# ---- block 1 ----
**Block 1: cell area per tile**

The die is cut into 8 by 9 equal tiles; dark blue is low, red is high, 0 to 100% covered.
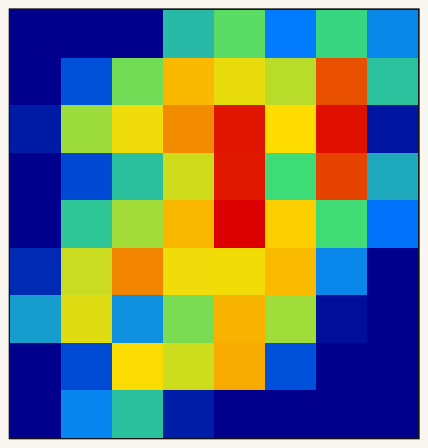
`config.mk`:
```
export PLATFORM = sky130hd
export DESIGN_NAME = debounced_edge_detector
export DESIGN_NICKNAME = d
export VERILOG_FILES = /design/src/rtl/debounced_edge_detector_pkg.sv /design/src/rtl/debounced_edge_detector_event_buffer.sv /design/src/rtl/debounced_edge_detector.sv
export SDC_FILE = /design/constraint.sdc
export NUM_CORES = 1
export LEC_CHECK = 0
export ABC_AREA = 1
export CAP_MARGIN = 20
export CORE_AREA = 2 2 39 41
export DETAILED_ROUTE_END_ITERATION = 10
export DIE_AREA = 0 0 41 43
export PLACE_DENSITY = 0.69
export REMOVE_ABC_BUFFERS = 1
export SETUP_SLACK_MARGIN = 0.3
export SYNTH_ARGS = -nofsm -noshare
export SYNTH_HDL_FRONTEND = slang
export SYNTH_SLANG_ARGS = --single-unit
```
`constraint.sdc`:
```
create_clock -name clock -period 1.4 [get_ports clock]
set_input_delay 0.42 -clock clock [delete_from_list [all_inputs] [get_ports clock]]
set_output_delay 0.42 -clock clock [all_outputs]
set_load 0.05 [all_outputs]
```
`src/rtl/debounced_edge_detector_pkg.sv`:
```
// -----------------------------------------------------------------------------
// debounced_edge_detector_pkg
//   Shared types for the debounced edge detector.
//   - state_t      : filter FSM state encoding
//   - stable_state : maps a level to its settled (STABLE_*) state
// -----------------------------------------------------------------------------
package debounced_edge_detector_pkg;

  typedef enum logic [1:0] {
    STABLE_LOW  = 2'd0,
    CHECK_HIGH  = 2'd1,
    STABLE_HIGH = 2'd2,
    CHECK_LOW   = 2'd3
  } state_t;

  // Settled state that corresponds to a given filtered level.
  function automatic state_t stable_state(input logic level);
    state_t result;
    if (level) begin
      result = STABLE_HIGH;
    end else begin
      result = STABLE_LOW;
    end
    return result;
  endfunction

endpackage

```
`src/rtl/debounced_edge_detector_event_buffer.sv`:
```
// -----------------------------------------------------------------------------
// edge_event_buffer
//   One-entry valid/ready holding register. A push is accepted when the entry
//   is empty or is being popped in the same cycle; otherwise the pushed item
//   is dropped, the held item is left untouched and a sticky overflow flag is
//   raised.
// Ports
//   i_clock          clock, all state on rising edge
//   i_reset          synchronous active-high reset
//   i_push           new item offered this cycle
//   i_push_data      item payload
//   i_ready          consumer takes the entry when o_valid & i_ready
//   i_clear_overflow clears o_overflow (a simultaneous drop wins)
//   o_valid          entry holds an item
//   o_data           held item, stable while o_valid & !i_ready
//   o_overflow       sticky: an item was dropped because the entry was full
// -----------------------------------------------------------------------------
module edge_event_buffer #(
  parameter int DATA_W = 1
) (
  input  logic              i_clock,
  input  logic              i_reset,
  input  logic              i_push,
  input  logic [DATA_W-1:0] i_push_data,
  input  logic              i_ready,
  input  logic              i_clear_overflow,
  output logic              o_valid,
  output logic [DATA_W-1:0] o_data,
  output logic              o_overflow
);

  logic              r_valid;
  logic [DATA_W-1:0] r_data;
  logic              r_overflow;

  logic w_pop;
  logic w_accept;
  logic w_drop;

  // Handshake decode: a pop frees the entry for a push in the same cycle.
  always_comb begin
    w_pop    = r_valid & i_ready;
    w_accept = i_push & (~r_valid | w_pop);
    w_drop   = i_push & r_valid & ~i_ready;
  end

  // Entry storage and sticky overflow flag.
  always_ff @(posedge i_clock) begin
    if (i_reset) begin
      r_valid    <= 1'b0;
      r_data     <= {DATA_W{1'b0}};
      r_overflow <= 1'b0;
    end else begin
      if (w_accept) begin
        r_valid <= 1'b1;
        r_data  <= i_push_data;
      end else if (w_pop) begin
        r_valid <= 1'b0;
      end else begin
        r_valid <= r_valid;
      end

      // A drop in the same cycle as a clear keeps the flag set.
      if (w_drop) begin
        r_overflow <= 1'b1;
      end else if (i_clear_overflow) begin
        r_overflow <= 1'b0;
      end else begin
        r_overflow <= r_overflow;
      end
    end
  end

  assign o_valid    = r_valid;
  assign o_data     = r_data;
  assign o_overflow = r_overflow;

endmodule

```
`src/rtl/debounced_edge_detector.sv`:
```
// -----------------------------------------------------------------------------
// debounced_edge_detector
//   Filters an already-synchronized level: a new level must be sampled on
//   STABLE_CYCLES consecutive clock edges before it is accepted. Presents the
//   filtered level, 1-cycle rising/falling strobes, and queues every filtered
//   edge as an event on a one-entry valid/ready interface.
// Parameters
//   STABLE_CYCLES  consecutive samples required to accept a new level (>=1)
//   RESET_VALUE    filtered level (and assumed input level) after reset
// Ports
//   clock           clock, all logic on rising edge
//   reset           synchronous active-high reset
//   data_in         synchronized input level
//   data_out        debounced level
//   rising_edge     strobe, high the cycle data_out first reads 1
//   falling_edge    strobe, high the cycle data_out first reads 0
//   event_valid     edge event pending
//   event_ready     consumer accepts event when valid & ready
//   event_polarity  1 = rising event, 0 = falling event
//   overflow        sticky: an edge was lost because the buffer was full
//   clear_overflow  clears overflow
// -----------------------------------------------------------------------------
module debounced_edge_detector
  import debounced_edge_detector_pkg::*;
#(
  parameter int STABLE_CYCLES = 4,
  parameter bit RESET_VALUE   = 1'b0
) (
  input  logic clock,
  input  logic reset,
  input  logic data_in,
  output logic data_out,
  output logic rising_edge,
  output logic falling_edge,
  output logic event_valid,
  input  logic event_ready,
  output logic event_polarity,
  output logic overflow,
  input  logic clear_overflow
);

  localparam int                CNT_W    = $clog2(STABLE_CYCLES + 1);
  // Count value at which the next matching sample completes the check.
  localparam logic [CNT_W-1:0]  LAST_CNT = CNT_W'(STABLE_CYCLES - 1);
  localparam logic [CNT_W-1:0]  CNT_ONE  = CNT_W'(1'b1);
  localparam logic [CNT_W-1:0]  CNT_ZERO = {CNT_W{1'b0}};
  // With a single required sample the new level is accepted straight from
  // the STABLE state and the CHECK states are never used.
  localparam logic              SINGLE   = (STABLE_CYCLES == 1) ? 1'b1 : 1'b0;

  state_t           r_state;
  logic [CNT_W-1:0] r_count;
  logic             r_data_out;
  logic             r_rising;
  logic             r_falling;

  logic w_rise;
  logic w_fall;
  logic w_push;

  // Decide whether this clock edge completes a filtered transition.
  always_comb begin
    w_rise = 1'b0;
    w_fall = 1'b0;
    case (r_state)
      STABLE_LOW:  w_rise = data_in & SINGLE;
      CHECK_HIGH:  w_rise = data_in & (r_count == LAST_CNT);
      STABLE_HIGH: w_fall = ~data_in & SINGLE;
      CHECK_LOW:   w_fall = ~data_in & (r_count == LAST_CNT);
      default: begin
        w_rise = 1'b0;
        w_fall = 1'b0;
      end
    endcase
    w_push = w_rise | w_fall;
  end

  // Filter FSM, stability counter, filtered level and edge strobes.
  always_ff @(posedge clock) begin
    if (reset) begin
      r_state    <= stable_state(RESET_VALUE);
      r_count    <= CNT_ZERO;
      r_data_out <= RESET_VALUE;
      r_rising   <= 1'b0;
      r_falling  <= 1'b0;
    end else begin
      r_rising  <= w_rise;
      r_falling <= w_fall;
      case (r_state)
        STABLE_LOW: begin
          if (w_rise) begin
            r_state    <= STABLE_HIGH;
            r_count    <= CNT_ZERO;
            r_data_out <= 1'b1;
          end else if (data_in) begin
            r_state <= CHECK_HIGH;
            r_count <= CNT_ONE;
          end else begin
            r_count <= CNT_ZERO;
          end
        end
        CHECK_HIGH: begin
          if (w_rise) begin
            r_state    <= STABLE_HIGH;
            r_count    <= CNT_ZERO;
            r_data_out <= 1'b1;
          end else if (data_in) begin
            r_count <= r_count + CNT_ONE;
          end else begin
            // Pulse too short: abandon without strobe or event.
            r_state <= STABLE_LOW;
            r_count <= CNT_ZERO;
          end
        end
        STABLE_HIGH: begin
          if (w_fall) begin
            r_state    <= STABLE_LOW;
            r_count    <= CNT_ZERO;
            r_data_out <= 1'b0;
          end else if (!data_in) begin
            r_state <= CHECK_LOW;
            r_count <= CNT_ONE;
          end else begin
            r_count <= CNT_ZERO;
          end
        end
        CHECK_LOW: begin
          if (w_fall) begin
            r_state    <= STABLE_LOW;
            r_count    <= CNT_ZERO;
            r_data_out <= 1'b0;
          end else if (!data_in) begin
            r_count <= r_count + CNT_ONE;
          end else begin
            r_state <= STABLE_HIGH;
            r_count <= CNT_ZERO;
          end
        end
        default: begin
          r_state <= stable_state(r_data_out);
          r_count <= CNT_ZERO;
        end
      endcase
    end
  end

  // Every filtered edge is offered to the event buffer in the same cycle the
  // strobe register loads, so the event appears together with the strobe.
  edge_event_buffer #(
    .DATA_W (1)
  ) u_event_buffer (
    .i_clock          (clock),
    .i_reset          (reset),
    .i_push           (w_push),
    .i_push_data      (w_rise),
    .i_ready          (event_ready),
    .i_clear_overflow (clear_overflow),
    .o_valid          (event_valid),
    .o_data           (event_polarity),
    .o_overflow       (overflow)
  );

  assign data_out     = r_data_out;
  assign rising_edge  = r_rising;
  assign falling_edge = r_falling;

endmodule

```
==> results.ini <==
[status]
outcome = finished, final reports clean

[grt]
grt_max_degree = 7
top_usage_layer = met2
grt_overflow = 0

[hold_path]
min-delay-start = u_event_buffer.o_overflow$_SDFFE_PP0P_
min_path_cells = 2

[yosys]
top_area_cell = dfxtp_1
ys_ff = 11
syn_area_per_cell_um2 = 7.55
ys_area_um2 = 445
area_leaders = dfxtp_1 49%, inv_1 8.4%, nand2_1 8.4%, nor2_1 8.4%, ha_1 5.6%
synthArstFlopShare = 0
syn_inst = 59
synth-edff-count = 0

[layout]
largestRegisters = r_count: 3 flops, r_state: 2 flops
n_fill_cell = 122
finalNonFillerCells = 93

[floorplan]
die_w_um = 41

[clocking]
cts_buffer_depth = 2
root_buffer = clkbuf_4
h-tree-depth = 1
cts_buffers = 3
path_clk_slew_ns = 0.08

[power]
power.total_uw = 583
power_clock_uw = 219
ir_drop_mv = 0.371
clkPwrFrac = 0.375
power.internal_uw = 446

[timing]
whs_ns = 0.492
fmax_mhz = 834
slew-limit-headroom = 0.806
tightest_slew_ns = 0.291
fin_tns_setup_ns = 0

[worst_setup_path]
ff2ff_path_depth = 6
path_cells = buf_12
ff2ff_setup_slack_ns = 0.25
critical-path-slowest-cell = dfxtp_2
slowest_delay_ns = 0.36
cp.buffers_inverters = 1
crit_fanout = 2

[place]
postPlaceCellArea_um2 = 656
place_hpwl_um = 725

[route]
drt-total-wl_um = 1070

Notes on 'cell area per tile' of block 1 above:
densest ninth of the die = middle
emptiest ninth of the die = bottom right
tiles over 75% full = 19%
fullest tile = 100%
nearly empty tiles = 22%
mean over tiles = 42%
fin util: 0.555
floorplan core density: 0.322
core area: 0.00138 mm²

cell type report:
type	instances	area (µm²)	share of cell area
timing repair buffer	14	184	0.239
sequential	11	230	0.300
clock buffer	4	26.3	0.0342
tap	16	20.0	0.0261
multi-input combinational	37	267	0.347
inverter	11	41.3	0.0537
cell families (layout without fill, tap and decap cells):
logic type / after synthesis / in the layout / share of synthesized area
adder cells (fa/ha/maj): 2 / 2 / 0.0562
flip-flops: 11 / 11 / 0.494
buffers and inverters: 11 / 29 / 0.0927
AND-OR/OR-AND: 5 / 5 / 0.0562
AND/OR/NAND/NOR: 30 / 30 / 0.301

# ---- block 2 ----
==> config.mk <==
export PLATFORM = sky130hd
export DESIGN_NAME = operand_entry_ctrl_flat
export DESIGN_NICKNAME = d
export VERILOG_FILES = /design/src/rtl/operand_entry_ctrl_if.sv /design/src/rtl/operand_entry_ctrl.sv /design/src/flat_wrapper.sv
export SDC_FILE = /design/constraint.sdc
export NUM_CORES = 1
export LEC_CHECK = 0
export CORE_MARGIN = 4
export CORE_UTILIZATION = 25
export DETAILED_ROUTE_END_ITERATION = 7
export GPL_ROUTABILITY_DRIVEN = 0
export PLACE_DENSITY = 0.41
export REMOVE_ABC_BUFFERS = 1
export SLEW_MARGIN = 20
export SYNTH_ARGS = -nofsm -noshare
export SYNTH_HDL_FRONTEND = slang
export SYNTH_SLANG_ARGS = --single-unit
export TNS_END_PERCENT = 50
==> constraint.sdc <==
create_clock -name CLOCK_50 -period 4.8 [get_ports CLOCK_50]
set_input_delay 1.44 -clock CLOCK_50 [delete_from_list [all_inputs] [get_ports CLOCK_50]]
set_output_delay 1.44 -clock CLOCK_50 [all_outputs]
set_load 0.01 [all_outputs]
==> src/rtl/operand_entry_ctrl_if.sv <==
`default_nettype none
// ============================================================================
//  Module   : operand_entry_ctrl_if
//  Brief    : Valid/ready request and single-pulse response bundle to the ALU.
//  Revision : 1.0  initial release
// ============================================================================
interface operand_entry_ctrl_if #(
    parameter int DATA_W = 4,
    parameter int OP_W   = 2
);
    logic              req_valid;
    logic              req_ready;
    logic [DATA_W-1:0] req_a;
    logic [DATA_W-1:0] req_b;
    logic [OP_W-1:0]   req_op;
    logic              rsp_valid;
    logic [DATA_W-1:0] rsp_r1;
    logic [DATA_W-1:0] rsp_r2;

    modport master (
        output req_valid, req_a, req_b, req_op,
        input  req_ready, rsp_valid, rsp_r1, rsp_r2
    );

    modport slave (
        input  req_valid, req_a, req_b, req_op,
        output req_ready, rsp_valid, rsp_r1, rsp_r2
    );
endinterface
`default_nettype wire

==> src/rtl/operand_entry_ctrl.sv <==
`default_nettype none
// ============================================================================
//  Module   : operand_entry_ctrl
//  Brief    : Debounced, auto-repeating operand/opcode entry from push-buttons,
//             one ALU request per commit, latched result digits.
//  Revision : 1.0  initial release
// ============================================================================
module operand_entry_ctrl #(
    parameter int DATA_W       = 4,
    parameter int DIGIT_MAX    = 9,
    parameter int OP_W         = 2,
    parameter int OP_MAX       = 3,
    parameter int DEBOUNCE_CYC = 500000,
    parameter int REPEAT_EN    = 1,
    parameter int REPEAT_DLY   = 25000000,
    parameter int REPEAT_PER   = 10000000
) (
    input  wire                CLOCK_50,
    input  wire                RESET_N,
    input  wire  [3:0]         KEY,
    output logic [DATA_W-1:0]  a_out,
    output logic [DATA_W-1:0]  b_out,
    output logic [OP_W-1:0]    op_out,
    output logic [DATA_W-1:0]  res1,
    output logic [DATA_W-1:0]  res2,
    output logic               res_valid,
    output logic               busy,
    operand_entry_ctrl_if.master alu
);

    localparam int c_DB_W   = (DEBOUNCE_CYC > 1) ? $clog2(DEBOUNCE_CYC) : 1;
    localparam int c_RP_MAX = (REPEAT_DLY > REPEAT_PER) ? REPEAT_DLY : REPEAT_PER;
    localparam int c_RP_W   = (c_RP_MAX > 1) ? $clog2(c_RP_MAX) : 1;

    localparam logic [c_DB_W-1:0] c_DB_LAST   = c_DB_W'(DEBOUNCE_CYC - 1);
    localparam logic [c_RP_W-1:0] c_DLY_LAST  = c_RP_W'(REPEAT_DLY - 1);
    localparam logic [c_RP_W-1:0] c_PER_LAST  = c_RP_W'(REPEAT_PER - 1);
    localparam logic [DATA_W-1:0] c_DIGIT_MAX = DATA_W'(DIGIT_MAX);
    localparam logic [OP_W-1:0]   c_OP_MAX    = OP_W'(OP_MAX);

    typedef enum logic [1:0] {
        S_IDLE = 2'd0,
        S_REQ  = 2'd1,
        S_WAIT = 2'd2
    } state_t;

    state_t r_state;
    state_t w_state_nxt;

    logic [3:0]        r_key_meta;
    logic [3:0]        r_key_sync;
    logic [3:0]        r_key_acc;     // 1 = released
    logic [3:0]        r_press;
    logic [c_DB_W-1:0] r_db_cnt [4];
    logic [2:0]        w_rep;
    logic [2:0]        w_edit;
    logic              w_commit;
    logic              w_idle;

    logic [DATA_W-1:0] r_a, r_b, r_req_a, r_req_b, r_res1, r_res2;
    logic [OP_W-1:0]   r_op, r_req_op;
    logic              r_req_valid, r_res_valid, r_busy;

    always_ff @(posedge CLOCK_50 or negedge RESET_N) begin
        if (!RESET_N) begin
            r_key_meta <= '1;
            r_key_sync <= '1;
        end else begin
            r_key_meta <= KEY;
            r_key_sync <= r_key_meta;
        end
    end

    // Accepted level only moves after DEBOUNCE_CYC consecutive disagreeing samples.
    always_ff @(posedge CLOCK_50 or negedge RESET_N) begin
        if (!RESET_N) begin
            r_key_acc <= '1;
            r_press   <= '0;
            for (int k = 0; k < 4; k++) r_db_cnt[k] <= '0;
        end else begin
            r_press <= '0;
            for (int k = 0; k < 4; k++) begin
                if (r_key_sync[k] == r_key_acc[k]) begin
                    r_db_cnt[k] <= '0;
                end else if (r_db_cnt[k] == c_DB_LAST) begin
                    r_db_cnt[k]  <= '0;
                    r_key_acc[k] <= ~r_key_acc[k];
                    r_press[k]   <= r_key_acc[k];
                end else begin
                    r_db_cnt[k] <= r_db_cnt[k] + 1'b1;
                end
            end
        end
    end

    generate
        if (REPEAT_EN != 0) begin : g_rep
            logic [c_RP_W-1:0] r_rp_cnt [3];
            logic [2:0]        r_rp_per;
            logic [2:0]        r_rp_pulse;

            // First repeat after REPEAT_DLY held cycles, then one every REPEAT_PER.
            always_ff @(posedge CLOCK_50 or negedge RESET_N) begin
                if (!RESET_N) begin
                    r_rp_per   <= '0;
                    r_rp_pulse <= '0;
                    for (int k = 0; k < 3; k++) r_rp_cnt[k] <= '0;
                end else begin
                    r_rp_pulse <= '0;
                    for (int k = 0; k < 3; k++) begin
                        if (r_key_acc[k]) begin
                            r_rp_cnt[k] <= '0;
                            r_rp_per[k] <= 1'b0;
                        end else if (r_rp_cnt[k] == (r_rp_per[k] ? c_PER_LAST : c_DLY_LAST)) begin
                            r_rp_cnt[k]   <= '0;
                            r_rp_per[k]   <= 1'b1;
                            r_rp_pulse[k] <= 1'b1;
                        end else begin
                            r_rp_cnt[k] <= r_rp_cnt[k] + 1'b1;
                        end
                    end
                end
            end

            assign w_rep = r_rp_pulse;
        end else begin : g_no_rep
            assign w_rep = '0;
        end
    endgenerate

    assign w_edit   = r_press[2:0] | w_rep;
    assign w_commit = r_press[3];
    assign w_idle   = (r_state == S_IDLE);

    always_ff @(posedge CLOCK_50 or negedge RESET_N) begin
        if (!RESET_N) r_state <= S_IDLE;
        else          r_state <= w_state_nxt;
    end

    always_comb begin
        w_state_nxt = r_state;
        case (r_state)
            S_IDLE:  if (w_commit)                      w_state_nxt = S_REQ;
            S_REQ:   if (r_req_valid && alu.req_ready)  w_state_nxt = S_WAIT;
            S_WAIT:  if (alu.rsp_valid)                 w_state_nxt = S_IDLE;
            default:                                    w_state_nxt = S_IDLE;
        endcase
    end

    // Edits are only honoured in IDLE so the snapshot and result stay coherent.
    always_ff @(posedge CLOCK_50 or negedge RESET_N) begin
        if (!RESET_N) begin
            r_a         <= '0;
            r_b         <= '0;
            r_op        <= '0;
            r_req_a     <= '0;
            r_req_b     <= '0;
            r_req_op    <= '0;
            r_req_valid <= 1'b0;
            r_res1      <= '0;
            r_res2      <= '0;
            r_res_valid <= 1'b0;
            r_busy      <= 1'b0;
        end else begin
            if (w_idle) begin
                if (w_edit[2]) r_a  <= (r_a  == c_DIGIT_MAX) ? '0 : r_a  + 1'b1;
                if (w_edit[1]) r_b  <= (r_b  == c_DIGIT_MAX) ? '0 : r_b  + 1'b1;
                if (w_edit[0]) r_op <= (r_op == c_OP_MAX)    ? '0 : r_op + 1'b1;
                if (|w_edit)   r_res_valid <= 1'b0;
                if (w_commit) begin
                    r_req_a  <= r_a;
                    r_req_b  <= r_b;
                    r_req_op <= r_op;
                end
            end
            if (r_state == S_WAIT && alu.rsp_valid) begin
                r_res1      <= alu.rsp_r1;
                r_res2      <= alu.rsp_r2;
                r_res_valid <= 1'b1;
            end
            r_req_valid <= (w_state_nxt == S_REQ);
            r_busy      <= (w_state_nxt != S_IDLE);
        end
    end

    assign a_out         = r_a;
    assign b_out         = r_b;
    assign op_out        = r_op;
    assign res1          = r_res1;
    assign res2          = r_res2;
    assign res_valid     = r_res_valid;
    assign busy          = r_busy;
    assign alu.req_valid = r_req_valid;
    assign alu.req_a     = r_req_a;
    assign alu.req_b     = r_req_b;
    assign alu.req_op    = r_req_op;

endmodule
`default_nettype wire

==> src/flat_wrapper.sv <==
// flat-port wrapper written by rule: the top's interface ports become plain ports
module operand_entry_ctrl_flat 
#(
    parameter int DATA_W       = 4,
    parameter int DIGIT_MAX    = 9,
    parameter int OP_W         = 2,
    parameter int OP_MAX       = 3,
    parameter int DEBOUNCE_CYC = 500000,
    parameter int REPEAT_EN    = 1,
    parameter int REPEAT_DLY   = 25000000,
    parameter int REPEAT_PER   = 10000000
)
  (CLOCK_50, RESET_N, KEY, a_out, b_out, op_out, res1, res2, res_valid, busy, alu_req_valid, alu_req_a, alu_req_b, alu_req_op, alu_req_ready, alu_rsp_valid, alu_rsp_r1, alu_rsp_r2);
  operand_entry_ctrl_if #(.DATA_W(DATA_W), .OP_W(OP_W)) alu_i ();
  input  wire CLOCK_50;
  input  wire RESET_N;
  input  wire  [3:0] KEY;
  output logic [DATA_W-1:0] a_out;
  output logic [DATA_W-1:0] b_out;
  output logic [OP_W-1:0] op_out;
  output logic [DATA_W-1:0] res1;
  output logic [DATA_W-1:0] res2;
  output logic res_valid;
  output logic busy;
  output wire logic [$bits(alu_i.req_valid)-1:0] alu_req_valid;
  output wire logic [$bits(alu_i.req_a)-1:0] alu_req_a;
  output wire logic [$bits(alu_i.req_b)-1:0] alu_req_b;
  output wire logic [$bits(alu_i.req_op)-1:0] alu_req_op;
  input wire logic [$bits(alu_i.req_ready)-1:0] alu_req_ready;
  input wire logic [$bits(alu_i.rsp_valid)-1:0] alu_rsp_valid;
  input wire logic [$bits(alu_i.rsp_r1)-1:0] alu_rsp_r1;
  input wire logic [$bits(alu_i.rsp_r2)-1:0] alu_rsp_r2;
  assign alu_req_valid = alu_i.req_valid;
  assign alu_req_a = alu_i.req_a;
  assign alu_req_b = alu_i.req_b;
  assign alu_req_op = alu_i.req_op;
  assign alu_i.req_ready = alu_req_ready;
  assign alu_i.rsp_valid = alu_rsp_valid;
  assign alu_i.rsp_r1 = alu_rsp_r1;
  assign alu_i.rsp_r2 = alu_rsp_r2;
  operand_entry_ctrl #(.DATA_W(DATA_W), .DIGIT_MAX(DIGIT_MAX), .OP_W(OP_W), .OP_MAX(OP_MAX), .DEBOUNCE_CYC(DEBOUNCE_CYC), .REPEAT_EN(REPEAT_EN), .REPEAT_DLY(REPEAT_DLY), .REPEAT_PER(REPEAT_PER)) u_core (.CLOCK_50(CLOCK_50), .RESET_N(RESET_N), .KEY(KEY), .a_out(a_out), .b_out(b_out), .op_out(op_out), .res1(res1), .res2(res2), .res_valid(res_valid), .busy(busy), .alu(alu_i));
endmodule
**Block 2: selected gate families**

Scale bar: 50 µm.
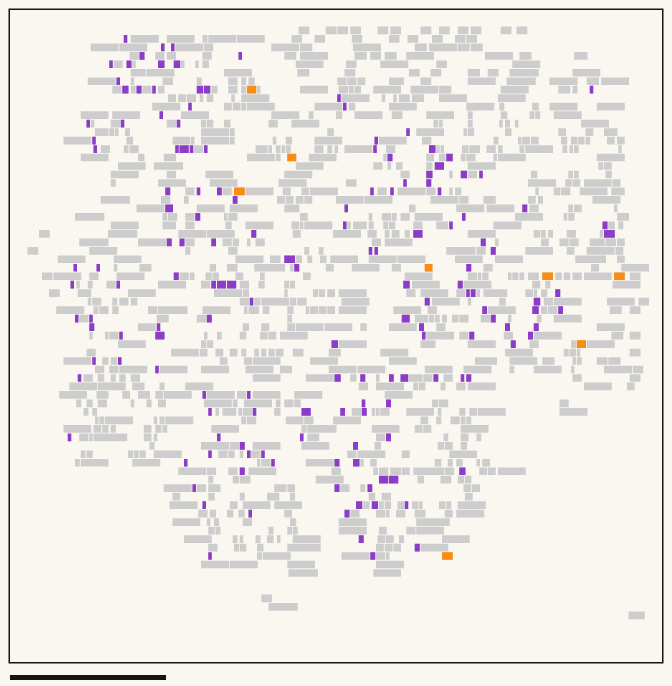
non-inverting ao/oa cells -> orange  # cells 8, most used o21ba_2
nor cells -> purple  # cells 155, most used nor2_1

==> results.ini <==
[clocking]
cts_buffer_depth = 3
tritoncts = yes
path_clk_slew_ns = 0.06
post-cts-setup-buffer-count = 0

[job]
warnings = 25

[route]
detail_route.first_pass.iterations = 4
drt-total-wl_um = 23600
postRouteAntennaNets = 0

[yosys]
syn_area_mm2 = 0.0101
synthMostInstantiatedCell = dfrtp_1
ys_sh_simple = 0.252
top_area_cell = dfrtp_1
top_area_frac = 0.480

[worst_setup_path]
crit_path_start_kind = flip-flop
ff2ff_path_depth = 5
cp.required_ns = 3.36
crit_fanout = 7

[timing]
min_period_ns = 3.12
worst_slack_ns = 1.68

[floorplan]
die_w_um = 209
fp-row-count = 73

[power]
power_leakage_nw = 4.57

[grt]
use_met3 = 0.0176
grt_max_degree = 80

[layout]
buffers = 53
clkbuf_count = 35

[place]
place_hpwl_um = 15300

[status]
outcome = finished, final reports clean

## logic make-up after synthesis
| group | count (synthesis) |
|---|---|
| AND-OR/OR-AND | 134 |
| XOR/XNOR | 92 |
| adder cells (fa/ha/maj) | 8 |
| buffers and inverters | 53 |
| flip-flops | 206 |
| multiplexers | 26 |
| AND/OR/NAND/NOR | 443 |
## metal layers
| metal | part of all wire | vias up |
|---|---|---|
| met2 | 0.45 | 93 |
| met5 | 0 | - |
| met4 | 0.019 | 0 |
| met3 | 0.031 | 28 |
| met1 | 0.50 | 3671 |
| li1 | - | 3685 |

# ---- block 3 ----
**Block 3: selected gate families**

Scale bar: 20 µm.
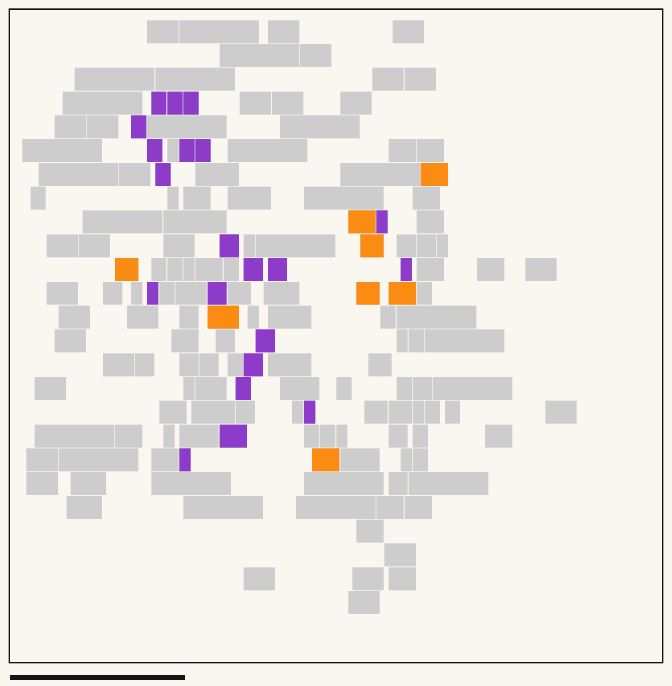
**Block 3: cell area per tile**

The die is cut into 7 by 7 equal tiles; dark blue is low, red is high, 0 to 100% covered.
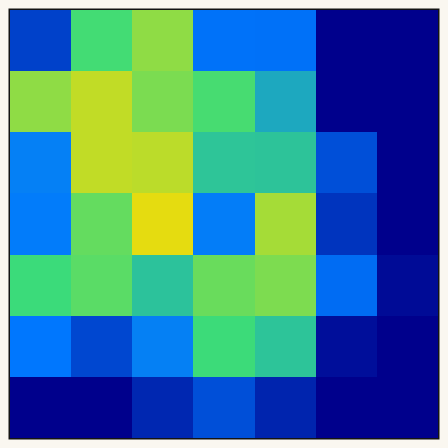
File: src/rtl/onehot_scan_decoder.sv
// Registered one-hot decoder with a walking-one scan sequencer.
// Index is loaded directly or stepped up/down at a programmable dwell.
module onehot_scan_decoder #(
  parameter int SEL_W   = 3,
  parameter int DWELL_W = 8
) (
  input  logic                  clk,
  input  logic                  rst_n,
  input  logic                  enable,
  input  logic [1:0]            mode,
  input  logic [SEL_W-1:0]      s,
  input  logic                  load,
  input  logic [DWELL_W-1:0]    dwell,
  output logic [(2**SEL_W)-1:0] d,
  output logic [SEL_W-1:0]      idx,
  output logic                  wrap,
  output logic                  busy
);

  localparam int OUT_W = 2**SEL_W;

  localparam logic [1:0] M_DIRECT = 2'b00;
  localparam logic [1:0] M_UP     = 2'b01;
  localparam logic [1:0] M_DOWN   = 2'b10;
  localparam logic [1:0] M_HOLD   = 2'b11;

  typedef enum logic {
    IDLE,
    ACTIVE
  } state_e;

  state_e             state_q, state_d;
  logic [SEL_W-1:0]   idx_q, idx_d;
  logic [DWELL_W-1:0] cnt_q, cnt_d;
  logic [1:0]         mode_q, mode_d;
  logic [OUT_W-1:0]   d_q, d_d;
  logic               wrap_q, wrap_d;
  logic               busy_q, busy_d;

  logic scan_up;
  logic scan_dn;
  logic restart;

  assign scan_up = (mode == M_UP);
  assign scan_dn = (mode == M_DOWN);
  // Activation and mode change both restart the dwell without stepping.
  assign restart = (state_q == IDLE) || (mode != mode_q);

  always_comb begin
    state_d = state_q;
    idx_d   = idx_q;
    cnt_d   = cnt_q;
    mode_d  = mode_q;
    wrap_d  = 1'b0;

    if (!enable) begin
      state_d = IDLE;
      cnt_d   = '0;
    end else begin
      state_d = ACTIVE;
      mode_d  = mode;
      if (load) begin
        idx_d = s;
        cnt_d = '0;
      end else if (restart) begin
        cnt_d = '0;
      end else if (scan_up || scan_dn) begin
        if (cnt_q == dwell) begin
          cnt_d = '0;
          if (scan_up) begin
            idx_d  = idx_q + 1'b1;
            wrap_d = (idx_q == '1);
          end else begin
            idx_d  = idx_q - 1'b1;
            wrap_d = (idx_q == '0);
          end
        end else begin
          cnt_d = cnt_q + 1'b1;
        end
      end
    end
  end

  // Outputs derive from next state so all of them change on one edge.
  always_comb begin
    d_d = '0;
    if (state_d == ACTIVE) begin
      d_d[idx_d] = 1'b1;
    end
  end

  always_comb begin
    busy_d = 1'b0;
    if (state_d == ACTIVE) begin
      unique case (1'b1)
        (mode_d == M_UP):     busy_d = 1'b1;
        (mode_d == M_DOWN):   busy_d = 1'b1;
        (mode_d == M_DIRECT): busy_d = 1'b0;
        (mode_d == M_HOLD):   busy_d = 1'b0;
        default:              busy_d = 1'b0;
      endcase
    end
  end

  always_ff @(posedge clk or negedge rst_n) begin
    if (!rst_n) begin
      state_q <= IDLE;
      idx_q   <= '0;
      cnt_q   <= '0;
      mode_q  <= M_DIRECT;
      d_q     <= '0;
      wrap_q  <= 1'b0;
      busy_q  <= 1'b0;
    end else begin
      state_q <= state_d;
      idx_q   <= idx_d;
      cnt_q   <= cnt_d;
      mode_q  <= mode_d;
      d_q     <= d_d;
      wrap_q  <= wrap_d;
      busy_q  <= busy_d;
    end
  end

  assign d    = d_q;
  assign idx  = idx_q;
  assign wrap = wrap_q;
  assign busy = busy_q;

endmodule

File: config.mk
export PLATFORM = sky130hd
export DESIGN_NAME = onehot_scan_decoder
export DESIGN_NICKNAME = d
export VERILOG_FILES = /design/src/rtl/onehot_scan_decoder.sv
export SDC_FILE = /design/constraint.sdc
export NUM_CORES = 1
export LEC_CHECK = 0
export CAP_MARGIN = 0
export CORE_MARGIN = 1
export CORE_UTILIZATION = 25
export CTS_CLUSTER_DIAMETER = 100
export DETAILED_ROUTE_END_ITERATION = 16
export HOLD_SLACK_MARGIN = 0.08
export PLACE_DENSITY = 0.55
export SLEW_MARGIN = 20
export SYNTH_ARGS = -nofsm -noshare
export SYNTH_HDL_FRONTEND = slang
export SYNTH_SLANG_ARGS = --single-unit
File: constraint.sdc
create_clock -name clk -period 4.54 [get_ports clk]
set_input_delay 0.454 -clock clk [delete_from_list [all_inputs] [get_ports clk]]
set_output_delay 0.454 -clock clk [all_outputs]
set_load 0.02 [all_outputs]
==> results.ini <==
[power]
ir_drop_mv = 0.164
netSwitchingFraction = 0.276
power_leader = sequential cells

[timing]
fin_crit_sh = 0.655
hold_violations = 0
min_period_ns = 2.97
slew-limit-headroom = 0.427
setup_viol = 0
whs_ns = 0.161
fin_tns_setup_ns = 0

[clocking]
clock_sinks = 24
clk_latency_ns = 0.26
tritoncts = yes

[place]
numPortBuffers = 29

[yosys]
ys_area_mm2 = 0.00132
syn_area_mm2 = 0.00132
top_area_frac = 0.456
postSynthSeqShare = 0.456
syn_inst = 130
yosys_most_used_dff = dfrtp_1

[layout]
clkCellAreaFrac = 0.0319
ff_latch_area_um2 = 601
fin_nets = 181
logic_gate_count = 95
layout_top_cells = 28 x clkdlybuf4s50_1, 24 x dfrtp_1, 11 x xnor2_1, 9 x nor3_1
top_area_cell_class = combinational gates

[status]
outcome = finished, final reports clean

[route]
wl_per_cell_um = 12.1

[floorplan]
io_pins = 30
die_y_um = 74.6

[worst_setup_path]
crit_fanout = 5
critical-path-slowest-cell = or4b_4
crit_path_end = d[1]$_DFF_PN0_
crit_path_start_kind = primary input
critical_path.top_delay_family = simple AND/OR/NAND/NOR gates
crit_start = mode[1]

[grt]
grt_pass1_vias = 1068
grt_max_degree = 25

About 'selected gate families' of block 3:
nor cells -> purple  # cells 21, most used nor3_1
non-inverting ao/oa cells -> orange  # cells 8, most used a22o_1, where middle
Finished Layout Cells: 230
most numerous logic cell after layout: clkdlybuf4s50_1
Comb/total area: 0.387

About 'cell area per tile' of block 3:
mean over tiles = 30%
fullest tile = 72%
nearly empty tiles = 22%
emptiest ninth of the die = top right
floorplan core density: 0.259
fin util: 0.340

## metal layers
metal | vias up | wire length [µm] | track usage
met5 | - | 0 | 0
met4 | 0 | 0 | 0.0189
met2 | 25 | 1350 | 0.185
met3 | 0 | 113 | 0.0217
met1 | 530 | 1330 | 0.149
li1 | 540 | - | -
## logic make-up after synthesis
group / Yosys count / share of synthesized area
AND/OR/NAND/NOR: 46 / 0.210
AND-OR/OR-AND: 30 / 0.153
flip-flops: 24 / 0.456
XOR/XNOR: 13 / 0.0865
buffers and inverters: 11 / 0.0352
multiplexers: 3 / 0.0247
adder cells (fa/ha/maj): 3 / 0.0342

# ---- block 4 ----
## src/rtl/count_access_controller.sv

```systemverilog
// 8254-style count register / status access path for a single counter:
// control-word decode, LSB/MSB count writes, count latch and read-back muxing.
module count_access_controller (
    input  logic        clk,
    input  logic        reset,
    input  logic [7:0]  databus,
    input  logic        wr,
    input  logic        rd,
    input  logic        ctrl_wr,
    input  logic [7:0]  ctrl_word,
    input  logic [15:0] count_value,
    input  logic        ce_loaded,
    output logic [15:0] initial_count,
    output logic        load_pulse,
    output logic        null_count,
    output logic        write_in_progress,
    output logic [2:0]  mode,
    output logic        bcd,
    output logic [7:0]  dataout
);

    typedef enum logic {WLSB, WMSB} wstate_t;
    typedef enum logic {RLSB, RMSB} rptr_t;

    wstate_t     r_wstate;
    wstate_t     w_wstate_next;
    rptr_t       r_rptr;
    rptr_t       w_rptr_next;

    logic [1:0]  r_rw;
    logic [2:0]  r_mode;
    logic        r_bcd;
    logic [15:0] r_latch;
    logic        r_latched;
    logic [15:0] r_initial_count;
    logic        r_load_pulse;
    logic        r_null_count;

    logic        w_ctrl_prog;
    logic        w_latch_cmd;
    logic        w_rd_done;
    logic        w_complete;
    logic [15:0] w_ic_next;
    logic [15:0] w_src;

    always_ff @(posedge clk or posedge reset) begin
        if (reset) begin
            r_wstate <= WLSB;
            r_rptr   <= RLSB;
        end else begin
            r_wstate <= w_wstate_next;
            r_rptr   <= w_rptr_next;
        end
    end

    always_comb begin
        w_wstate_next = r_wstate;
        w_rptr_next   = r_rptr;
        w_rd_done     = 1'b0;
        w_complete    = 1'b0;
        w_ic_next     = r_initial_count;
        w_ctrl_prog   = ctrl_wr && (ctrl_word[5:4] != 2'b00);
        w_latch_cmd   = ctrl_wr && (ctrl_word[5:4] == 2'b00);

        if (rd) begin
            if (r_rw == 2'b11) begin
                w_rptr_next = (r_rptr == RLSB) ? RMSB : RLSB;
                w_rd_done   = (r_rptr == RMSB);
            end else begin
                w_rd_done   = 1'b1;
            end
        end

        // A control word pre-empts any write in the same cycle
        if (w_ctrl_prog) begin
            w_wstate_next = WLSB;
            w_rptr_next   = RLSB;
        end else if (!ctrl_wr && wr) begin
            case (r_rw)
                2'b01: begin
                    w_ic_next  = {8'h00, databus};
                    w_complete = 1'b1;
                end
                2'b10: begin
                    w_ic_next  = {databus, 8'h00};
                    w_complete = 1'b1;
                end
                2'b11: begin
                    if (r_wstate == WLSB) begin
                        w_ic_next[7:0] = databus;
                        w_wstate_next  = WMSB;
                    end else begin
                        w_ic_next[15:8] = databus;
                        w_wstate_next   = WLSB;
                        w_complete      = 1'b1;
                    end
                end
                default: ;
            endcase
        end
    end

    always_ff @(posedge clk or posedge reset) begin
        if (reset) begin
            r_rw            <= 2'b01;
            r_mode          <= '0;
            r_bcd           <= 1'b0;
            r_latch         <= '0;
            r_latched       <= 1'b0;
            r_initial_count <= '0;
            r_load_pulse    <= 1'b0;
            r_null_count    <= 1'b1;
        end else begin
            r_initial_count <= w_ic_next;
            r_load_pulse    <= w_complete;
            if (w_ctrl_prog) begin
                r_rw         <= ctrl_word[5:4];
                r_mode       <= ctrl_word[3:1];
                r_bcd        <= ctrl_word[0];
                r_latched    <= 1'b0;
                r_null_count <= 1'b1;
            end else begin
                if (w_complete) begin
                    r_null_count <= 1'b1;
                end else if (ce_loaded) begin
                    r_null_count <= 1'b0;
                end
                // A read finishing this cycle frees the latch before the latch command is considered
                if (w_latch_cmd && (!r_latched || w_rd_done)) begin
                    r_latch   <= count_value;
                    r_latched <= 1'b1;
                end else if (w_rd_done) begin
                    r_latched <= 1'b0;
                end
            end
        end
    end

    assign w_src = r_latched ? r_latch : count_value;

    always_comb begin
        dataout = w_src[7:0];
        case (r_rw)
            2'b10:   dataout = w_src[15:8];
            2'b11:   dataout = (r_rptr == RMSB) ? w_src[15:8] : w_src[7:0];
            default: dataout = w_src[7:0];
        endcase
    end

    assign initial_count     = r_initial_count;
    assign load_pulse        = r_load_pulse;
    assign null_count        = r_null_count;
    assign write_in_progress = (r_wstate == WMSB);
    assign mode              = r_mode;
    assign bcd               = r_bcd;

endmodule

```

## config.mk

```make
export PLATFORM = sky130hd
export DESIGN_NAME = count_access_controller
export DESIGN_NICKNAME = d
export VERILOG_FILES = /design/src/rtl/count_access_controller.sv
export SDC_FILE = /design/constraint.sdc
export NUM_CORES = 1
export LEC_CHECK = 0
export CAP_MARGIN = 20
export CORE_ASPECT_RATIO = 1.5
export CORE_MARGIN = 3
export CORE_UTILIZATION = 45
export DETAILED_ROUTE_END_ITERATION = 10
export GPL_TIMING_DRIVEN = 0
export PLACE_DENSITY = 0.76
export SETUP_SLACK_MARGIN = 0.5
export SLEW_MARGIN = 15
export SYNTH_ARGS = -nofsm -noshare
export SYNTH_HDL_FRONTEND = slang
export SYNTH_SLANG_ARGS = --single-unit
```

## constraint.sdc

```tcl
create_clock -name clk -period 3 [get_ports clk]
set_clock_uncertainty 0.2 [all_clocks]
set_input_delay 0.45 -clock clk [delete_from_list [all_inputs] [get_ports clk]]
set_output_delay 0.45 -clock clk [all_outputs]
set_load 0.005 [all_outputs]
```

**Block 4: cell area per tile**

The die is cut into 6 by 9 equal tiles; dark blue is low, red is high, 0 to 100% covered.
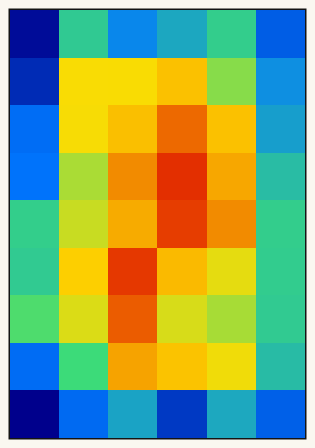
mean over tiles = 55%
nearly empty tiles = 1.9%
densest ninth of the die = middle
core area: 0.00428 mm²
fin util: 0.701
floorplan core density: 0.473

==> results.ini <==
[clocking]
cts_buffers = 5
clk_latency_ns = 0.29
h-tree-depth = 2
clock_sinks = 43
path_clk_slew_ns = 0.08
cts_hold_buf = 0

[grt]
grt_max_degree = 35
grt_pass1_wl_um = 7270
antenna_found_initial = 0

[worst_setup_path]
r2r_end = r_latch[2]$_DFFE_PP0P_
crit_path_end = dataout[7]
crit_arrival_ns = 1.77
cp.required_ns = 2.35
critical-path-slowest-cell = dfrtp_1
ff2ff_setup_slack_ns = 0.68
crit_type = reg2out
critical_path.top_delay_family = buffers and inverters
slowest_delay_ns = 0.34
crit_path_start_kind = flip-flop

[layout]
comb_area_um2 = 948
n_antenna_cell = 0
syn2layout_area_growth_pct = 48.1
comb_area_frac = 0.316
design_area_mm2 = 0.00300
inv_count = 5
clkbuf_count = 6
bufAreaShareNonClock = 0.255
finalNonFillerCells = 305

[yosys]
ys_ff = 43
ys_sh_simple = 0.112
syn_inst = 181
synth_nets = 222
postSynthSeqShare = 0.532
synth-warning-count = 0
top_logic_kind = multiplexers
common_cells = 44 x nand2_1, 41 x dfrtp_1, 17 x o21ai_0, 16 x mux2i_1
ys_cells = 181
ys_area_mm2 = 0.00203
synth-edff-count = 0
ys_sh_adder = 0.0185

[timing]
fin_tns_setup_ns = 0
whs_ns = 0.186
slew-limit-headroom = 0.503
rsz0062_at_grt = true
min_period_ns = 2.42
fin_crit_sh = 0.806
tightest_slew_ns = 0.741
setup_viol = 0
slew_violations = 0
hold_violations = 0
fmax_mhz = 414

[route]
top_layer_used = met4
drt-total-wl_um = 4690
drt_first_iter_violations = 67
postRouteAntennaNets = 0
vias = 1593
detail_route.first_pass.iterations = 4
wl_per_cell_um = 15.4

[place]
detailedPlace.worstSlack_ns = 0.197
dp.cells = 294
numPortBuffers = 66

[hold_path]
hold_class = in2async

[floorplan]
io_pins = 69
die_y_um = 88.2
die_w_um = 60.8

[status]
outcome = finished, final reports clean

[power]
power.total_mw = 1.81

**Block 4: routing congestion map**

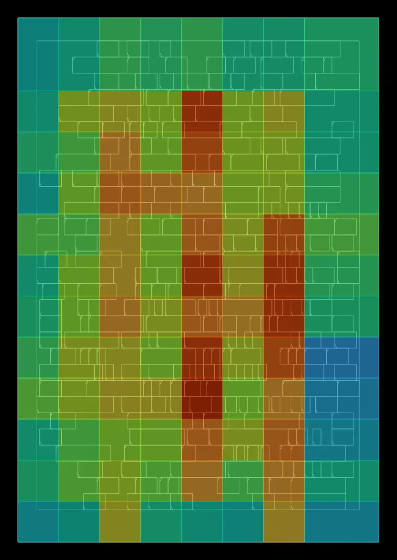
gr busiest metal: met2
GR Util met3: 0.0442

## where the power goes
part           switching, mW  total (mW)  internal [mW]
combinational          0.199       0.521          0.322
sequential            0.0660       0.761          0.695
clock                  0.197       0.530          0.333
## worst register-to-register path, cell delays in order, from the launching register on
cell and delay (ns):
dfrtp_1 0.44, ha_1 0.21, buf_6 0.14, nand2b_1 0.07, a21boi_1 0.07, or4b_1 0.46, buf_4 0.18, buf_8 0.16
mux2_4 0.30
## repair_timing
item                                    in CTS  in global routing
buffers inserted                             2                  1
resized                                     21                 14
endpoints found under the setup margin       8                 10

# ---- block 5 ----
`src/rtl/music_pkg.sv`:
```
// Shared types and constants for the note_player voice.
// FREQ_ROM maps piano key numbers (49 = A4 = 440 Hz) to 20-bit phase steps
// for a 1024-entry sine table with 10 fractional bits at 48 kHz.
package music_pkg;

  localparam int NOTE_W   = 6;
  localparam int DUR_W    = 6;
  localparam int STEP_W   = 20;
  localparam int SAMPLE_W = 16;

  typedef enum logic [1:0] {
    IDLE,
    PLAYING,
    DONE
  } note_state_t;

  typedef enum logic {
    S_IDLE,
    S_WAIT
  } sample_state_t;

  localparam logic [STEP_W-1:0] FREQ_ROM [64] = '{
    20'd0,     20'd601,   20'd636,   20'd674,   20'd714,   20'd757,   20'd802,   20'd850,
    20'd900,   20'd954,   20'd1010,  20'd1070,  20'd1134,  20'd1201,  20'd1273,  20'd1349,
    20'd1429,  20'd1514,  20'd1604,  20'd1699,  20'd1800,  20'd1907,  20'd2021,  20'd2141,
    20'd2268,  20'd2403,  20'd2546,  20'd2697,  20'd2858,  20'd3028,  20'd3208,  20'd3398,
    20'd3600,  20'd3814,  20'd4041,  20'd4282,  20'd4536,  20'd4806,  20'd5092,  20'd5394,
    20'd5715,  20'd6055,  20'd6415,  20'd6797,  20'd7201,  20'd7629,  20'd8083,  20'd8563,
    20'd9072,  20'd9612,  20'd10183, 20'd10789, 20'd11430, 20'd12110, 20'd12830, 20'd13593,
    20'd14402, 20'd15258, 20'd16165, 20'd17126, 20'd18145, 20'd19224, 20'd20367, 20'd21578
  };

endpackage

```
`src/rtl/frequency_rom.sv`:
```
// Registered note -> phase step lookup, one cycle of latency.
// When en is low the step is forced to 0 so the voice is silent in IDLE.
module frequency_rom
  import music_pkg::*;
(
  input  logic              clk,
  input  logic              reset,
  input  logic              en,
  input  logic [NOTE_W-1:0] note,
  output logic [STEP_W-1:0] step_size
);

  // Table lookup registered on every edge.
  always_ff @(posedge clk or negedge reset) begin
    if (!reset) step_size <= '0;
    else        step_size <= en ? FREQ_ROM[note] : '0;
  end

endmodule

```
`src/rtl/note_player.sv`:
```
// One voice: note/duration sequencing, phase step generation and codec
// sample serving through the sine_reader handshake.
// Optional build macro NOTE_PLAYER_ENVELOPE_EN halves voiced samples on the
// final beat of a note as a simple release.
//
// Note FSM
//   state   | meaning
//   IDLE    | no note active, step_size forced to 0
//   PLAYING | counting beats of the latched duration
//   DONE    | note finished, done_with_note high for this cycle
// Sample FSM
//   state   | meaning
//   S_IDLE  | waiting for a codec request
//   S_WAIT  | sine_reader asked for a sample, waiting for its ready
module note_player
  import music_pkg::*;
#(
  parameter int NOTE_W = music_pkg::NOTE_W,
  parameter int DUR_W  = music_pkg::DUR_W
) (
  input  logic                clk,
  input  logic                reset,
  input  logic                play_enable,
  input  logic                load_new_note,
  input  logic [NOTE_W-1:0]   note_to_load,
  input  logic [DUR_W-1:0]    duration_to_load,
  input  logic                beat,
  input  logic                generate_next_sample,
  input  logic [SAMPLE_W-1:0] sine_sample,
  input  logic                sine_sample_ready,
  output logic [STEP_W-1:0]   step_size,
  output logic                sine_generate_next,
  output logic [SAMPLE_W-1:0] sample_out,
  output logic                new_sample_ready,
  output logic                done_with_note
);

  note_state_t         note_state_q, note_state_d;
  logic [NOTE_W-1:0]   note_q, note_d;
  logic [DUR_W-1:0]    cnt_q, cnt_d;

  sample_state_t       s_state_q, s_state_d;
  logic                gen_d, rdy_d;
  logic [SAMPLE_W-1:0] smp_d, voiced_sample;
  logic                voiced;

  // Note FSM state, latched note and beat counter.
  always_ff @(posedge clk or negedge reset) begin
    if (!reset) begin
      note_state_q <= IDLE;
      note_q       <= '0;
      cnt_q        <= '0;
    end else begin
      note_state_q <= note_state_d;
      note_q       <= note_d;
      cnt_q        <= cnt_d;
    end
  end

  // Note FSM next state; a load overrides everything, including the final beat.
  always_comb begin
    note_state_d = note_state_q;
    note_d       = note_q;
    cnt_d        = cnt_q;
    case (note_state_q)
      PLAYING: begin
        if (beat && play_enable) begin
          if (cnt_q == DUR_W'(1)) begin
            cnt_d        = '0;
            note_state_d = DONE;
          end else begin
            cnt_d = cnt_q - DUR_W'(1);
          end
        end
      end
      DONE:    note_state_d = IDLE;
      default: ;
    endcase
    if (load_new_note) begin
      note_d       = note_to_load;
      cnt_d        = duration_to_load;
      note_state_d = (duration_to_load == '0) ? DONE : PLAYING;
    end
  end

  assign done_with_note = (note_state_q == DONE);

  // The ROM is fed the next-cycle note so step_size lands one cycle after a load.
  frequency_rom u_frequency_rom (
    .clk       (clk),
    .reset     (reset),
    .en        (note_state_d != IDLE),
    .note      (note_d),
    .step_size (step_size)
  );

  assign voiced = (note_state_q == PLAYING) && play_enable && (note_q != '0);

`ifdef NOTE_PLAYER_ENVELOPE_EN
  assign voiced_sample = ((note_state_q == PLAYING) && (cnt_q == DUR_W'(1)))
                         ? SAMPLE_W'($signed(sine_sample) >>> 1)
                         : sine_sample;
`else
  assign voiced_sample = sine_sample;
`endif

  // Sample FSM state and registered handshake outputs.
  always_ff @(posedge clk or negedge reset) begin
    if (!reset) begin
      s_state_q          <= S_IDLE;
      sine_generate_next <= 1'b0;
      new_sample_ready   <= 1'b0;
      sample_out         <= '0;
    end else begin
      s_state_q          <= s_state_d;
      sine_generate_next <= gen_d;
      new_sample_ready   <= rdy_d;
      sample_out         <= smp_d;
    end
  end

  // Sample FSM next state; a pending sine sample is delivered even if the note changes.
  always_comb begin
    s_state_d = s_state_q;
    gen_d     = 1'b0;
    rdy_d     = 1'b0;
    smp_d     = sample_out;
    case (s_state_q)
      S_IDLE: begin
        if (generate_next_sample) begin
          if (voiced) begin
            gen_d     = 1'b1;
            s_state_d = S_WAIT;
          end else begin
            rdy_d = 1'b1;
            smp_d = '0;
          end
        end
      end
      S_WAIT: begin
        if (sine_sample_ready) begin
          rdy_d     = 1'b1;
          smp_d     = voiced_sample;
          s_state_d = S_IDLE;
        end
      end
      default: s_state_d = S_IDLE;
    endcase
  end

endmodule
```
`config.mk`:
```
export PLATFORM = sky130hd
export DESIGN_NAME = note_player
export DESIGN_NICKNAME = d
export VERILOG_FILES = /design/src/rtl/music_pkg.sv /design/src/rtl/frequency_rom.sv /design/src/rtl/note_player.sv
export SDC_FILE = /design/constraint.sdc
export NUM_CORES = 1
export LEC_CHECK = 0
export ABC_AREA = 0
export CORE_MARGIN = 3
export CORE_UTILIZATION = 25
export DETAILED_ROUTE_END_ITERATION = 8
export GPL_ROUTABILITY_DRIVEN = 0
export PLACE_DENSITY = 0.47
export SKIP_CTS_REPAIR_TIMING = 1
export SYNTH_ARGS = -nofsm -noshare
export SYNTH_HDL_FRONTEND = slang
export SYNTH_HIERARCHICAL = 1
export SYNTH_SLANG_ARGS = --single-unit
```
`constraint.sdc`:
```
create_clock -name clk -period 2.66 [get_ports clk]
set_clock_uncertainty 0.15 [all_clocks]
set_input_delay 0.266 -clock clk [delete_from_list [all_inputs] [get_ports clk]]
set_output_delay 0.266 -clock clk [all_outputs]
set_load 0.01 [all_outputs]
```
**Block 5: routed metal, one color a layer**

Scale bar: 20 µm.
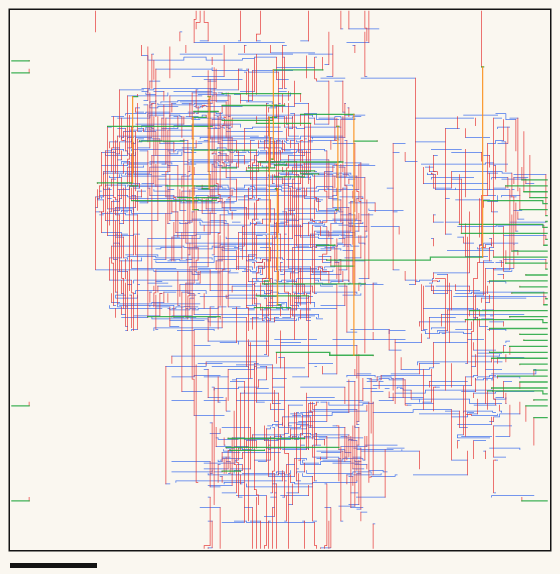
metal 4 -> orange  # wire length 264 µm
metal 2 -> red  # wire length 5150 µm
metal 1 -> blue  # wire length 5080 µm
metal 3 -> green  # wire length 783 µm

**Block 5: routing congestion map**

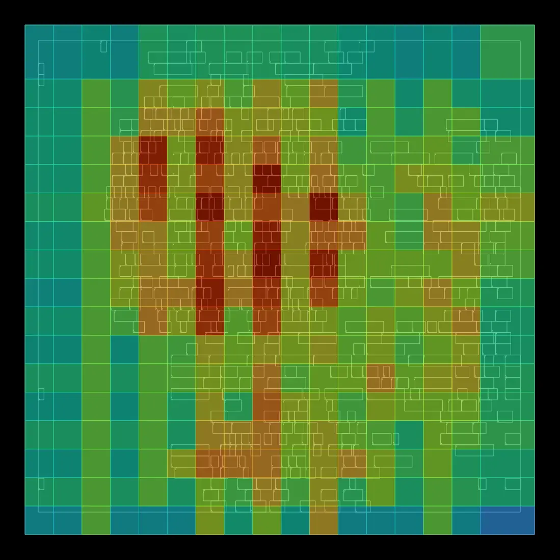
fin util: 0.369
met1 usage: 0.205

==> results.ini <==
[route]
detail_route.first_pass.iterations = 5
wirelength_met1_um = 5080
postRouteAntennaNets = 0
wl_per_cell_um = 16.3
wl_met2_um = 5150

[layout]
clkbuf_count = 5
logic_gate_count = 289
comb_area_frac = 0.397
top_area_cell_class = combinational gates
design_area_mm2 = 0.00492
inv_count = 17

[yosys]
xor_share = 0.00254
top_logic_kind = AND-OR/OR-AND gates
synthArstFlopShare = 1.00
synth-warning-count = 6
area_leaders = dfrtp_1 35%, ha_1 4.7%, and3_1 3.4%, o21ai_0 3.3%, a21oi_1 3.2%
synth-edff-count = 0
top_area_frac = 0.348

[clocking]
tritoncts = yes
cts_buffers = 5
cts_buffer_depth = 2

[power]
netSwitchingFraction = 0.330

[grt]
use_met3 = 0.0288

[status]
outcome = finished, final reports clean

[worst_setup_path]
r2r-start = cnt_q[1]$_DFFE_PN0P_
critical-path-slowest-cell = dfrtp_1

[place]
postPlaceCellArea_mm2 = 0.00473

[hold_path]
hold_class = in2async

-- worst max path at each step --
stage,from,endpoint,cells past startpoint
finish,cnt_q[1]$_DFFE_PN0P_,u_frequency_rom/step_size[12]$_DFF_PN0_,9
global placement,load_new_note,u_frequency_rom/step_size[10]$_DFF_PN0_,10
detailed placement,load_new_note,u_frequency_rom/step_size[10]$_DFF_PN0_,10
floorplan,load_new_note,u_frequency_rom/step_size[7]$_DFF_PN0_,11
global route,cnt_q[1]$_DFFE_PN0P_,u_frequency_rom/step_size[12]$_DFF_PN0_,9
CTS,load_new_note,u_frequency_rom/step_size[10]$_DFF_PN0_,10

# ---- block 6 ----
File: src/rtl/free_list_mgr.sv
// Shared packet-buffer block allocator: fills a free-index FIFO after reset, grants one block per
// accepted request, and reclaims freed blocks (flooded blocks only after their last release).
module free_list_mgr #(
    parameter int N      = 4,
    parameter int ADDR_W = 3
) (
    input  logic              clk,
    input  logic              rst,
    input  logic              alloc_req_i,
    output logic              alloc_gnt_o,
    output logic [ADDR_W-1:0] alloc_block_idx_o,
    input  logic              free_req_i,
    input  logic [ADDR_W-1:0] free_block_idx_i,
    input  logic              flood_i,
    output logic              ready_o,
    output logic [ADDR_W:0]   free_count_o,
    output logic              dbl_free_o
);
    localparam int NUM_BLOCKS = 2 ** ADDR_W;
    localparam int CNT_W      = (N > 2) ? $clog2(N) : 1;

    // state   | meaning
    // ST_INIT | loading index k into FIFO slot k, requests ignored
    // ST_RUN  | serving allocations and frees until reset
    typedef enum logic {ST_INIT, ST_RUN} state_t;

    state_t              r_state;
    state_t              w_state_nxt;
    logic [ADDR_W-1:0]   r_fifo [NUM_BLOCKS];
    logic [ADDR_W-1:0]   r_rd_ptr;
    logic [ADDR_W-1:0]   r_wr_ptr;
    logic [ADDR_W:0]     r_count;
    logic [NUM_BLOCKS-1:0] r_alloc;
    logic [CNT_W-1:0]    r_flood_cnt [NUM_BLOCKS];
    logic                r_gnt;
    logic [ADDR_W-1:0]   r_gnt_idx;
    logic                r_dbl;

    logic              w_run;
    logic              w_init_last;
    logic [ADDR_W-1:0] w_head;
    logic              w_pop;
    logic              w_free_ok;
    logic              w_dbl;
    logic              w_flood_last;
    logic              w_push;
    logic              w_flood_inc;

    assign w_run        = (r_state == ST_RUN);
    assign w_init_last  = (r_state == ST_INIT) && (r_wr_ptr == ADDR_W'(NUM_BLOCKS - 1));
    assign w_head       = r_fifo[r_rd_ptr];
    assign w_pop        = w_run && alloc_req_i && (r_count != '0);
    // A block popped this cycle still reads as unallocated, so freeing it counts as a double free.
    assign w_free_ok    = w_run && free_req_i && r_alloc[free_block_idx_i];
    assign w_dbl        = w_run && free_req_i && !r_alloc[free_block_idx_i];
    assign w_flood_last = (r_flood_cnt[free_block_idx_i] == CNT_W'(N - 2));
    assign w_push       = w_free_ok && (!flood_i || w_flood_last);
    assign w_flood_inc  = w_free_ok && flood_i && !w_flood_last;

    always_ff @(posedge clk or posedge rst) begin
        if (rst) begin
            r_state <= ST_INIT;
        end else begin
            r_state <= w_state_nxt;
        end
    end

    always_comb begin
        w_state_nxt = r_state;
        case (r_state)
            ST_INIT: if (w_init_last) w_state_nxt = ST_RUN;
            ST_RUN:  w_state_nxt = ST_RUN;
            default: w_state_nxt = ST_INIT;
        endcase
    end

    always_ff @(posedge clk or posedge rst) begin
        if (rst) begin
            r_rd_ptr  <= '0;
            r_wr_ptr  <= '0;
            r_count   <= '0;
            r_alloc   <= '0;
            r_gnt     <= 1'b0;
            r_gnt_idx <= '0;
            r_dbl     <= 1'b0;
            for (int k = 0; k < NUM_BLOCKS; k++) begin
                r_flood_cnt[k] <= '0;
            end
        end else begin
            r_gnt <= w_pop;
            r_dbl <= w_dbl;

            // During INIT the write pointer doubles as the index being loaded and wraps to 0.
            if (r_state == ST_INIT) begin
                r_wr_ptr <= r_wr_ptr + ADDR_W'(1);
                if (w_init_last) r_count <= (ADDR_W + 1)'(NUM_BLOCKS);
            end else begin
                if (w_push) r_wr_ptr <= r_wr_ptr + ADDR_W'(1);
                case ({w_push, w_pop})
                    2'b10:   r_count <= r_count + (ADDR_W + 1)'(1);
                    2'b01:   r_count <= r_count - (ADDR_W + 1)'(1);
                    default: r_count <= r_count;
                endcase
            end

            if (w_pop) begin
                r_gnt_idx           <= w_head;
                r_rd_ptr            <= r_rd_ptr + ADDR_W'(1);
                r_alloc[w_head]     <= 1'b1;
                r_flood_cnt[w_head] <= '0;
            end

            if (w_push) begin
                r_alloc[free_block_idx_i]     <= 1'b0;
                r_flood_cnt[free_block_idx_i] <= '0;
            end else if (w_flood_inc) begin
                r_flood_cnt[free_block_idx_i] <= r_flood_cnt[free_block_idx_i] + CNT_W'(1);
            end
        end
    end

    always_ff @(posedge clk) begin
        if (r_state == ST_INIT) begin
            r_fifo[r_wr_ptr] <= r_wr_ptr;
        end else if (w_push) begin
            r_fifo[r_wr_ptr] <= free_block_idx_i;
        end
    end

    assign alloc_gnt_o       = r_gnt;
    assign alloc_block_idx_o = r_gnt_idx;
    assign ready_o           = w_run;
    assign free_count_o      = r_count;
    assign dbl_free_o        = r_dbl;

endmodule

File: config.mk
export PLATFORM = sky130hd
export DESIGN_NAME = free_list_mgr
export DESIGN_NICKNAME = d
export VERILOG_FILES = /design/src/rtl/free_list_mgr.sv
export SDC_FILE = /design/constraint.sdc
export NUM_CORES = 1
export LEC_CHECK = 0
export CAP_MARGIN = 20
export CORE_ASPECT_RATIO = 1.2
export CORE_MARGIN = 2
export CORE_UTILIZATION = 56
export DETAILED_ROUTE_END_ITERATION = 8
export DONT_BUFFER_PORTS = 1
export GPL_TIMING_DRIVEN = 1
export PLACE_DENSITY_LB_ADDON = 0.2
export SYNTH_ARGS = -nofsm -noshare
export SYNTH_HDL_FRONTEND = slang
export SYNTH_SLANG_ARGS = --single-unit
export TNS_END_PERCENT = 20
File: constraint.sdc
create_clock -name clk -period 3.2 [get_ports clk]
set_clock_uncertainty 0.1 [all_clocks]
set_input_delay 0.8 -clock clk [delete_from_list [all_inputs] [get_ports clk]]
set_output_delay 0.8 -clock clk [all_outputs]
set_load 0.005 [all_outputs]
**Block 6: cell area per tile**

The die is cut into 7 by 9 equal tiles; dark blue is low, red is high, 0 to 100% covered.
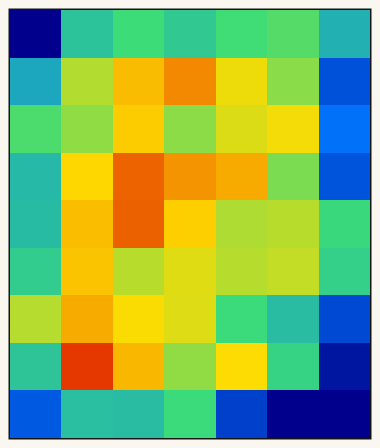
mean over tiles = 55%
nearly empty tiles = 4.8%
fullest tile = 94%
tiles over 75% full = 22%
densest ninth of the die = middle

**Block 6: selected gate families**

Scale bar: 20 µm.
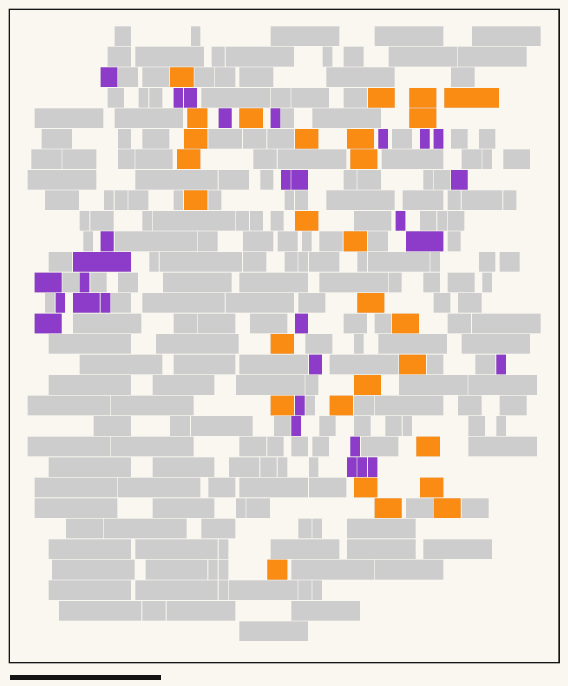
non-inverting ao/oa cells -> orange  # cells 28, most used o22a_1
nor cells -> purple  # cells 30, most used nor2_1
most numerous logic cell after layout: dfrtp_1
Finished Layout Cells: 339
Comb/total area: 0.395

[metrics by stage]
step / power [mW] / setup TNS [ns] / instances
floorplan: 2.12 / 0 / 264
global placement: 2.30 / 0 / 323
detailed placement: 2.33 / -0.0157 / 323
CTS: 3.03 / 0 / 339
global route: 3.21 / 0 / 339
finish: 3.00 / 0 / 339
[logic make-up after synthesis]
logic type | count (synthesis) | share of synthesized area
and+or+nand+nor | 79 | 0.119
DFF | 64 | 0.543
AOI/OAI and AO/OA | 59 | 0.146
muxes | 26 | 0.116
buffers and inverters | 25 | 0.0383
adders and majority gates | 6 | 0.0237
xor gates and xnor gates | 5 | 0.0138
==> results.ini <==
[layout]
design_area_mm2 = 0.00350
buffers = 11
flops = 64
bufAreaShareNonClock = 0.0236
drive_above_1_share = 0.193
largestRegisters = r_fifo: 24 flops, r_flood_cnt: 16 flops, r_alloc: 8 flops
seq_area_frac = 0.491

[clocking]
h-tree-depth = 3
path_clk_slew_ns = 0.08
cts_hold_buf = 0

[job]
warnings = 26

[yosys]
synthArstFlopShare = 0.625
synth-warning-count = 0
area_leaders = dfrtp_1 32%, edfxtp_1 23%, mux4_2 5.7%, mux2i_1 3.8%, nand2_1 2.7%
syn_inst = 264

[worst_setup_path]
cp.depth = 13
critical_path.top_delay_family = AND-OR/OR-AND gates
r2r-start = r_flood_cnt[3]$_DFF_PP0_
ff2ff_setup_slack_ns = 0.42
ff2ff_path_depth = 13
slowest_delay_ns = 0.47

[place]
numPortBuffers = 0

[power]
power.internal_mw = 1.95
p_comb_uw = 961

[timing]
fmax_mhz = 350
min_period_ns = 2.86
worst_slack_ns = 0.340
fin_crit_sh = 0.894

[status]
outcome = finished, final reports clean

[grt]
grt_max_degree = 41

[route]
drc = 0


# ---- block 7 ----
**Block 7: clock network drawn from the DEF**

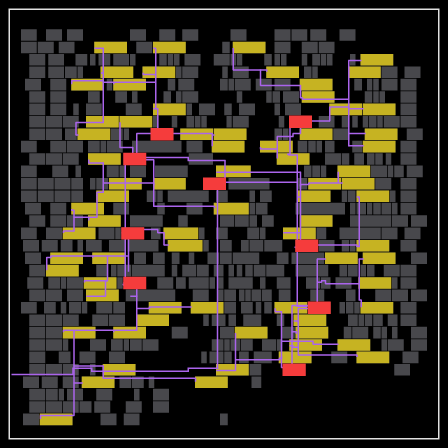
**Block 7: cell area per tile**

The die is cut into 9 by 9 equal tiles; dark blue is low, red is high, 0 to 100% covered.
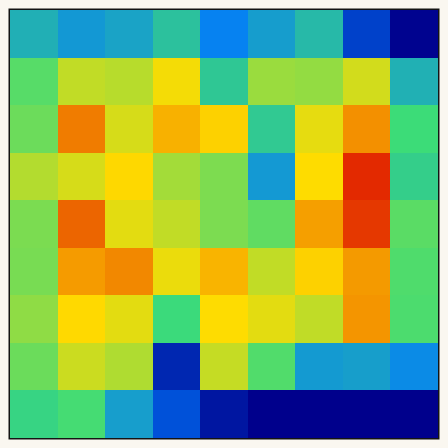
<file path="src/rtl/mem_arbiter.sv">
// Two-port (write/read) arbiter in front of a single-ported memory wrapper.
// Each access runs IDLE -> SETUP -> ACCESS (ACCESS_CYCLES) -> DONE; ties resolved round-robin.
module mem_arbiter #(
  parameter int unsigned ACCESS_CYCLES = 4,
  parameter int unsigned ADDR_W        = 24,
  parameter int unsigned DATA_W        = 16
) (
  input  logic              clk,
  input  logic              rst,
  input  logic              wr_req,
  input  logic [ADDR_W-1:0] wr_addr,
  input  logic [DATA_W-1:0] wr_data,
  output logic              wr_ack,
  input  logic              rd_req,
  input  logic [ADDR_W-1:0] rd_addr,
  output logic [DATA_W-1:0] rd_data,
  output logic              rd_valid,
  output logic [ADDR_W-1:0] mem_addr,
  output logic [DATA_W-1:0] mem_dW,
  output logic              mem_RE,
  output logic              mem_WE,
  input  logic [DATA_W-1:0] mem_dR,
  output logic              busy
);

  localparam int unsigned    CNT_W    = 8;
  localparam logic [CNT_W-1:0] CNT_LOAD = CNT_W'(ACCESS_CYCLES - 1);

  typedef enum logic [1:0] {IDLE, SETUP, ACCESS, DONE} state_e;
  typedef enum logic {GNT_RD = 1'b0, GNT_WR = 1'b1} grant_e;

  state_e            state_q, state_d;
  grant_e            last_q, last_d;   // last grant; also the owner of the access in flight
  grant_e            pick_c;
  logic [CNT_W-1:0]  cnt_q, cnt_d;
  logic [ADDR_W-1:0] addr_q, addr_d;
  logic [DATA_W-1:0] dw_q, dw_d;
  logic [DATA_W-1:0] rdata_q, rdata_d;
  logic              re_q, re_d;
  logic              we_q, we_d;
  logic              wack_q, wack_d;
  logic              rvalid_q, rvalid_d;
  logic              busy_q, busy_d;

  always_ff @(posedge clk) begin
    if (rst) begin
      state_q  <= IDLE;
      last_q   <= GNT_RD;
      cnt_q    <= '0;
      addr_q   <= '0;
      dw_q     <= '0;
      rdata_q  <= '0;
      re_q     <= 1'b0;
      we_q     <= 1'b0;
      wack_q   <= 1'b0;
      rvalid_q <= 1'b0;
      busy_q   <= 1'b0;
    end else begin
      state_q  <= state_d;
      last_q   <= last_d;
      cnt_q    <= cnt_d;
      addr_q   <= addr_d;
      dw_q     <= dw_d;
      rdata_q  <= rdata_d;
      re_q     <= re_d;
      we_q     <= we_d;
      wack_q   <= wack_d;
      rvalid_q <= rvalid_d;
      busy_q   <= busy_d;
    end
  end

  // Strobes and pulses are computed for the next cycle so every output comes from a flop.
  always_comb begin
    state_d  = state_q;
    last_d   = last_q;
    cnt_d    = cnt_q;
    addr_d   = addr_q;
    dw_d     = dw_q;
    rdata_d  = rdata_q;
    re_d     = 1'b0;
    we_d     = 1'b0;
    wack_d   = 1'b0;
    rvalid_d = 1'b0;
    pick_c   = (wr_req && (!rd_req || last_q == GNT_RD)) ? GNT_WR : GNT_RD;

    case (state_q)
      IDLE: begin
        if (wr_req || rd_req) begin
          state_d = SETUP;
          last_d  = pick_c;
          if (pick_c == GNT_WR) begin
            addr_d = wr_addr;
            dw_d   = wr_data;
          end else begin
            addr_d = rd_addr;
          end
        end
      end
      SETUP: begin
        state_d = ACCESS;
        cnt_d   = CNT_LOAD;
        re_d    = (last_q == GNT_RD);
        we_d    = (last_q == GNT_WR);
      end
      ACCESS: begin
        if (cnt_q == '0) begin
          state_d  = DONE;
          wack_d   = (last_q == GNT_WR);
          rvalid_d = (last_q == GNT_RD);
          if (last_q == GNT_RD) begin
            rdata_d = mem_dR;
          end
        end else begin
          cnt_d = cnt_q - CNT_W'(1);
          re_d  = (last_q == GNT_RD);
          we_d  = (last_q == GNT_WR);
        end
      end
      DONE: begin
        state_d = IDLE;
      end
      default: begin
        state_d = IDLE;
      end
    endcase

    busy_d = (state_d != IDLE);
  end

  assign mem_addr = addr_q;
  assign mem_dW   = dw_q;
  assign mem_RE   = re_q;
  assign mem_WE   = we_q;
  assign rd_data  = rdata_q;
  assign wr_ack   = wack_q;
  assign rd_valid = rvalid_q;
  assign busy     = busy_q;

endmodule

</file>
<file path="config.mk">
export PLATFORM = sky130hd
export DESIGN_NAME = mem_arbiter
export DESIGN_NICKNAME = d
export VERILOG_FILES = /design/src/rtl/mem_arbiter.sv
export SDC_FILE = /design/constraint.sdc
export NUM_CORES = 1
export LEC_CHECK = 0
export CAP_MARGIN = 25
export CORE_MARGIN = 2
export CORE_UTILIZATION = 36
export DETAILED_ROUTE_END_ITERATION = 10
export GPL_ROUTABILITY_DRIVEN = 0
export PLACE_DENSITY = 0.75
export SLEW_MARGIN = 25
export SYNTH_ARGS = -nofsm -noshare
export SYNTH_HDL_FRONTEND = slang
export SYNTH_SLANG_ARGS = --single-unit
</file>
<file path="constraint.sdc">
create_clock -name clk -period 1.9 [get_ports clk]
set_input_delay 0.285 -clock clk [delete_from_list [all_inputs] [get_ports clk]]
set_output_delay 0.285 -clock clk [all_outputs]
set_load 0.005 [all_outputs]
</file>
==> results.ini <==
[route]
drt-total-wl_um = 8210
wl_per_cell_um = 13.8
detail_route.first_pass.iterations = 4
top_layer_used = met4

[timing]
worst_slack_ns = -0.0123
setup_viol = 1
fin_crit_sh = 1.01
slew_violations = 0

[yosys]
ys_cells = 330
ys_sh_adder = 0.0172
ys_sh_simple = 0.188

[grt]
use_met2 = 0.302
antenna_found_initial = 0
use_met3 = 0.0778
top_usage_layer = met2

[place]
dp.cells = 572
postPlaceCellArea_mm2 = 0.00462

[worst_setup_path]
critical_path.top_delay_family = simple AND/OR/NAND/NOR gates
slowest_delay_ns = 0.53

[layout]
n_antenna_cell = 0
layout_top_cell = clkdlybuf4s50_1
syn2layout_area_growth_pct = 71.3
comb_area_frac = 0.286
top_area_cell_class = buffers

[floorplan]
initCoreUtil = 0.375
io_pins = 145
fp-row-count = 32

[hold_path]
hold_path_end = mem_addr[9]$_SDFFE_PP0P_
min-delay-start = rst

[status]
violations = setup timing
outcome = complete, but fails checks

[clocking]
cts_buffer_depth = 2
tritoncts = yes

[power]
ir_drop_mv = 0.738

## Picture notes: 'clock network drawn from the DEF' of block 7
clock wires -> purple  # length 871 µm
clock drivers -> red  # count 9
flip-flops -> yellow  # count 72
routed clock nets = 10
flops lie = widely spread
Latency at later pin: 0.34 ns
clk pwr: 1.46 mW
clock power share: 0.221
Layout Skew: 0.0100 ns

## Picture notes: 'cell area per tile' of block 7
mean over tiles = 55%
emptiest ninth of the die = bottom right
tiles over 75% full = 20%
nearly empty tiles = 6.2%
fullest tile = 95%

[registers in the layout, indices dropped and copies added (netlist names)]
signal	count
mem_addr	24
mem_dW	16
rd_data	16
cnt_q	8
state_q	2
busy	1
last_q	1
mem_RE	1
mem_WE	1
rd_valid	1
wr_ack	1
[what timing repair did]
item                       4_1_cts  5_1_grt
buffers inserted                 0        4
setup endpoints to repair        0       17
gates resized                    0       15
hold buffers                     0        0
[power breakdown]
group	total, mW	internal, mW	leakage [nW]	switching, mW
Clock	1.46	0.882	0.121	0.577
Sequential	2.19	1.93	0.592	0.260
Combinational	2.94	1.65	1.18	1.29

# ---- block 8 ----
**Block 8: clock network drawn from the DEF**

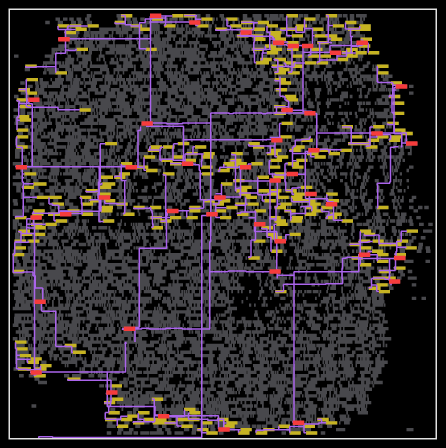
**Block 8: cell area per tile**

The die is cut into 34 by 35 equal tiles; dark blue is low, red is high, 0 to 100% covered.
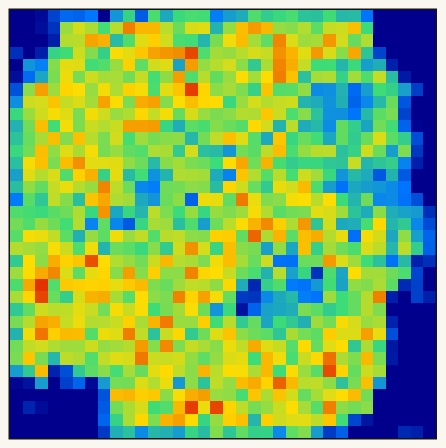
**Block 8: routed metal, one color a layer**

Scale bar: 100 µm.
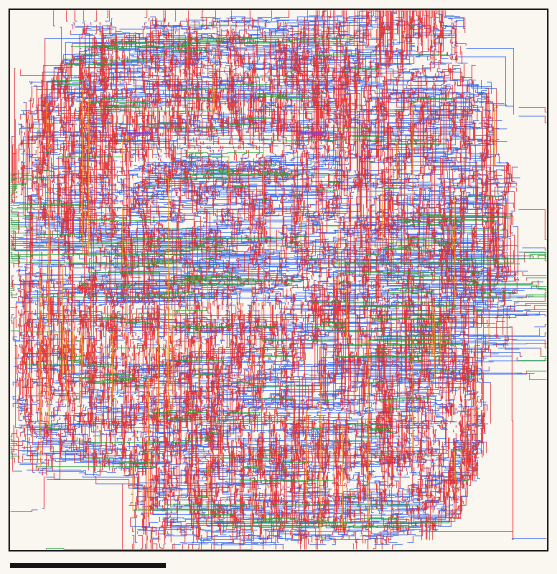
**config.mk**
```make
export PLATFORM = sky130hd
export DESIGN_NAME = homography_responder
export DESIGN_NICKNAME = d
export VERILOG_FILES = /design/src/rtl/homography_pkg.sv /design/src/rtl/homography_responder_serial_divider.sv /design/src/rtl/homography_responder.sv
export SDC_FILE = /design/constraint.sdc
export NUM_CORES = 2
export LEC_CHECK = 0
export ABC_AREA = 1
export CORE_AREA = 2 2 342 344
export DETAILED_ROUTE_END_ITERATION = 7
export DIE_AREA = 0 0 344 346
export PLACE_DENSITY = 0.67
export REMOVE_ABC_BUFFERS = 1
export SYNTH_ARGS = -nofsm -noshare
export SYNTH_HDL_FRONTEND = slang
export SYNTH_SLANG_ARGS = --single-unit
```
**constraint.sdc**
```tcl
create_clock -name clk_25 -period 7.6 [get_ports clk_25]
set_clock_uncertainty 0.2 [all_clocks]
set_input_delay 1.52 -clock clk_25 [delete_from_list [all_inputs] [get_ports clk_25]]
set_output_delay 1.52 -clock clk_25 [all_outputs]
set_load 0.01 [all_outputs]
```
**src/rtl/homography_pkg.sv**
```systemverilog
// ============================================================================
// Module   : homography_pkg
// Desc     : Shared state encoding, Q8.8 and RGB565 constants, MAC helpers.
// Revision : 1.0
// ============================================================================
`default_nettype none

package homography_pkg;

    typedef enum logic [2:0] {
        S_IDLE  = 3'd0,
        S_MAC   = 3'd1,
        S_DIV   = 3'd2,
        S_FETCH = 3'd3,
        S_RESP  = 3'd4
    } state_t;

    localparam logic signed [27:0] c_q88_one = 28'sd256;

    localparam int c_r_lsb = 11;
    localparam int c_g_lsb = 5;
    localparam int c_b_lsb = 0;

    localparam int c_img_w_default = 640;
    localparam int c_img_h_default = 480;

    function automatic logic signed [27:0] q88_sext(input logic [15:0] h);
        return {{12{h[15]}}, h};
    endfunction

    // Signed Q8.8 coefficient times an unsigned (zero-extended) pixel coordinate.
    function automatic logic signed [27:0] q88_term(input logic [15:0] h, input logic [9:0] p);
        logic signed [27:0] hs;
        logic signed [27:0] ps;
        hs = q88_sext(h);
        ps = {18'd0, p};
        return hs * ps;
    endfunction

endpackage

`default_nettype wire

```
**src/rtl/homography_responder_serial_divider.sv**
```systemverilog
// ============================================================================
// Module   : serial_divider
// Desc     : Unsigned restoring divider, one quotient bit per clock.
// Revision : 1.0
// ============================================================================
`default_nettype none

module serial_divider #(
    parameter int DIV_W = 28
) (
    input  logic             clk_25,
    input  logic             rst_n,
    input  logic             load,
    input  logic [DIV_W-1:0] dividend,
    input  logic [DIV_W-1:0] divisor,
    output logic [DIV_W-1:0] quotient,
    output logic             done
);

    localparam int c_cnt_w = $clog2(DIV_W + 1);

    logic [DIV_W-1:0]   r_rem;
    logic [DIV_W-1:0]   r_quo;
    logic [DIV_W-1:0]   r_div;
    logic [c_cnt_w-1:0] r_cnt;
    logic [DIV_W:0]     w_shift;
    logic [DIV_W:0]     w_diff;

    // r_quo starts as the dividend and shifts quotient bits in from the right.
    assign w_shift = {r_rem, r_quo[DIV_W-1]};
    assign w_diff  = w_shift - {1'b0, r_div};

    always_ff @(posedge clk_25 or negedge rst_n) begin
        if (!rst_n) begin
            r_rem <= '0;
            r_quo <= '0;
            r_div <= '0;
            r_cnt <= '0;
        end else if (load) begin
            r_rem <= '0;
            r_quo <= dividend;
            r_div <= divisor;
            r_cnt <= c_cnt_w'(DIV_W);
        end else if (r_cnt != '0) begin
            if (w_diff[DIV_W]) begin
                r_rem <= w_shift[DIV_W-1:0];
                r_quo <= {r_quo[DIV_W-2:0], 1'b0};
            end else begin
                r_rem <= w_diff[DIV_W-1:0];
                r_quo <= {r_quo[DIV_W-2:0], 1'b1};
            end
            r_cnt <= r_cnt - c_cnt_w'(1);
        end
    end

    assign quotient = r_quo;
    // High during the cycle in which the final quotient bit is produced.
    assign done     = (r_cnt == c_cnt_w'(1));

endmodule

`default_nettype wire

```
**src/rtl/homography_responder.sv**
```systemverilog
// ============================================================================
// Module   : homography_responder
// Desc     : Maps a display query through a 3x3 homography and returns the
//            RGB565 source pixel read from frame-buffer memory.
// Revision : 1.0
// ============================================================================
`default_nettype none

module homography_responder
    import homography_pkg::*;
#(
    parameter int IMG_W = c_img_w_default,
    parameter int IMG_H = c_img_h_default,
    parameter int DIV_W = 28
) (
    input  logic         clk_25,
    input  logic         rst_n,
    input  logic [9:0]   query_x,
    input  logic [9:0]   query_y,
    input  logic         start,
    input  logic [127:0] coef,
    output logic [9:0]   return_x,
    output logic [9:0]   return_y,
    output logic [4:0]   r,
    output logic [5:0]   g,
    output logic [4:0]   b,
    output logic         ready,
    output logic         busy,
    output logic         overrun,
    output logic [18:0]  mem_addr,
    output logic         mem_rd,
    input  logic [15:0]  mem_rdata,
    input  logic         mem_valid
);

    localparam logic [DIV_W-1:0] c_img_w_q = DIV_W'(IMG_W);
    localparam logic [DIV_W-1:0] c_img_h_q = DIV_W'(IMG_H);
    localparam logic [18:0]      c_img_w_a = 19'(IMG_W);

    state_t         r_state;
    logic [9:0]     r_qx;
    logic [9:0]     r_qy;
    logic [127:0]   r_coef;
    logic           r_oob;
    logic           r_fetch_issued;
    logic [9:0]     r_ret_x;
    logic [9:0]     r_ret_y;
    logic [4:0]     r_pix_r;
    logic [5:0]     r_pix_g;
    logic [4:0]     r_pix_b;
    logic           r_ready;
    logic           r_overrun;

    logic signed [27:0] w_num_u;
    logic signed [27:0] w_num_v;
    logic signed [27:0] w_w;
    logic               w_sign_fail;
    logic               w_bound_fail;
    logic [DIV_W-1:0]   w_quo_u;
    logic [DIV_W-1:0]   w_quo_v;
    logic               w_done_u;
    logic               w_done_v;
    logic [18:0]        w_addr;

    assign w_num_u = q88_term(r_coef[15:0], r_qx) + q88_term(r_coef[31:16], r_qy)
                   + q88_sext(r_coef[47:32]);
    assign w_num_v = q88_term(r_coef[63:48], r_qx) + q88_term(r_coef[79:64], r_qy)
                   + q88_sext(r_coef[95:80]);
    assign w_w     = q88_term(r_coef[111:96], r_qx) + q88_term(r_coef[127:112], r_qy)
                   + c_q88_one;

    assign w_sign_fail  = (w_w <= 28'sd0) || (w_num_u < 28'sd0) || (w_num_v < 28'sd0);
    assign w_bound_fail = (w_quo_u >= c_img_w_q) || (w_quo_v >= c_img_h_q);
    assign w_addr       = w_quo_v[18:0] * c_img_w_a + w_quo_u[18:0];

    serial_divider #(.DIV_W(DIV_W)) u_div_u (
        .clk_25   (clk_25),
        .rst_n    (rst_n),
        .load     (r_state == S_MAC),
        .dividend (DIV_W'($unsigned(w_num_u))),
        .divisor  (DIV_W'($unsigned(w_w))),
        .quotient (w_quo_u),
        .done     (w_done_u)
    );

    serial_divider #(.DIV_W(DIV_W)) u_div_v (
        .clk_25   (clk_25),
        .rst_n    (rst_n),
        .load     (r_state == S_MAC),
        .dividend (DIV_W'($unsigned(w_num_v))),
        .divisor  (DIV_W'($unsigned(w_w))),
        .quotient (w_quo_v),
        .done     (w_done_v)
    );

    always_ff @(posedge clk_25 or negedge rst_n) begin
        if (!rst_n) begin
            r_state        <= S_IDLE;
            r_qx           <= '0;
            r_qy           <= '0;
            r_coef         <= '0;
            r_oob          <= 1'b0;
            r_fetch_issued <= 1'b0;
            r_ret_x        <= '0;
            r_ret_y        <= '0;
            r_pix_r        <= '0;
            r_pix_g        <= '0;
            r_pix_b        <= '0;
            r_ready        <= 1'b0;
            r_overrun      <= 1'b0;
        end else begin
            r_ready <= 1'b0;
            if (start && (r_state != S_IDLE)) begin
                r_overrun <= 1'b1;
            end
            case (r_state)
                S_IDLE: begin
                    if (start) begin
                        r_qx    <= query_x;
                        r_qy    <= query_y;
                        r_coef  <= coef;
                        r_state <= S_MAC;
                    end
                end
                S_MAC: begin
                    r_oob   <= w_sign_fail;
                    r_state <= S_DIV;
                end
                S_DIV: begin
                    r_fetch_issued <= 1'b0;
                    if (w_done_u && w_done_v) begin
                        r_state <= S_FETCH;
                    end
                end
                S_FETCH: begin
                    r_fetch_issued <= 1'b1;
                    if (r_oob || w_bound_fail) begin
                        r_ret_x <= r_qx;
                        r_ret_y <= r_qy;
                        r_pix_r <= '0;
                        r_pix_g <= '0;
                        r_pix_b <= '0;
                        r_ready <= 1'b1;
                        r_state <= S_RESP;
                    end else if (mem_valid) begin
                        r_ret_x <= r_qx;
                        r_ret_y <= r_qy;
                        r_pix_r <= mem_rdata[c_r_lsb +: 5];
                        r_pix_g <= mem_rdata[c_g_lsb +: 6];
                        r_pix_b <= mem_rdata[c_b_lsb +: 5];
                        r_ready <= 1'b1;
                        r_state <= S_RESP;
                    end
                end
                S_RESP: begin
                    r_state <= S_IDLE;
                end
                default: begin
                    r_state <= S_IDLE;
                end
            endcase
        end
    end

    // The read strobe is only for the first fetch cycle of an in-bounds request.
    assign mem_rd   = (r_state == S_FETCH) && !r_fetch_issued && !r_oob && !w_bound_fail;
    assign mem_addr = (r_state == S_FETCH) ? w_addr : '0;
    assign busy     = (r_state != S_IDLE);
    assign return_x = r_ret_x;
    assign return_y = r_ret_y;
    assign r        = r_pix_r;
    assign g        = r_pix_g;
    assign b        = r_pix_b;
    assign ready    = r_ready;
    assign overrun  = r_overrun;

endmodule

`default_nettype wire

```
==> results.ini <==
[layout]
inv_count = 1823
comb_area_frac = 0.649

[status]
outcome = finished, final reports clean

[route]
postRouteAntennaNets = 0
wl_met2_um = 73700

[yosys]
syn_area_mm2 = 0.0573
top_logic_kind = adder cells
syn_inst = 6895
area_leaders = fa_1 36%, dfrtp_1 15%, inv_1 12%, nand2_1 11%, ha_1 9.7%

[clocking]
cts_hold_buf = 0
path_clk_slew_ns = 0.06

[timing]
slew-limit-headroom = 0.315
tightest_slew_ns = 1.03
slew_violations = 0

[hold_path]
hold_path_end = overrun$_DFFE_PN0P_

[worst_setup_path]
critical_path.top_delay_family = adder cells

About 'clock network drawn from the DEF' of block 8:
flip-flops -> yellow  # count 341
clock wires -> purple  # length 6400 µm
clock drivers -> red  # count 45
routed clock nets = 46
flops lie = widely spread

About 'cell area per tile' of block 8:
fullest tile = 94%
mean over tiles = 51%
tiles over 75% full = 15%
nearly empty tiles = 10%
floorplan core density: 0.496
core area: 0.115 mm²
fin util: 0.544

About 'routed metal, one color a layer' of block 8:
metal 2 -> red  # wire length 73.7 mm
metal 4 -> orange  # wire length 4190 µm
metal 3 -> green  # wire length 10100 µm
metal 5 -> purple  # wire length 27.6 µm
metal 1 -> blue  # wire length 70.0 mm
DR vias: 44200
GRT Util Overall: 0.277

-- metal layers --
metal  global-route usage  up-vias
met5                    0        -
met4               0.0646        4
met3               0.0360      190
met2                0.444     1271
met1                0.400    22200
li1                     -    20500
-- sequential cells by signal (all words and copies together) (netlist names), 5 cells and up --
name,cells
r_coef,128
u_div_u.quotient,28
u_div_u.r_rem,28
u_div_v.quotient,28
u_div_v.r_div,28
u_div_v.r_rem,28
r_qx,10
r_qy,10
return_x,10
return_y,10
g,6
b,5
r,5
u_div_u.r_cnt,5
u_div_v.r_cnt,5

# ---- block 9 ----
==> src/rtl/lsu_pkg.sv <==
// Shared types and helpers for the load/store unit: size encodings, FSM states,
// byte-enable constants and lane helpers.
package lsu_pkg;

  typedef enum logic [1:0] {
    SZ_BYTE = 2'b00,
    SZ_HALF = 2'b01,
    SZ_WORD = 2'b10
  } lsu_size_e;

  typedef enum logic [1:0] {
    IDLE,
    ACCESS,
    LOAD_CAP,
    RESP
  } lsu_state_e;

  localparam logic [3:0] BE_NONE    = 4'b0000;
  localparam logic [3:0] BE_BYTE0   = 4'b0001;
  localparam logic [3:0] BE_HALF_LO = 4'b0011;
  localparam logic [3:0] BE_HALF_HI = 4'b1100;
  localparam logic [3:0] BE_WORD    = 4'b1111;

  // Encoding 2'b11 is folded into a word access.
  function automatic lsu_size_e decode_size(input logic [1:0] raw);
    case (raw)
      2'b00:   return SZ_BYTE;
      2'b01:   return SZ_HALF;
      default: return SZ_WORD;
    endcase
  endfunction

  function automatic logic is_misaligned(input lsu_size_e sz, input logic [1:0] lo);
    case (sz)
      SZ_HALF: return lo[0];
      SZ_WORD: return |lo;
      default: return 1'b0;
    endcase
  endfunction

  // Low address bits that survive alignment for a given size.
  function automatic logic [1:0] keep_mask(input lsu_size_e sz);
    case (sz)
      SZ_BYTE: return 2'b11;
      SZ_HALF: return 2'b10;
      default: return 2'b00;
    endcase
  endfunction

  function automatic logic [3:0] byte_enable(input lsu_size_e sz, input logic [1:0] lo);
    case (sz)
      SZ_BYTE: return BE_BYTE0 << lo;
      SZ_HALF: return lo[1] ? BE_HALF_HI : BE_HALF_LO;
      default: return BE_WORD;
    endcase
  endfunction

  function automatic logic [31:0] lane_replicate(input lsu_size_e sz, input logic [31:0] wd);
    case (sz)
      SZ_BYTE: return {4{wd[7:0]}};
      SZ_HALF: return {2{wd[15:0]}};
      default: return wd;
    endcase
  endfunction

endpackage

==> src/rtl/lsu_load_ext.sv <==
// Load-data lane selection and sign/zero extension (purely combinational).
module lsu_load_ext
  import lsu_pkg::*;
(
  input  logic [31:0] mem_rdata_i,
  input  lsu_size_e   size_i,
  input  logic [1:0]  addr_lo_i,
  input  logic        unsigned_i,
  output logic [31:0] data_o
);

  logic [7:0]  byte_sel;
  logic [15:0] half_sel;

  always_comb begin
    data_o   = '0;
    byte_sel = mem_rdata_i[{addr_lo_i, 3'b000} +: 8];
    half_sel = addr_lo_i[1] ? mem_rdata_i[31:16] : mem_rdata_i[15:0];
    case (size_i)
      SZ_BYTE: data_o = {{24{~unsigned_i & byte_sel[7]}}, byte_sel};
      SZ_HALF: data_o = {{16{~unsigned_i & half_sel[15]}}, half_sel};
      default: data_o = mem_rdata_i;
    endcase
  end

endmodule

==> src/rtl/load_store_unit.sv <==
// MEM-stage load/store unit: one outstanding access, single-cycle memory strobe.
// Define LSU_MISALIGN_CHK_EN to flag misaligned accesses instead of aligning them.
module load_store_unit
  import lsu_pkg::*;
#(
  parameter int DATA_WIDTH = 32,
  parameter int ADDR_WIDTH = 32
) (
  input  logic                  clk,
  input  logic                  rst_n,
  input  logic                  req_valid,
  output logic                  req_ready,
  input  logic                  req_we,
  input  logic [1:0]            req_size,
  input  logic                  req_unsigned,
  input  logic [ADDR_WIDTH-1:0] req_addr,
  input  logic [DATA_WIDTH-1:0] req_wdata,
  output logic                  resp_valid,
  input  logic                  resp_ready,
  output logic [DATA_WIDTH-1:0] resp_rdata,
  output logic                  resp_misalign,
  output logic                  mem_RD,
  output logic                  mem_WR,
  output logic [ADDR_WIDTH-1:0] mem_addr,
  output logic [DATA_WIDTH-1:0] mem_wdata,
  output logic [3:0]            mem_byte_en,
  input  logic [DATA_WIDTH-1:0] mem_rdata
);

  lsu_state_e            state_q, state_d;
  logic [ADDR_WIDTH-1:0] addr_q, addr_d;
  lsu_size_e             size_q, size_d;
  logic                  we_q, we_d;
  logic                  uns_q, uns_d;
  logic [DATA_WIDTH-1:0] wdata_q, wdata_d;
  logic [DATA_WIDTH-1:0] rdata_q, rdata_d;
  logic [DATA_WIDTH-1:0] ext_data;
  lsu_size_e             req_sz;
`ifdef LSU_MISALIGN_CHK_EN
  logic                  mis_q, mis_d;
`endif

  lsu_load_ext u_load_ext (
    .mem_rdata_i (mem_rdata),
    .size_i      (size_q),
    .addr_lo_i   (addr_q[1:0]),
    .unsigned_i  (uns_q),
    .data_o      (ext_data)
  );

  always_ff @(posedge clk or negedge rst_n) begin
    if (!rst_n) begin
      state_q <= IDLE;
      addr_q  <= '0;
      size_q  <= SZ_BYTE;
      we_q    <= 1'b0;
      uns_q   <= 1'b0;
      wdata_q <= '0;
      rdata_q <= '0;
    end else begin
      state_q <= state_d;
      addr_q  <= addr_d;
      size_q  <= size_d;
      we_q    <= we_d;
      uns_q   <= uns_d;
      wdata_q <= wdata_d;
      rdata_q <= rdata_d;
    end
  end

`ifdef LSU_MISALIGN_CHK_EN
  always_ff @(posedge clk or negedge rst_n) begin
    if (!rst_n) mis_q <= 1'b0;
    else        mis_q <= mis_d;
  end
`endif

  always_comb begin
    state_d = state_q;
    addr_d  = addr_q;
    size_d  = size_q;
    we_d    = we_q;
    uns_d   = uns_q;
    wdata_d = wdata_q;
    rdata_d = rdata_q;
    req_sz  = decode_size(req_size);
`ifdef LSU_MISALIGN_CHK_EN
    mis_d   = mis_q;
`endif
    case (state_q)
      IDLE: begin
        if (req_valid) begin
          size_d  = req_sz;
          we_d    = req_we;
          uns_d   = req_unsigned;
          wdata_d = req_wdata;
          rdata_d = '0;
`ifdef LSU_MISALIGN_CHK_EN
          addr_d  = req_addr;
          mis_d   = is_misaligned(req_sz, req_addr[1:0]);
          state_d = is_misaligned(req_sz, req_addr[1:0]) ? RESP : ACCESS;
`else
          // Offending low bits are dropped so the access lands on the aligned container.
          addr_d  = {req_addr[ADDR_WIDTH-1:2], req_addr[1:0] & keep_mask(req_sz)};
          state_d = ACCESS;
`endif
        end
      end
      ACCESS:   state_d = we_q ? RESP : LOAD_CAP;
      LOAD_CAP: begin
        rdata_d = ext_data;
        state_d = RESP;
      end
      RESP: begin
        if (resp_ready) begin
          rdata_d = '0;
`ifdef LSU_MISALIGN_CHK_EN
          mis_d   = 1'b0;
`endif
          state_d = IDLE;
        end
      end
      default: state_d = IDLE;
    endcase
  end

  // rst_n gating keeps req_ready low while reset is held.
  assign req_ready   = rst_n && (state_q == IDLE);
  assign resp_valid  = (state_q == RESP);
  assign resp_rdata  = rdata_q;
`ifdef LSU_MISALIGN_CHK_EN
  assign resp_misalign = mis_q;
`else
  assign resp_misalign = 1'b0;
`endif

  assign mem_RD      = (state_q == ACCESS) && !we_q;
  assign mem_WR      = (state_q == ACCESS) && we_q;
  assign mem_addr    = addr_q;
  assign mem_byte_en = (state_q == ACCESS) ? byte_enable(size_q, addr_q[1:0]) : BE_NONE;
  assign mem_wdata   = (state_q == ACCESS) ? lane_replicate(size_q, wdata_q) : '0;

endmodule

==> config.mk <==
export PLATFORM = sky130hd
export DESIGN_NAME = load_store_unit
export DESIGN_NICKNAME = d
export VERILOG_FILES = /design/src/rtl/lsu_pkg.sv /design/src/rtl/lsu_load_ext.sv /design/src/rtl/load_store_unit.sv
export SDC_FILE = /design/constraint.sdc
export NUM_CORES = 1
export LEC_CHECK = 0
export CORE_MARGIN = 1.5
export CORE_UTILIZATION = 31
export CTS_BUF_LIST = sky130_fd_sc_hd__clkbuf_8
export DETAILED_ROUTE_END_ITERATION = 10
export SLEW_MARGIN = 30
export SYNTH_ARGS = -nofsm -noshare
export SYNTH_HDL_FRONTEND = slang
export SYNTH_SLANG_ARGS = --single-unit
==> constraint.sdc <==
create_clock -name clk -period 2.8 [get_ports clk]
set_input_delay 0.28 -clock clk [delete_from_list [all_inputs] [get_ports clk]]
set_output_delay 0.28 -clock clk [all_outputs]
set_load 0.02 [all_outputs]
**Block 9: selected gate families**

Scale bar: 50 µm.
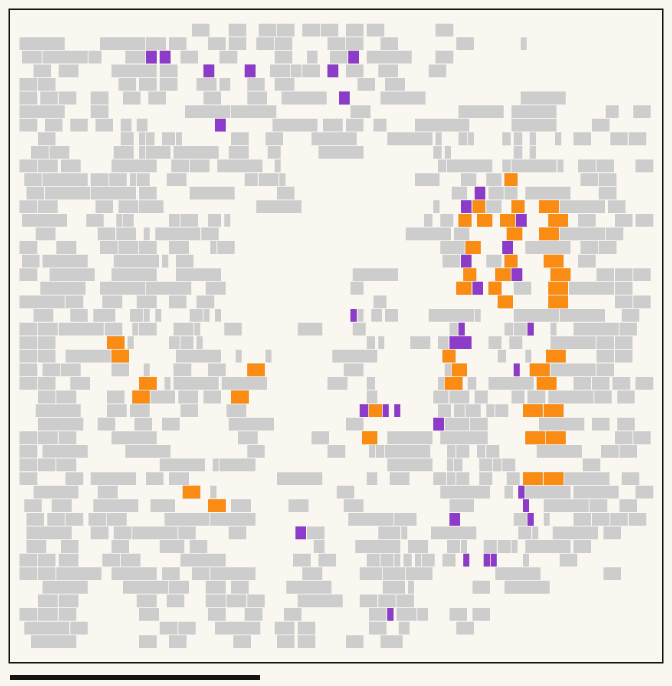
nor cells -> purple  # cells 33, most used nor2b_1
non-inverting ao/oa cells -> orange  # cells 43, most used a221o_2
most numerous logic cell after layout: clkdlybuf4s50_1
Finished Layout Cells: 852

**Block 9: routing congestion map**

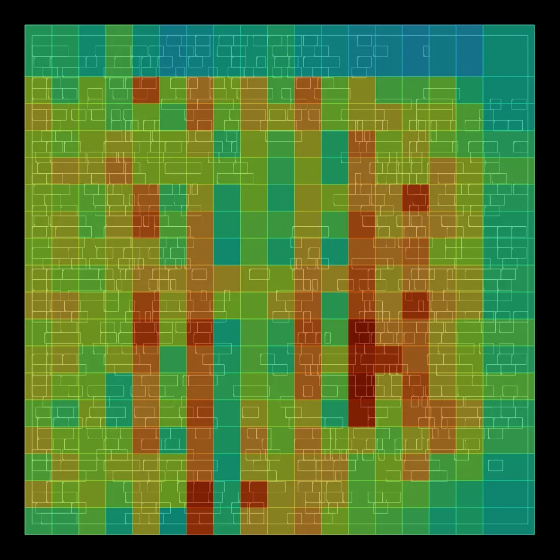
fin util: 0.478
met2 Usage GRT: 0.307

==> power by group <==
group          switching (mW)  leakage, nW  internal [mW]
Clock                   0.524       0.0997          0.435
Sequential              0.448         1.26           2.10
Combinational            2.32         1.86           2.28
Total                    3.30         3.23           4.81
==> cells by family (layout without fill, tap and decap cells) <==
group / count (synthesis) / after routing
flops: 102 / 102
simple gates: 101 / 101
compound gates: 94 / 94
mux: 84 / 84
buf+inv: 41 / 248
fa+ha+maj: 6 / 6
other cells: 1 / 1
==> results.ini <==
[worst_setup_path]
r2r_end = resp_rdata[17]$_DFFE_PN0P_
critical_path.top_delay_family = buffers and inverters
cp.depth = 5
critical-path-slowest-cell = clkdlybuf4s50_1
path_cells = inv_1, ha_1, buf_6, a21boi_0, clkdlybuf4s50_1
r2r-start = state_q[0]$_DFFE_PN0P_
ff2ff_setup_slack_ns = 0.41

[layout]
syn2layout_area_growth_pct = 50.7
n_antenna_cell = 0
logic_gate_count = 286
clkCellAreaFrac = 0.0264
clkbuf_count = 10
comb_area_frac = 0.305

[status]
outcome = finished, final reports clean

[route]
avgViaCountPerCell = 4.89
wl_per_cell_um = 18.1
top_layer_used = met4
drt_first_iter_violations = 214

[grt]
grt_max_degree = 72
grt_pass1_wl_um = 23600
antenna_found_initial = 0
grt_pass1_vias = 4421
use_met3 = 0.0635

[timing]
whs_ns = 0.375
hold_violations = 0
tightest_slew_ns = 0.916
rsz0062_at_grt = false
slew-limit-headroom = 0.387

[clocking]
cts_buffer_depth = 2
cts_resized = 1

[place]
detailedPlace.worstSlack_ns = 0.349
place_hpwl_um = 11600
postPlaceCellArea_mm2 = 0.00737

[yosys]
ys_area_mm2 = 0.00504
ys_sh_simple = 0.101
xor_share = 0

[power]
power_leakage_nw = 3.23

[floorplan]
die_w_um = 130


# ---- block 10 ----
**Block 10: routed metal, one color a layer**

Scale bar: 20 µm.
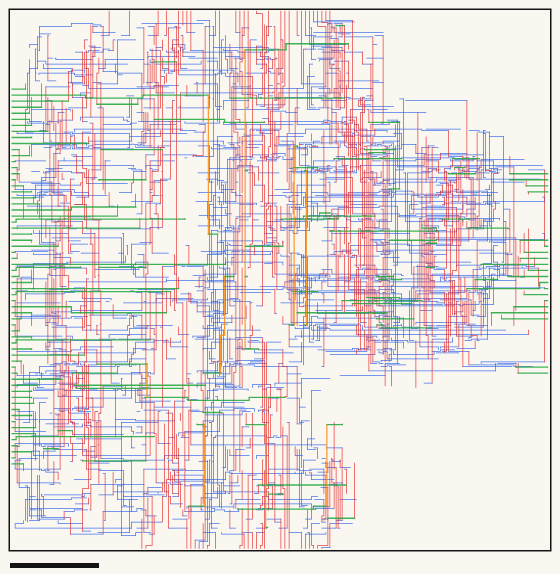
**Block 10: cell area per tile**

The die is cut into 12 by 12 equal tiles; dark blue is low, red is high, 0 to 100% covered.
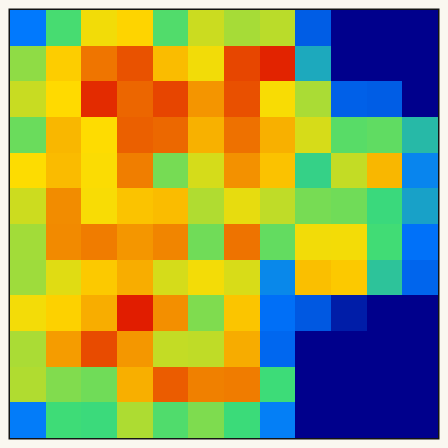
**Block 10: selected gate families**

Scale bar: 20 µm.
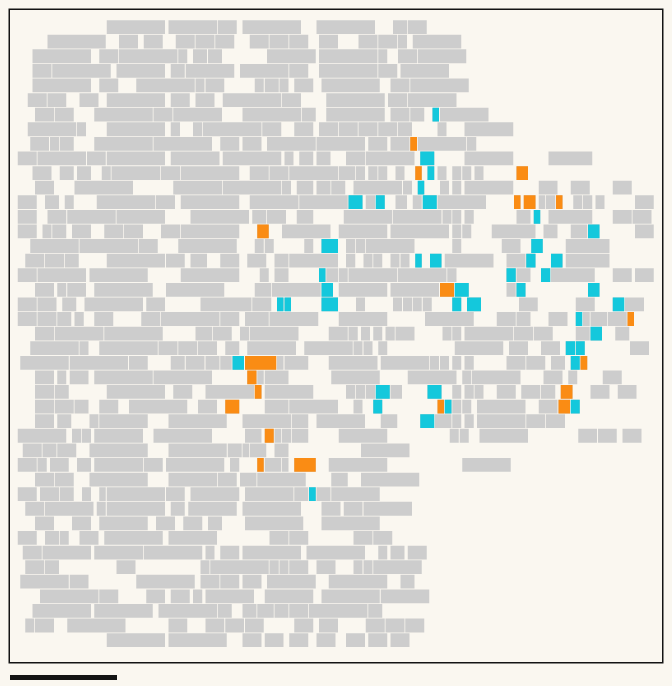
==> src/rtl/wb_arbiter.sv <==
// wb_arbiter: drives the single integer register-file write port.
// Results from the single-cycle ALU path are queued in a small FIFO. Results
// from the multi-cycle load unit are taken directly. A one-write-per-cycle
// arbiter picks a winner, and the winner is registered onto
// addrDest/dataDest/weDest.
// A 32-bit scoreboard tracks registers with outstanding loads, so decode can
// stall on read-after-write hazards.
module wb_arbiter #(
    parameter int XLEN         = 32,
    parameter int FIFO_DEPTH   = 2,
    parameter int STARVE_LIMIT = 4
) (
    input  logic            clk,
    input  logic            rst,
    input  logic            alu_valid,
    input  logic [4:0]      alu_rd,
    input  logic [XLEN-1:0] alu_data,
    output logic            alu_ready,
    input  logic            ld_valid,
    input  logic [4:0]      ld_rd,
    input  logic [XLEN-1:0] ld_data,
    output logic            ld_ready,
    input  logic            issue_valid,
    input  logic [4:0]      issue_rd,
    input  logic [4:0]      chkA_addr,
    input  logic [4:0]      chkB_addr,
    output logic            chkA_busy,
    output logic            chkB_busy,
    output logic [4:0]      addrDest,
    output logic [XLEN-1:0] dataDest,
    output logic            weDest
);

    localparam int PW = (FIFO_DEPTH > 1) ? $clog2(FIFO_DEPTH) : 1;
    localparam int CW = PW + 1;
    localparam int SW = $clog2(STARVE_LIMIT + 1);
    localparam logic [CW-1:0] DEPTH_C  = CW'(FIFO_DEPTH);
    localparam logic [SW-1:0] STARVE_C = SW'(STARVE_LIMIT);

    // ALU result FIFO storage and bookkeeping
    logic [4:0]      rd_mem_r   [FIFO_DEPTH];
    logic [XLEN-1:0] data_mem_r [FIFO_DEPTH];
    logic [PW-1:0]   wr_ptr_r;
    logic [PW-1:0]   rd_ptr_r;
    logic [CW-1:0]   count_r;
    logic [SW-1:0]   starve_cnt_r;
    logic [31:0]     sb_r;
    logic            we_ld_r;

    logic            empty_s;
    logic            full_s;
    logic            starve_hit_s;
    logic            push_s;
    logic            pop_s;
    logic            ld_win_s;
    logic            alu_win_s;
    logic [4:0]      head_rd_s;
    logic [XLEN-1:0] head_data_s;
    logic [31:0]     sb_set_s;
    logic [31:0]     sb_clr_s;
    logic [31:0]     sb_next_s;

    assign empty_s      = (count_r == CW'(0));
    assign full_s       = (count_r == DEPTH_C);
    assign starve_hit_s = !empty_s && (starve_cnt_r == STARVE_C);
    assign head_rd_s    = rd_mem_r[rd_ptr_r];
    assign head_data_s  = data_mem_r[rd_ptr_r];

    // Handshake outputs are held low while reset is asserted
    assign alu_ready = !rst && !full_s;
    assign ld_ready  = !rst && !starve_hit_s;
    assign push_s    = alu_valid && alu_ready;

    // Pick the single writer for this cycle: the load, unless the FIFO head is starved
    always_comb begin
        ld_win_s  = 1'b0;
        alu_win_s = 1'b0;
        if (ld_valid && !starve_hit_s) begin
            ld_win_s  = 1'b1;
            alu_win_s = 1'b0;
        end else if (!empty_s) begin
            ld_win_s  = 1'b0;
            alu_win_s = 1'b1;
        end else begin
            ld_win_s  = 1'b0;
            alu_win_s = 1'b0;
        end
    end

    assign pop_s = alu_win_s;

    // FIFO payload write; contents are discarded logically through the pointer reset
    always_ff @(posedge clk) begin
        if (push_s) begin
            rd_mem_r[wr_ptr_r]   <= alu_rd;
            data_mem_r[wr_ptr_r] <= alu_data;
        end
    end

    // FIFO pointers and occupancy; a push and a pop in the same cycle leave the count unchanged
    always_ff @(posedge clk or posedge rst) begin
        if (rst) begin
            wr_ptr_r <= PW'(0);
            rd_ptr_r <= PW'(0);
            count_r  <= CW'(0);
        end else begin
            if (push_s) begin
                wr_ptr_r <= wr_ptr_r + PW'(1);
            end
            if (pop_s) begin
                rd_ptr_r <= rd_ptr_r + PW'(1);
            end
            case ({push_s, pop_s})
                2'b10:   count_r <= count_r + CW'(1);
                2'b01:   count_r <= count_r - CW'(1);
                default: count_r <= count_r;
            endcase
        end
    end

    // Count consecutive load wins over a waiting FIFO head, saturating at the limit
    always_ff @(posedge clk or posedge rst) begin
        if (rst) begin
            starve_cnt_r <= SW'(0);
        end else if (empty_s || pop_s) begin
            starve_cnt_r <= SW'(0);
        end else if (ld_win_s && (starve_cnt_r != STARVE_C)) begin
            starve_cnt_r <= starve_cnt_r + SW'(1);
        end else begin
            starve_cnt_r <= starve_cnt_r;
        end
    end

    // Register the winner onto the write port; x0 winners are consumed without a write
    always_ff @(posedge clk or posedge rst) begin
        if (rst) begin
            addrDest <= 5'd0;
            dataDest <= '0;
            weDest   <= 1'b0;
            we_ld_r  <= 1'b0;
        end else if (ld_win_s) begin
            addrDest <= ld_rd;
            dataDest <= ld_data;
            weDest   <= (ld_rd != 5'd0);
            we_ld_r  <= 1'b1;
        end else if (alu_win_s) begin
            addrDest <= head_rd_s;
            dataDest <= head_data_s;
            weDest   <= (head_rd_s != 5'd0);
            we_ld_r  <= 1'b0;
        end else begin
            weDest   <= 1'b0;
            we_ld_r  <= 1'b0;
        end
    end

    // Scoreboard update: a set from an issuing load overrides a clear from a completing load
    assign sb_set_s  = (issue_valid && (issue_rd != 5'd0)) ? (32'd1 << issue_rd) : 32'd0;
    assign sb_clr_s  = (weDest && we_ld_r) ? (32'd1 << addrDest) : 32'd0;
    assign sb_next_s = ((sb_r & ~sb_clr_s) | sb_set_s) & ~32'd1;

    // Scoreboard register; bit 0 is held at zero by the next-state mask
    always_ff @(posedge clk or posedge rst) begin
        if (rst) begin
            sb_r <= 32'd0;
        end else begin
            sb_r <= sb_next_s;
        end
    end

    // Busy lookups read only the registered scoreboard, with no same-cycle issue bypass
    assign chkA_busy = sb_r[chkA_addr];
    assign chkB_busy = sb_r[chkB_addr];

endmodule
==> config.mk <==
export PLATFORM = sky130hd
export DESIGN_NAME = wb_arbiter
export DESIGN_NICKNAME = d
export VERILOG_FILES = /design/src/rtl/wb_arbiter.sv
export SDC_FILE = /design/constraint.sdc
export NUM_CORES = 1
export LEC_CHECK = 0
export CORE_UTILIZATION = 45
export DETAILED_ROUTE_END_ITERATION = 7
export PLACE_DENSITY = 0.8
export SYNTH_ARGS = -nofsm -noshare
export SYNTH_HDL_FRONTEND = slang
export SYNTH_SLANG_ARGS = --single-unit
export TNS_END_PERCENT = 30
==> constraint.sdc <==
create_clock -name clk -period 9.7 [get_ports clk]
set_input_delay 1.94 -clock clk [delete_from_list [all_inputs] [get_ports clk]]
set_output_delay 1.94 -clock clk [all_outputs]
set_load 0.1 [all_outputs]
==> results.ini <==
[status]
outcome = finished, final reports clean

[clocking]
tritoncts = yes
path_clk_slew_ns = 0.06

[yosys]
syn_area_mm2 = 0.00643
area_leaders = edfxtp_1 35%, dfrtp_1 30%, mux2i_1 8.6%, o21ai_0 6.5%, a22oi_1 4.7%
top_area_cell = edfxtp_1
top_logic_kind = AND-OR/OR-AND gates
top_area_frac = 0.346
synth-warning-count = 0
synthMostInstantiatedCell = o21ai_0
ys_ff = 151
postSynthSeqShare = 0.646

[power]
power_leakage_nw = 3.19
pwr_density_cell_mw_per_mm2 = 318

[worst_setup_path]
cp.buffers_inverters = 2
end_kind = primary output
crit_arrival_ns = 4.62
r2r-start = count_r[0]$_DFFE_PP0P_
crit_path_start_kind = primary input
slowest_delay_ns = 1.14
path_cells = clkdlybuf4s50_1, mux2i_1, a211oi_1, nand3_1, nand4_1, clkdlybuf4s50_1

[route]
postRouteAntennaNets = 0
wl_per_cell_um = 19.2
detail_route.first_pass.iterations = 4
wl_met3_um = 1350
wirelength_met1_um = 6220

[layout]
layout_top_cell = clkdlybuf4s50_1
comb_area_mm2 = 0.00212
ff_latch_area_mm2 = 0.00415
top_area_cell_class = flip-flops and latches
layout_top_cells = 135 x clkdlybuf4s50_1, 83 x o21ai_0, 76 x dfrtp_1, 74 x edfxtp_1, 55 x mux2i_1
n_fill_cell = 1081
drive_above_1_share = 0.0829
n_antenna_cell = 0
fin_nets = 711
clkCellAreaFrac = 0.0734

[grt]
top_usage_layer = met2
use_met2 = 0.361
grt_pass1_vias = 4785

[floorplan]
die_w_um = 122
fp-row-count = 43
die_area_mm2 = 0.0148
well_tap_count = 180

[place]
gp_congestion = 0.922
place_hpwl_um = 10700

[hold_path]
hold_path_end = starve_cnt_r[0]$_DFFE_PP0P_

[timing]
min_period_ns = 6.56
whs_ns = 0.494

Notes on 'routed metal, one color a layer' of block 10 above:
metal 1 -> blue  # wire length 6220 µm
metal 2 -> red  # wire length 7640 µm
metal 4 -> orange  # wire length 263 µm
metal 3 -> green  # wire length 1350 µm
GRT Util Overall: 0.220
DR vias: 4678

Notes on 'cell area per tile' of block 10 above:
nearly empty tiles = 15%
mean over tiles = 56%
fullest tile = 97%
emptiest ninth of the die = bottom right
floorplan core density: 0.463
core area: 0.0139 mm²

Notes on 'selected gate families' of block 10 above:
nand cells -> cyan  # cells 41
nor cells -> orange  # cells 20, most used nor2_1

## worst reg2reg max path, cell delays in order (launching register included)
cell     delay [ns]
dfrtp_1        0.55
inv_1          0.08
a21oi_1        0.24
nand2_1        0.20
nor2_4         0.85
## power by group
| group | switching, mW | internal, mW |
|---|---|---|
| clock network | 0.258 | 0.431 |
| logic | 0.688 | 0.311 |
| registers | 0.179 | 0.847 |
## state kept, by name, indices dropped and copies added, names as in the netlist, 2 cells and up
signal and count:
data_mem_r 64, dataDest 32, sb_r 31, rd_mem_r 10, addrDest 5, starve_cnt_r 3, count_r 2

# ---- block 11 ----
**Block 11: routed metal, one color a layer**

Scale bar: 50 µm.
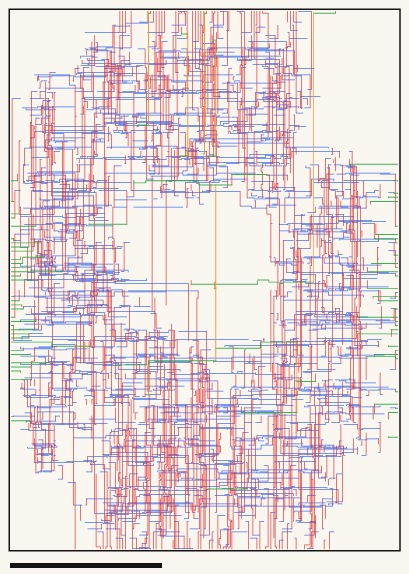
===== config.mk =====
export PLATFORM = sky130hd
export DESIGN_NAME = pipe_stage_skid_reg
export DESIGN_NICKNAME = d
export VERILOG_FILES = /design/src/rtl/pipe_stage_skid_reg.sv
export SDC_FILE = /design/constraint.sdc
export NUM_CORES = 1
export LEC_CHECK = 0
export CAP_MARGIN = 30
export CELL_PAD_IN_SITES_DETAIL_PLACEMENT = 1
export CELL_PAD_IN_SITES_GLOBAL_PLACEMENT = 2
export CORE_ASPECT_RATIO = 1.4
export CORE_MARGIN = 2
export CORE_UTILIZATION = 30
export CTS_CLUSTER_SIZE = 20
export DETAILED_ROUTE_END_ITERATION = 8
export HOLD_SLACK_MARGIN = 0.12
export PLACE_DENSITY = 0.86
export SETUP_SLACK_MARGIN = 0.15
export SYNTH_ARGS = -nofsm -noshare
export SYNTH_HDL_FRONTEND = slang
export SYNTH_SLANG_ARGS = --single-unit

===== constraint.sdc =====
create_clock -name clk -period 2.95 [get_ports clk]
set_input_delay 0.59 -clock clk [delete_from_list [all_inputs] [get_ports clk]]
set_output_delay 0.59 -clock clk [all_outputs]
set_load 0.03 [all_outputs]

===== src/rtl/pipe_stage_skid_reg.sv =====
// Inter-stage pipeline register with valid/ready handshake, 2-entry skid storage,
// flush-to-NOP, stall freeze and a saturating count of flushed entries.
module pipe_stage_skid_reg #(
    parameter int unsigned     INS_W   = 32,
    parameter int unsigned     PC_W    = 32,
    parameter int unsigned     VEC_W   = 5,
    parameter logic [INS_W-1:0] NOP_INS = '0,
    parameter int unsigned     CNT_W   = 8
) (
    input  logic             clk,
    input  logic             reset,
    input  logic             in_valid,
    output logic             in_ready,
    input  logic [INS_W-1:0] in_ins,
    input  logic [PC_W-1:0]  in_pc4,
    input  logic [VEC_W-1:0] in_vec,
    output logic             out_valid,
    input  logic             out_ready,
    output logic [INS_W-1:0] out_ins,
    output logic [PC_W-1:0]  out_pc4,
    output logic [VEC_W-1:0] out_vec,
    input  logic             flush,
    input  logic             stall,
    output logic [1:0]       occupancy,
    output logic [CNT_W-1:0] drop_cnt
);

    localparam int unsigned SUM_W = CNT_W + 1;

    typedef enum logic [1:0] {
        EMPTY = 2'd0,
        ONE   = 2'd1,
        FULL  = 2'd2
    } state_t;

    state_t             state_q, state_d;
    logic [INS_W-1:0]   head_ins_q, head_ins_d;
    logic [PC_W-1:0]    head_pc4_q, head_pc4_d;
    logic [VEC_W-1:0]   head_vec_q, head_vec_d;
    logic [INS_W-1:0]   skid_ins_q, skid_ins_d;
    logic [PC_W-1:0]    skid_pc4_q, skid_pc4_d;
    logic [VEC_W-1:0]   skid_vec_q, skid_vec_d;
    logic [CNT_W-1:0]   drop_cnt_q, drop_cnt_d;
    logic [SUM_W-1:0]   drop_sum;
    logic               acc, emit;

    assign out_ins  = head_ins_q;
    assign out_pc4  = head_pc4_q;
    assign out_vec  = head_vec_q;
    assign drop_cnt = drop_cnt_q;

    // Handshake gating; depends only on state and control inputs, never on out_ready
    always_comb begin
        in_ready  = (state_q != FULL)  && !flush && !stall && !reset;
        out_valid = (state_q != EMPTY) && !flush && !stall && !reset;
        acc       = in_valid && in_ready;
        emit      = out_valid && out_ready;
    end

    always_comb begin
        case (state_q)
            EMPTY:   occupancy = 2'd0;
            ONE:     occupancy = 2'd1;
            FULL:    occupancy = 2'd2;
            default: occupancy = 2'd0;
        endcase
    end

    // Flushed entries are added with saturation at all-ones
    always_comb begin
        drop_sum = {1'b0, drop_cnt_q} + SUM_W'(occupancy);
    end

    always_comb begin
        state_d    = state_q;
        head_ins_d = head_ins_q;
        head_pc4_d = head_pc4_q;
        head_vec_d = head_vec_q;
        skid_ins_d = skid_ins_q;
        skid_pc4_d = skid_pc4_q;
        skid_vec_d = skid_vec_q;
        drop_cnt_d = drop_cnt_q;

        if (flush) begin
            state_d    = EMPTY;
            head_ins_d = NOP_INS;
            head_pc4_d = '0;
            head_vec_d = '0;
            skid_ins_d = '0;
            skid_pc4_d = '0;
            skid_vec_d = '0;
            drop_cnt_d = drop_sum[CNT_W] ? {CNT_W{1'b1}} : drop_sum[CNT_W-1:0];
        end else if (!stall) begin
            case (state_q)
                EMPTY: begin
                    if (acc) begin
                        state_d    = ONE;
                        head_ins_d = in_ins;
                        head_pc4_d = in_pc4;
                        head_vec_d = in_vec;
                    end
                end
                ONE: begin
                    if (acc && emit) begin
                        head_ins_d = in_ins;
                        head_pc4_d = in_pc4;
                        head_vec_d = in_vec;
                    end else if (acc) begin
                        state_d    = FULL;
                        skid_ins_d = in_ins;
                        skid_pc4_d = in_pc4;
                        skid_vec_d = in_vec;
                    end else if (emit) begin
                        state_d    = EMPTY;
                        head_ins_d = NOP_INS;
                        head_pc4_d = '0;
                        head_vec_d = '0;
                    end
                end
                FULL: begin
                    // in_ready is low here, so only the head can move
                    if (emit) begin
                        state_d    = ONE;
                        head_ins_d = skid_ins_q;
                        head_pc4_d = skid_pc4_q;
                        head_vec_d = skid_vec_q;
                    end
                end
                default: begin
                    state_d    = EMPTY;
                    head_ins_d = NOP_INS;
                    head_pc4_d = '0;
                    head_vec_d = '0;
                end
            endcase
        end
    end

    always_ff @(posedge clk) begin
        if (reset) begin
            state_q    <= EMPTY;
            head_ins_q <= NOP_INS;
            head_pc4_q <= '0;
            head_vec_q <= '0;
            skid_ins_q <= '0;
            skid_pc4_q <= '0;
            skid_vec_q <= '0;
            drop_cnt_q <= '0;
        end else begin
            state_q    <= state_d;
            head_ins_q <= head_ins_d;
            head_pc4_q <= head_pc4_d;
            head_vec_q <= head_vec_d;
            skid_ins_q <= skid_ins_d;
            skid_pc4_q <= skid_pc4_d;
            skid_vec_q <= skid_vec_d;
            drop_cnt_q <= drop_cnt_d;
        end
    end

endmodule

==> results.ini <==
[floorplan]
core-area_mm2 = 0.0211
die_w_um = 128

[yosys]
synthMuxAreaShare = 0.109
synth-edff-count = 0
ys_sh_aoi = 0.261
synthArstFlopShare = 0
synth_nets = 771
top_logic_kind = AND-OR/OR-AND gates
xor_share = 0.00271

[worst_setup_path]
r2r-start = state_q[1]$_SDFFE_PP0P_
path_cells = nand2b_1, inv_1, clkdlybuf4s50_1
cp.required_ns = 2.36
crit_path_end = occupancy[1]
ff2ff_setup_slack_ns = 0.73
crit_start = state_q[1]$_SDFFE_PP0P_
crit_fanout = 26
critical-path-slowest-cell = clkdlybuf4s50_1

[timing]
slew_violations = 0
min_period_ns = 2.65
rsz0062_at_grt = false
worst_slack_ns = 0.296

[layout]
layout_top_cell = clkdlybuf4s50_1
buffers = 175
n_antenna_cell = 0
bufAreaShareNonClock = 0.199
comb_area_mm2 = 0.00320
layout_top_cells = 153 x clkdlybuf4s50_1, 146 x dfxtp_1, 141 x nand2_1, 79 x a21oi_1, 70 x mux2i_1
seq_area_frac = 0.336
post-route-util = 0.418

[place]
postPlaceCellArea_mm2 = 0.00827

[status]
outcome = finished, final reports clean

[hold_path]
hold_class = reg2reg
hold_path_end = skid_ins_q[28]$_SDFFE_PP0P_

[power]
power.total_mw = 4.59

[clocking]
cts_resized = 0
cts_buffer_depth = 2
post-cts-setup-buffer-count = 0
cts_buffers = 17
h-tree-depth = 4

[route]
postRouteAntennaNets = 0
wl_met2_um = 10100
drt-total-wl_um = 19400
drc = 0

[grt]
grt_pass1_vias = 5786
antenna_found_initial = 0

## Picture notes: 'routed metal, one color a layer' of block 11
metal 2 -> red  # wire length 10100 µm
metal 1 -> blue  # wire length 8330 µm
metal 3 -> green  # wire length 579 µm
metal 4 -> orange  # wire length 341 µm

==> routing by layer <==
layer	global-route usage	vias up
li1	-	2771
met1	0.208	2761
met2	0.318	92
met3	0.0332	19
met4	0.0522	0
met5	0	-
==> sequential cells by signal (all words and copies together), names as in the netlist <==
name        flops
drop_cnt        8
out_ins        32
out_pc4        32
out_vec         5
skid_ins_q     32
skid_pc4_q     32
skid_vec_q      5
state_q         2
==> power breakdown <==
part           leakage, nW  internal [mW]  switching [mW]
clock network        0.268           1.20           0.912
logic                 1.38          0.209           0.230
registers             1.20           2.02          0.0171
total                 2.84           3.43            1.16


==> layout pictures side by side <==
Cell area per tile.
(a)
The die is cut into 13 by 13 equal tiles; dark blue is low, red is high, 0 to 100% covered.
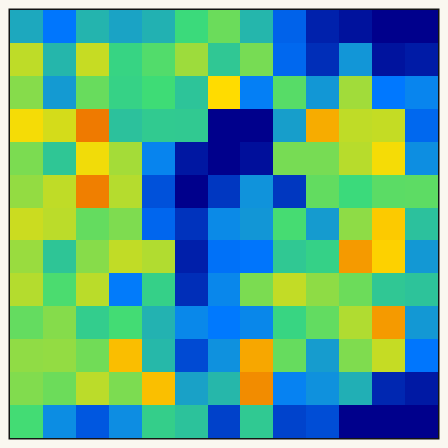
(b)
The die is cut into 21 by 21 equal tiles; dark blue is low, red is high, 0 to 100% covered.
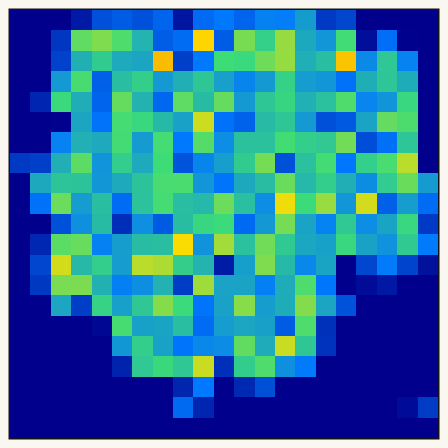
(c)
The die is cut into 13 by 18 equal tiles; dark blue is low, red is high, 0 to 100% covered.
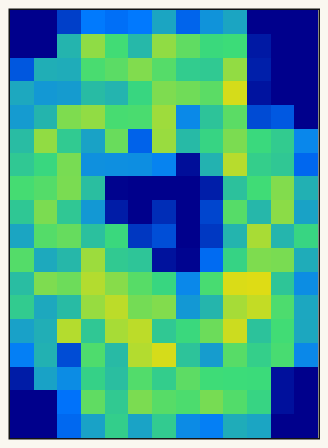
(d)
The die is cut into 12 by 12 equal tiles; dark blue is low, red is high, 0 to 100% covered.
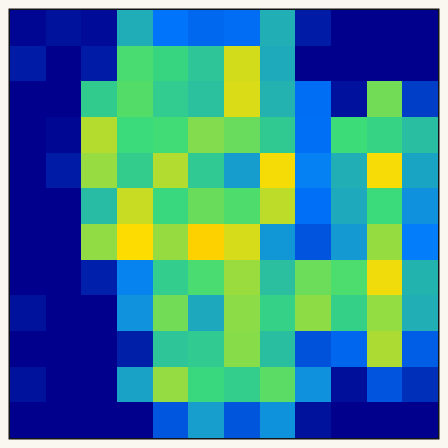
- lowest utilization: (b)
block 9 -> (a)
block 2 -> (b)
block 5 -> (d)
block 11 -> (c)


==> gallery <==
Clock network drawn from the DEF.
picture 1
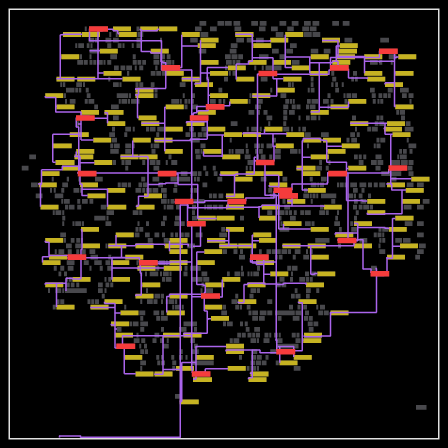
picture 2
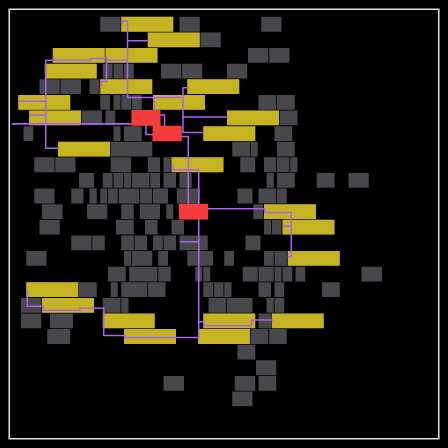
picture 3
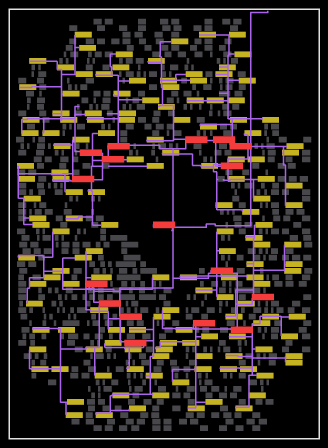
picture 4
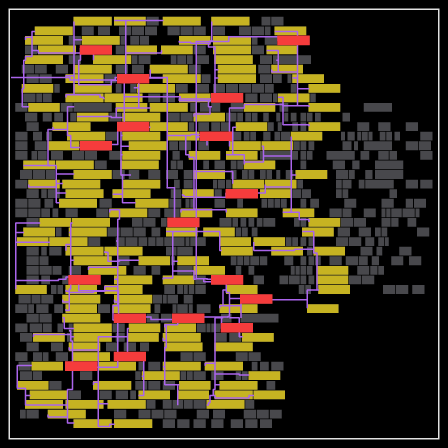
picture 5
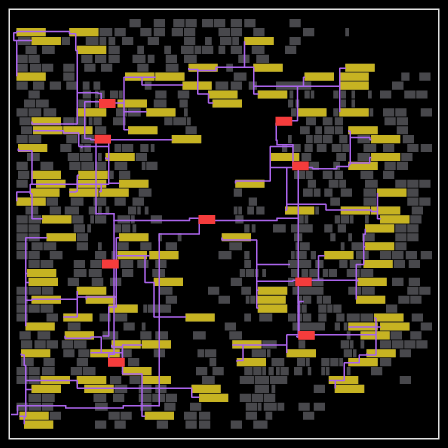
picture 6
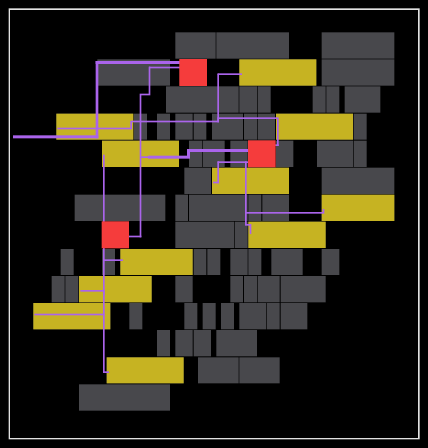
Block 1 is picture 6.
Block 9 is picture 5.
Block 2 is picture 1.
Block 10 is picture 4.
Block 3 is picture 2.
Block 11 is picture 3.

Key to picture 3:
clock wires -> purple  # length 2110 µm
flip-flops -> yellow  # count 148
clock drivers -> red  # count 17
routed clock nets = 18
flops lie = widely spread

No activity file was given, so power comes from the tool's default toggle rates.
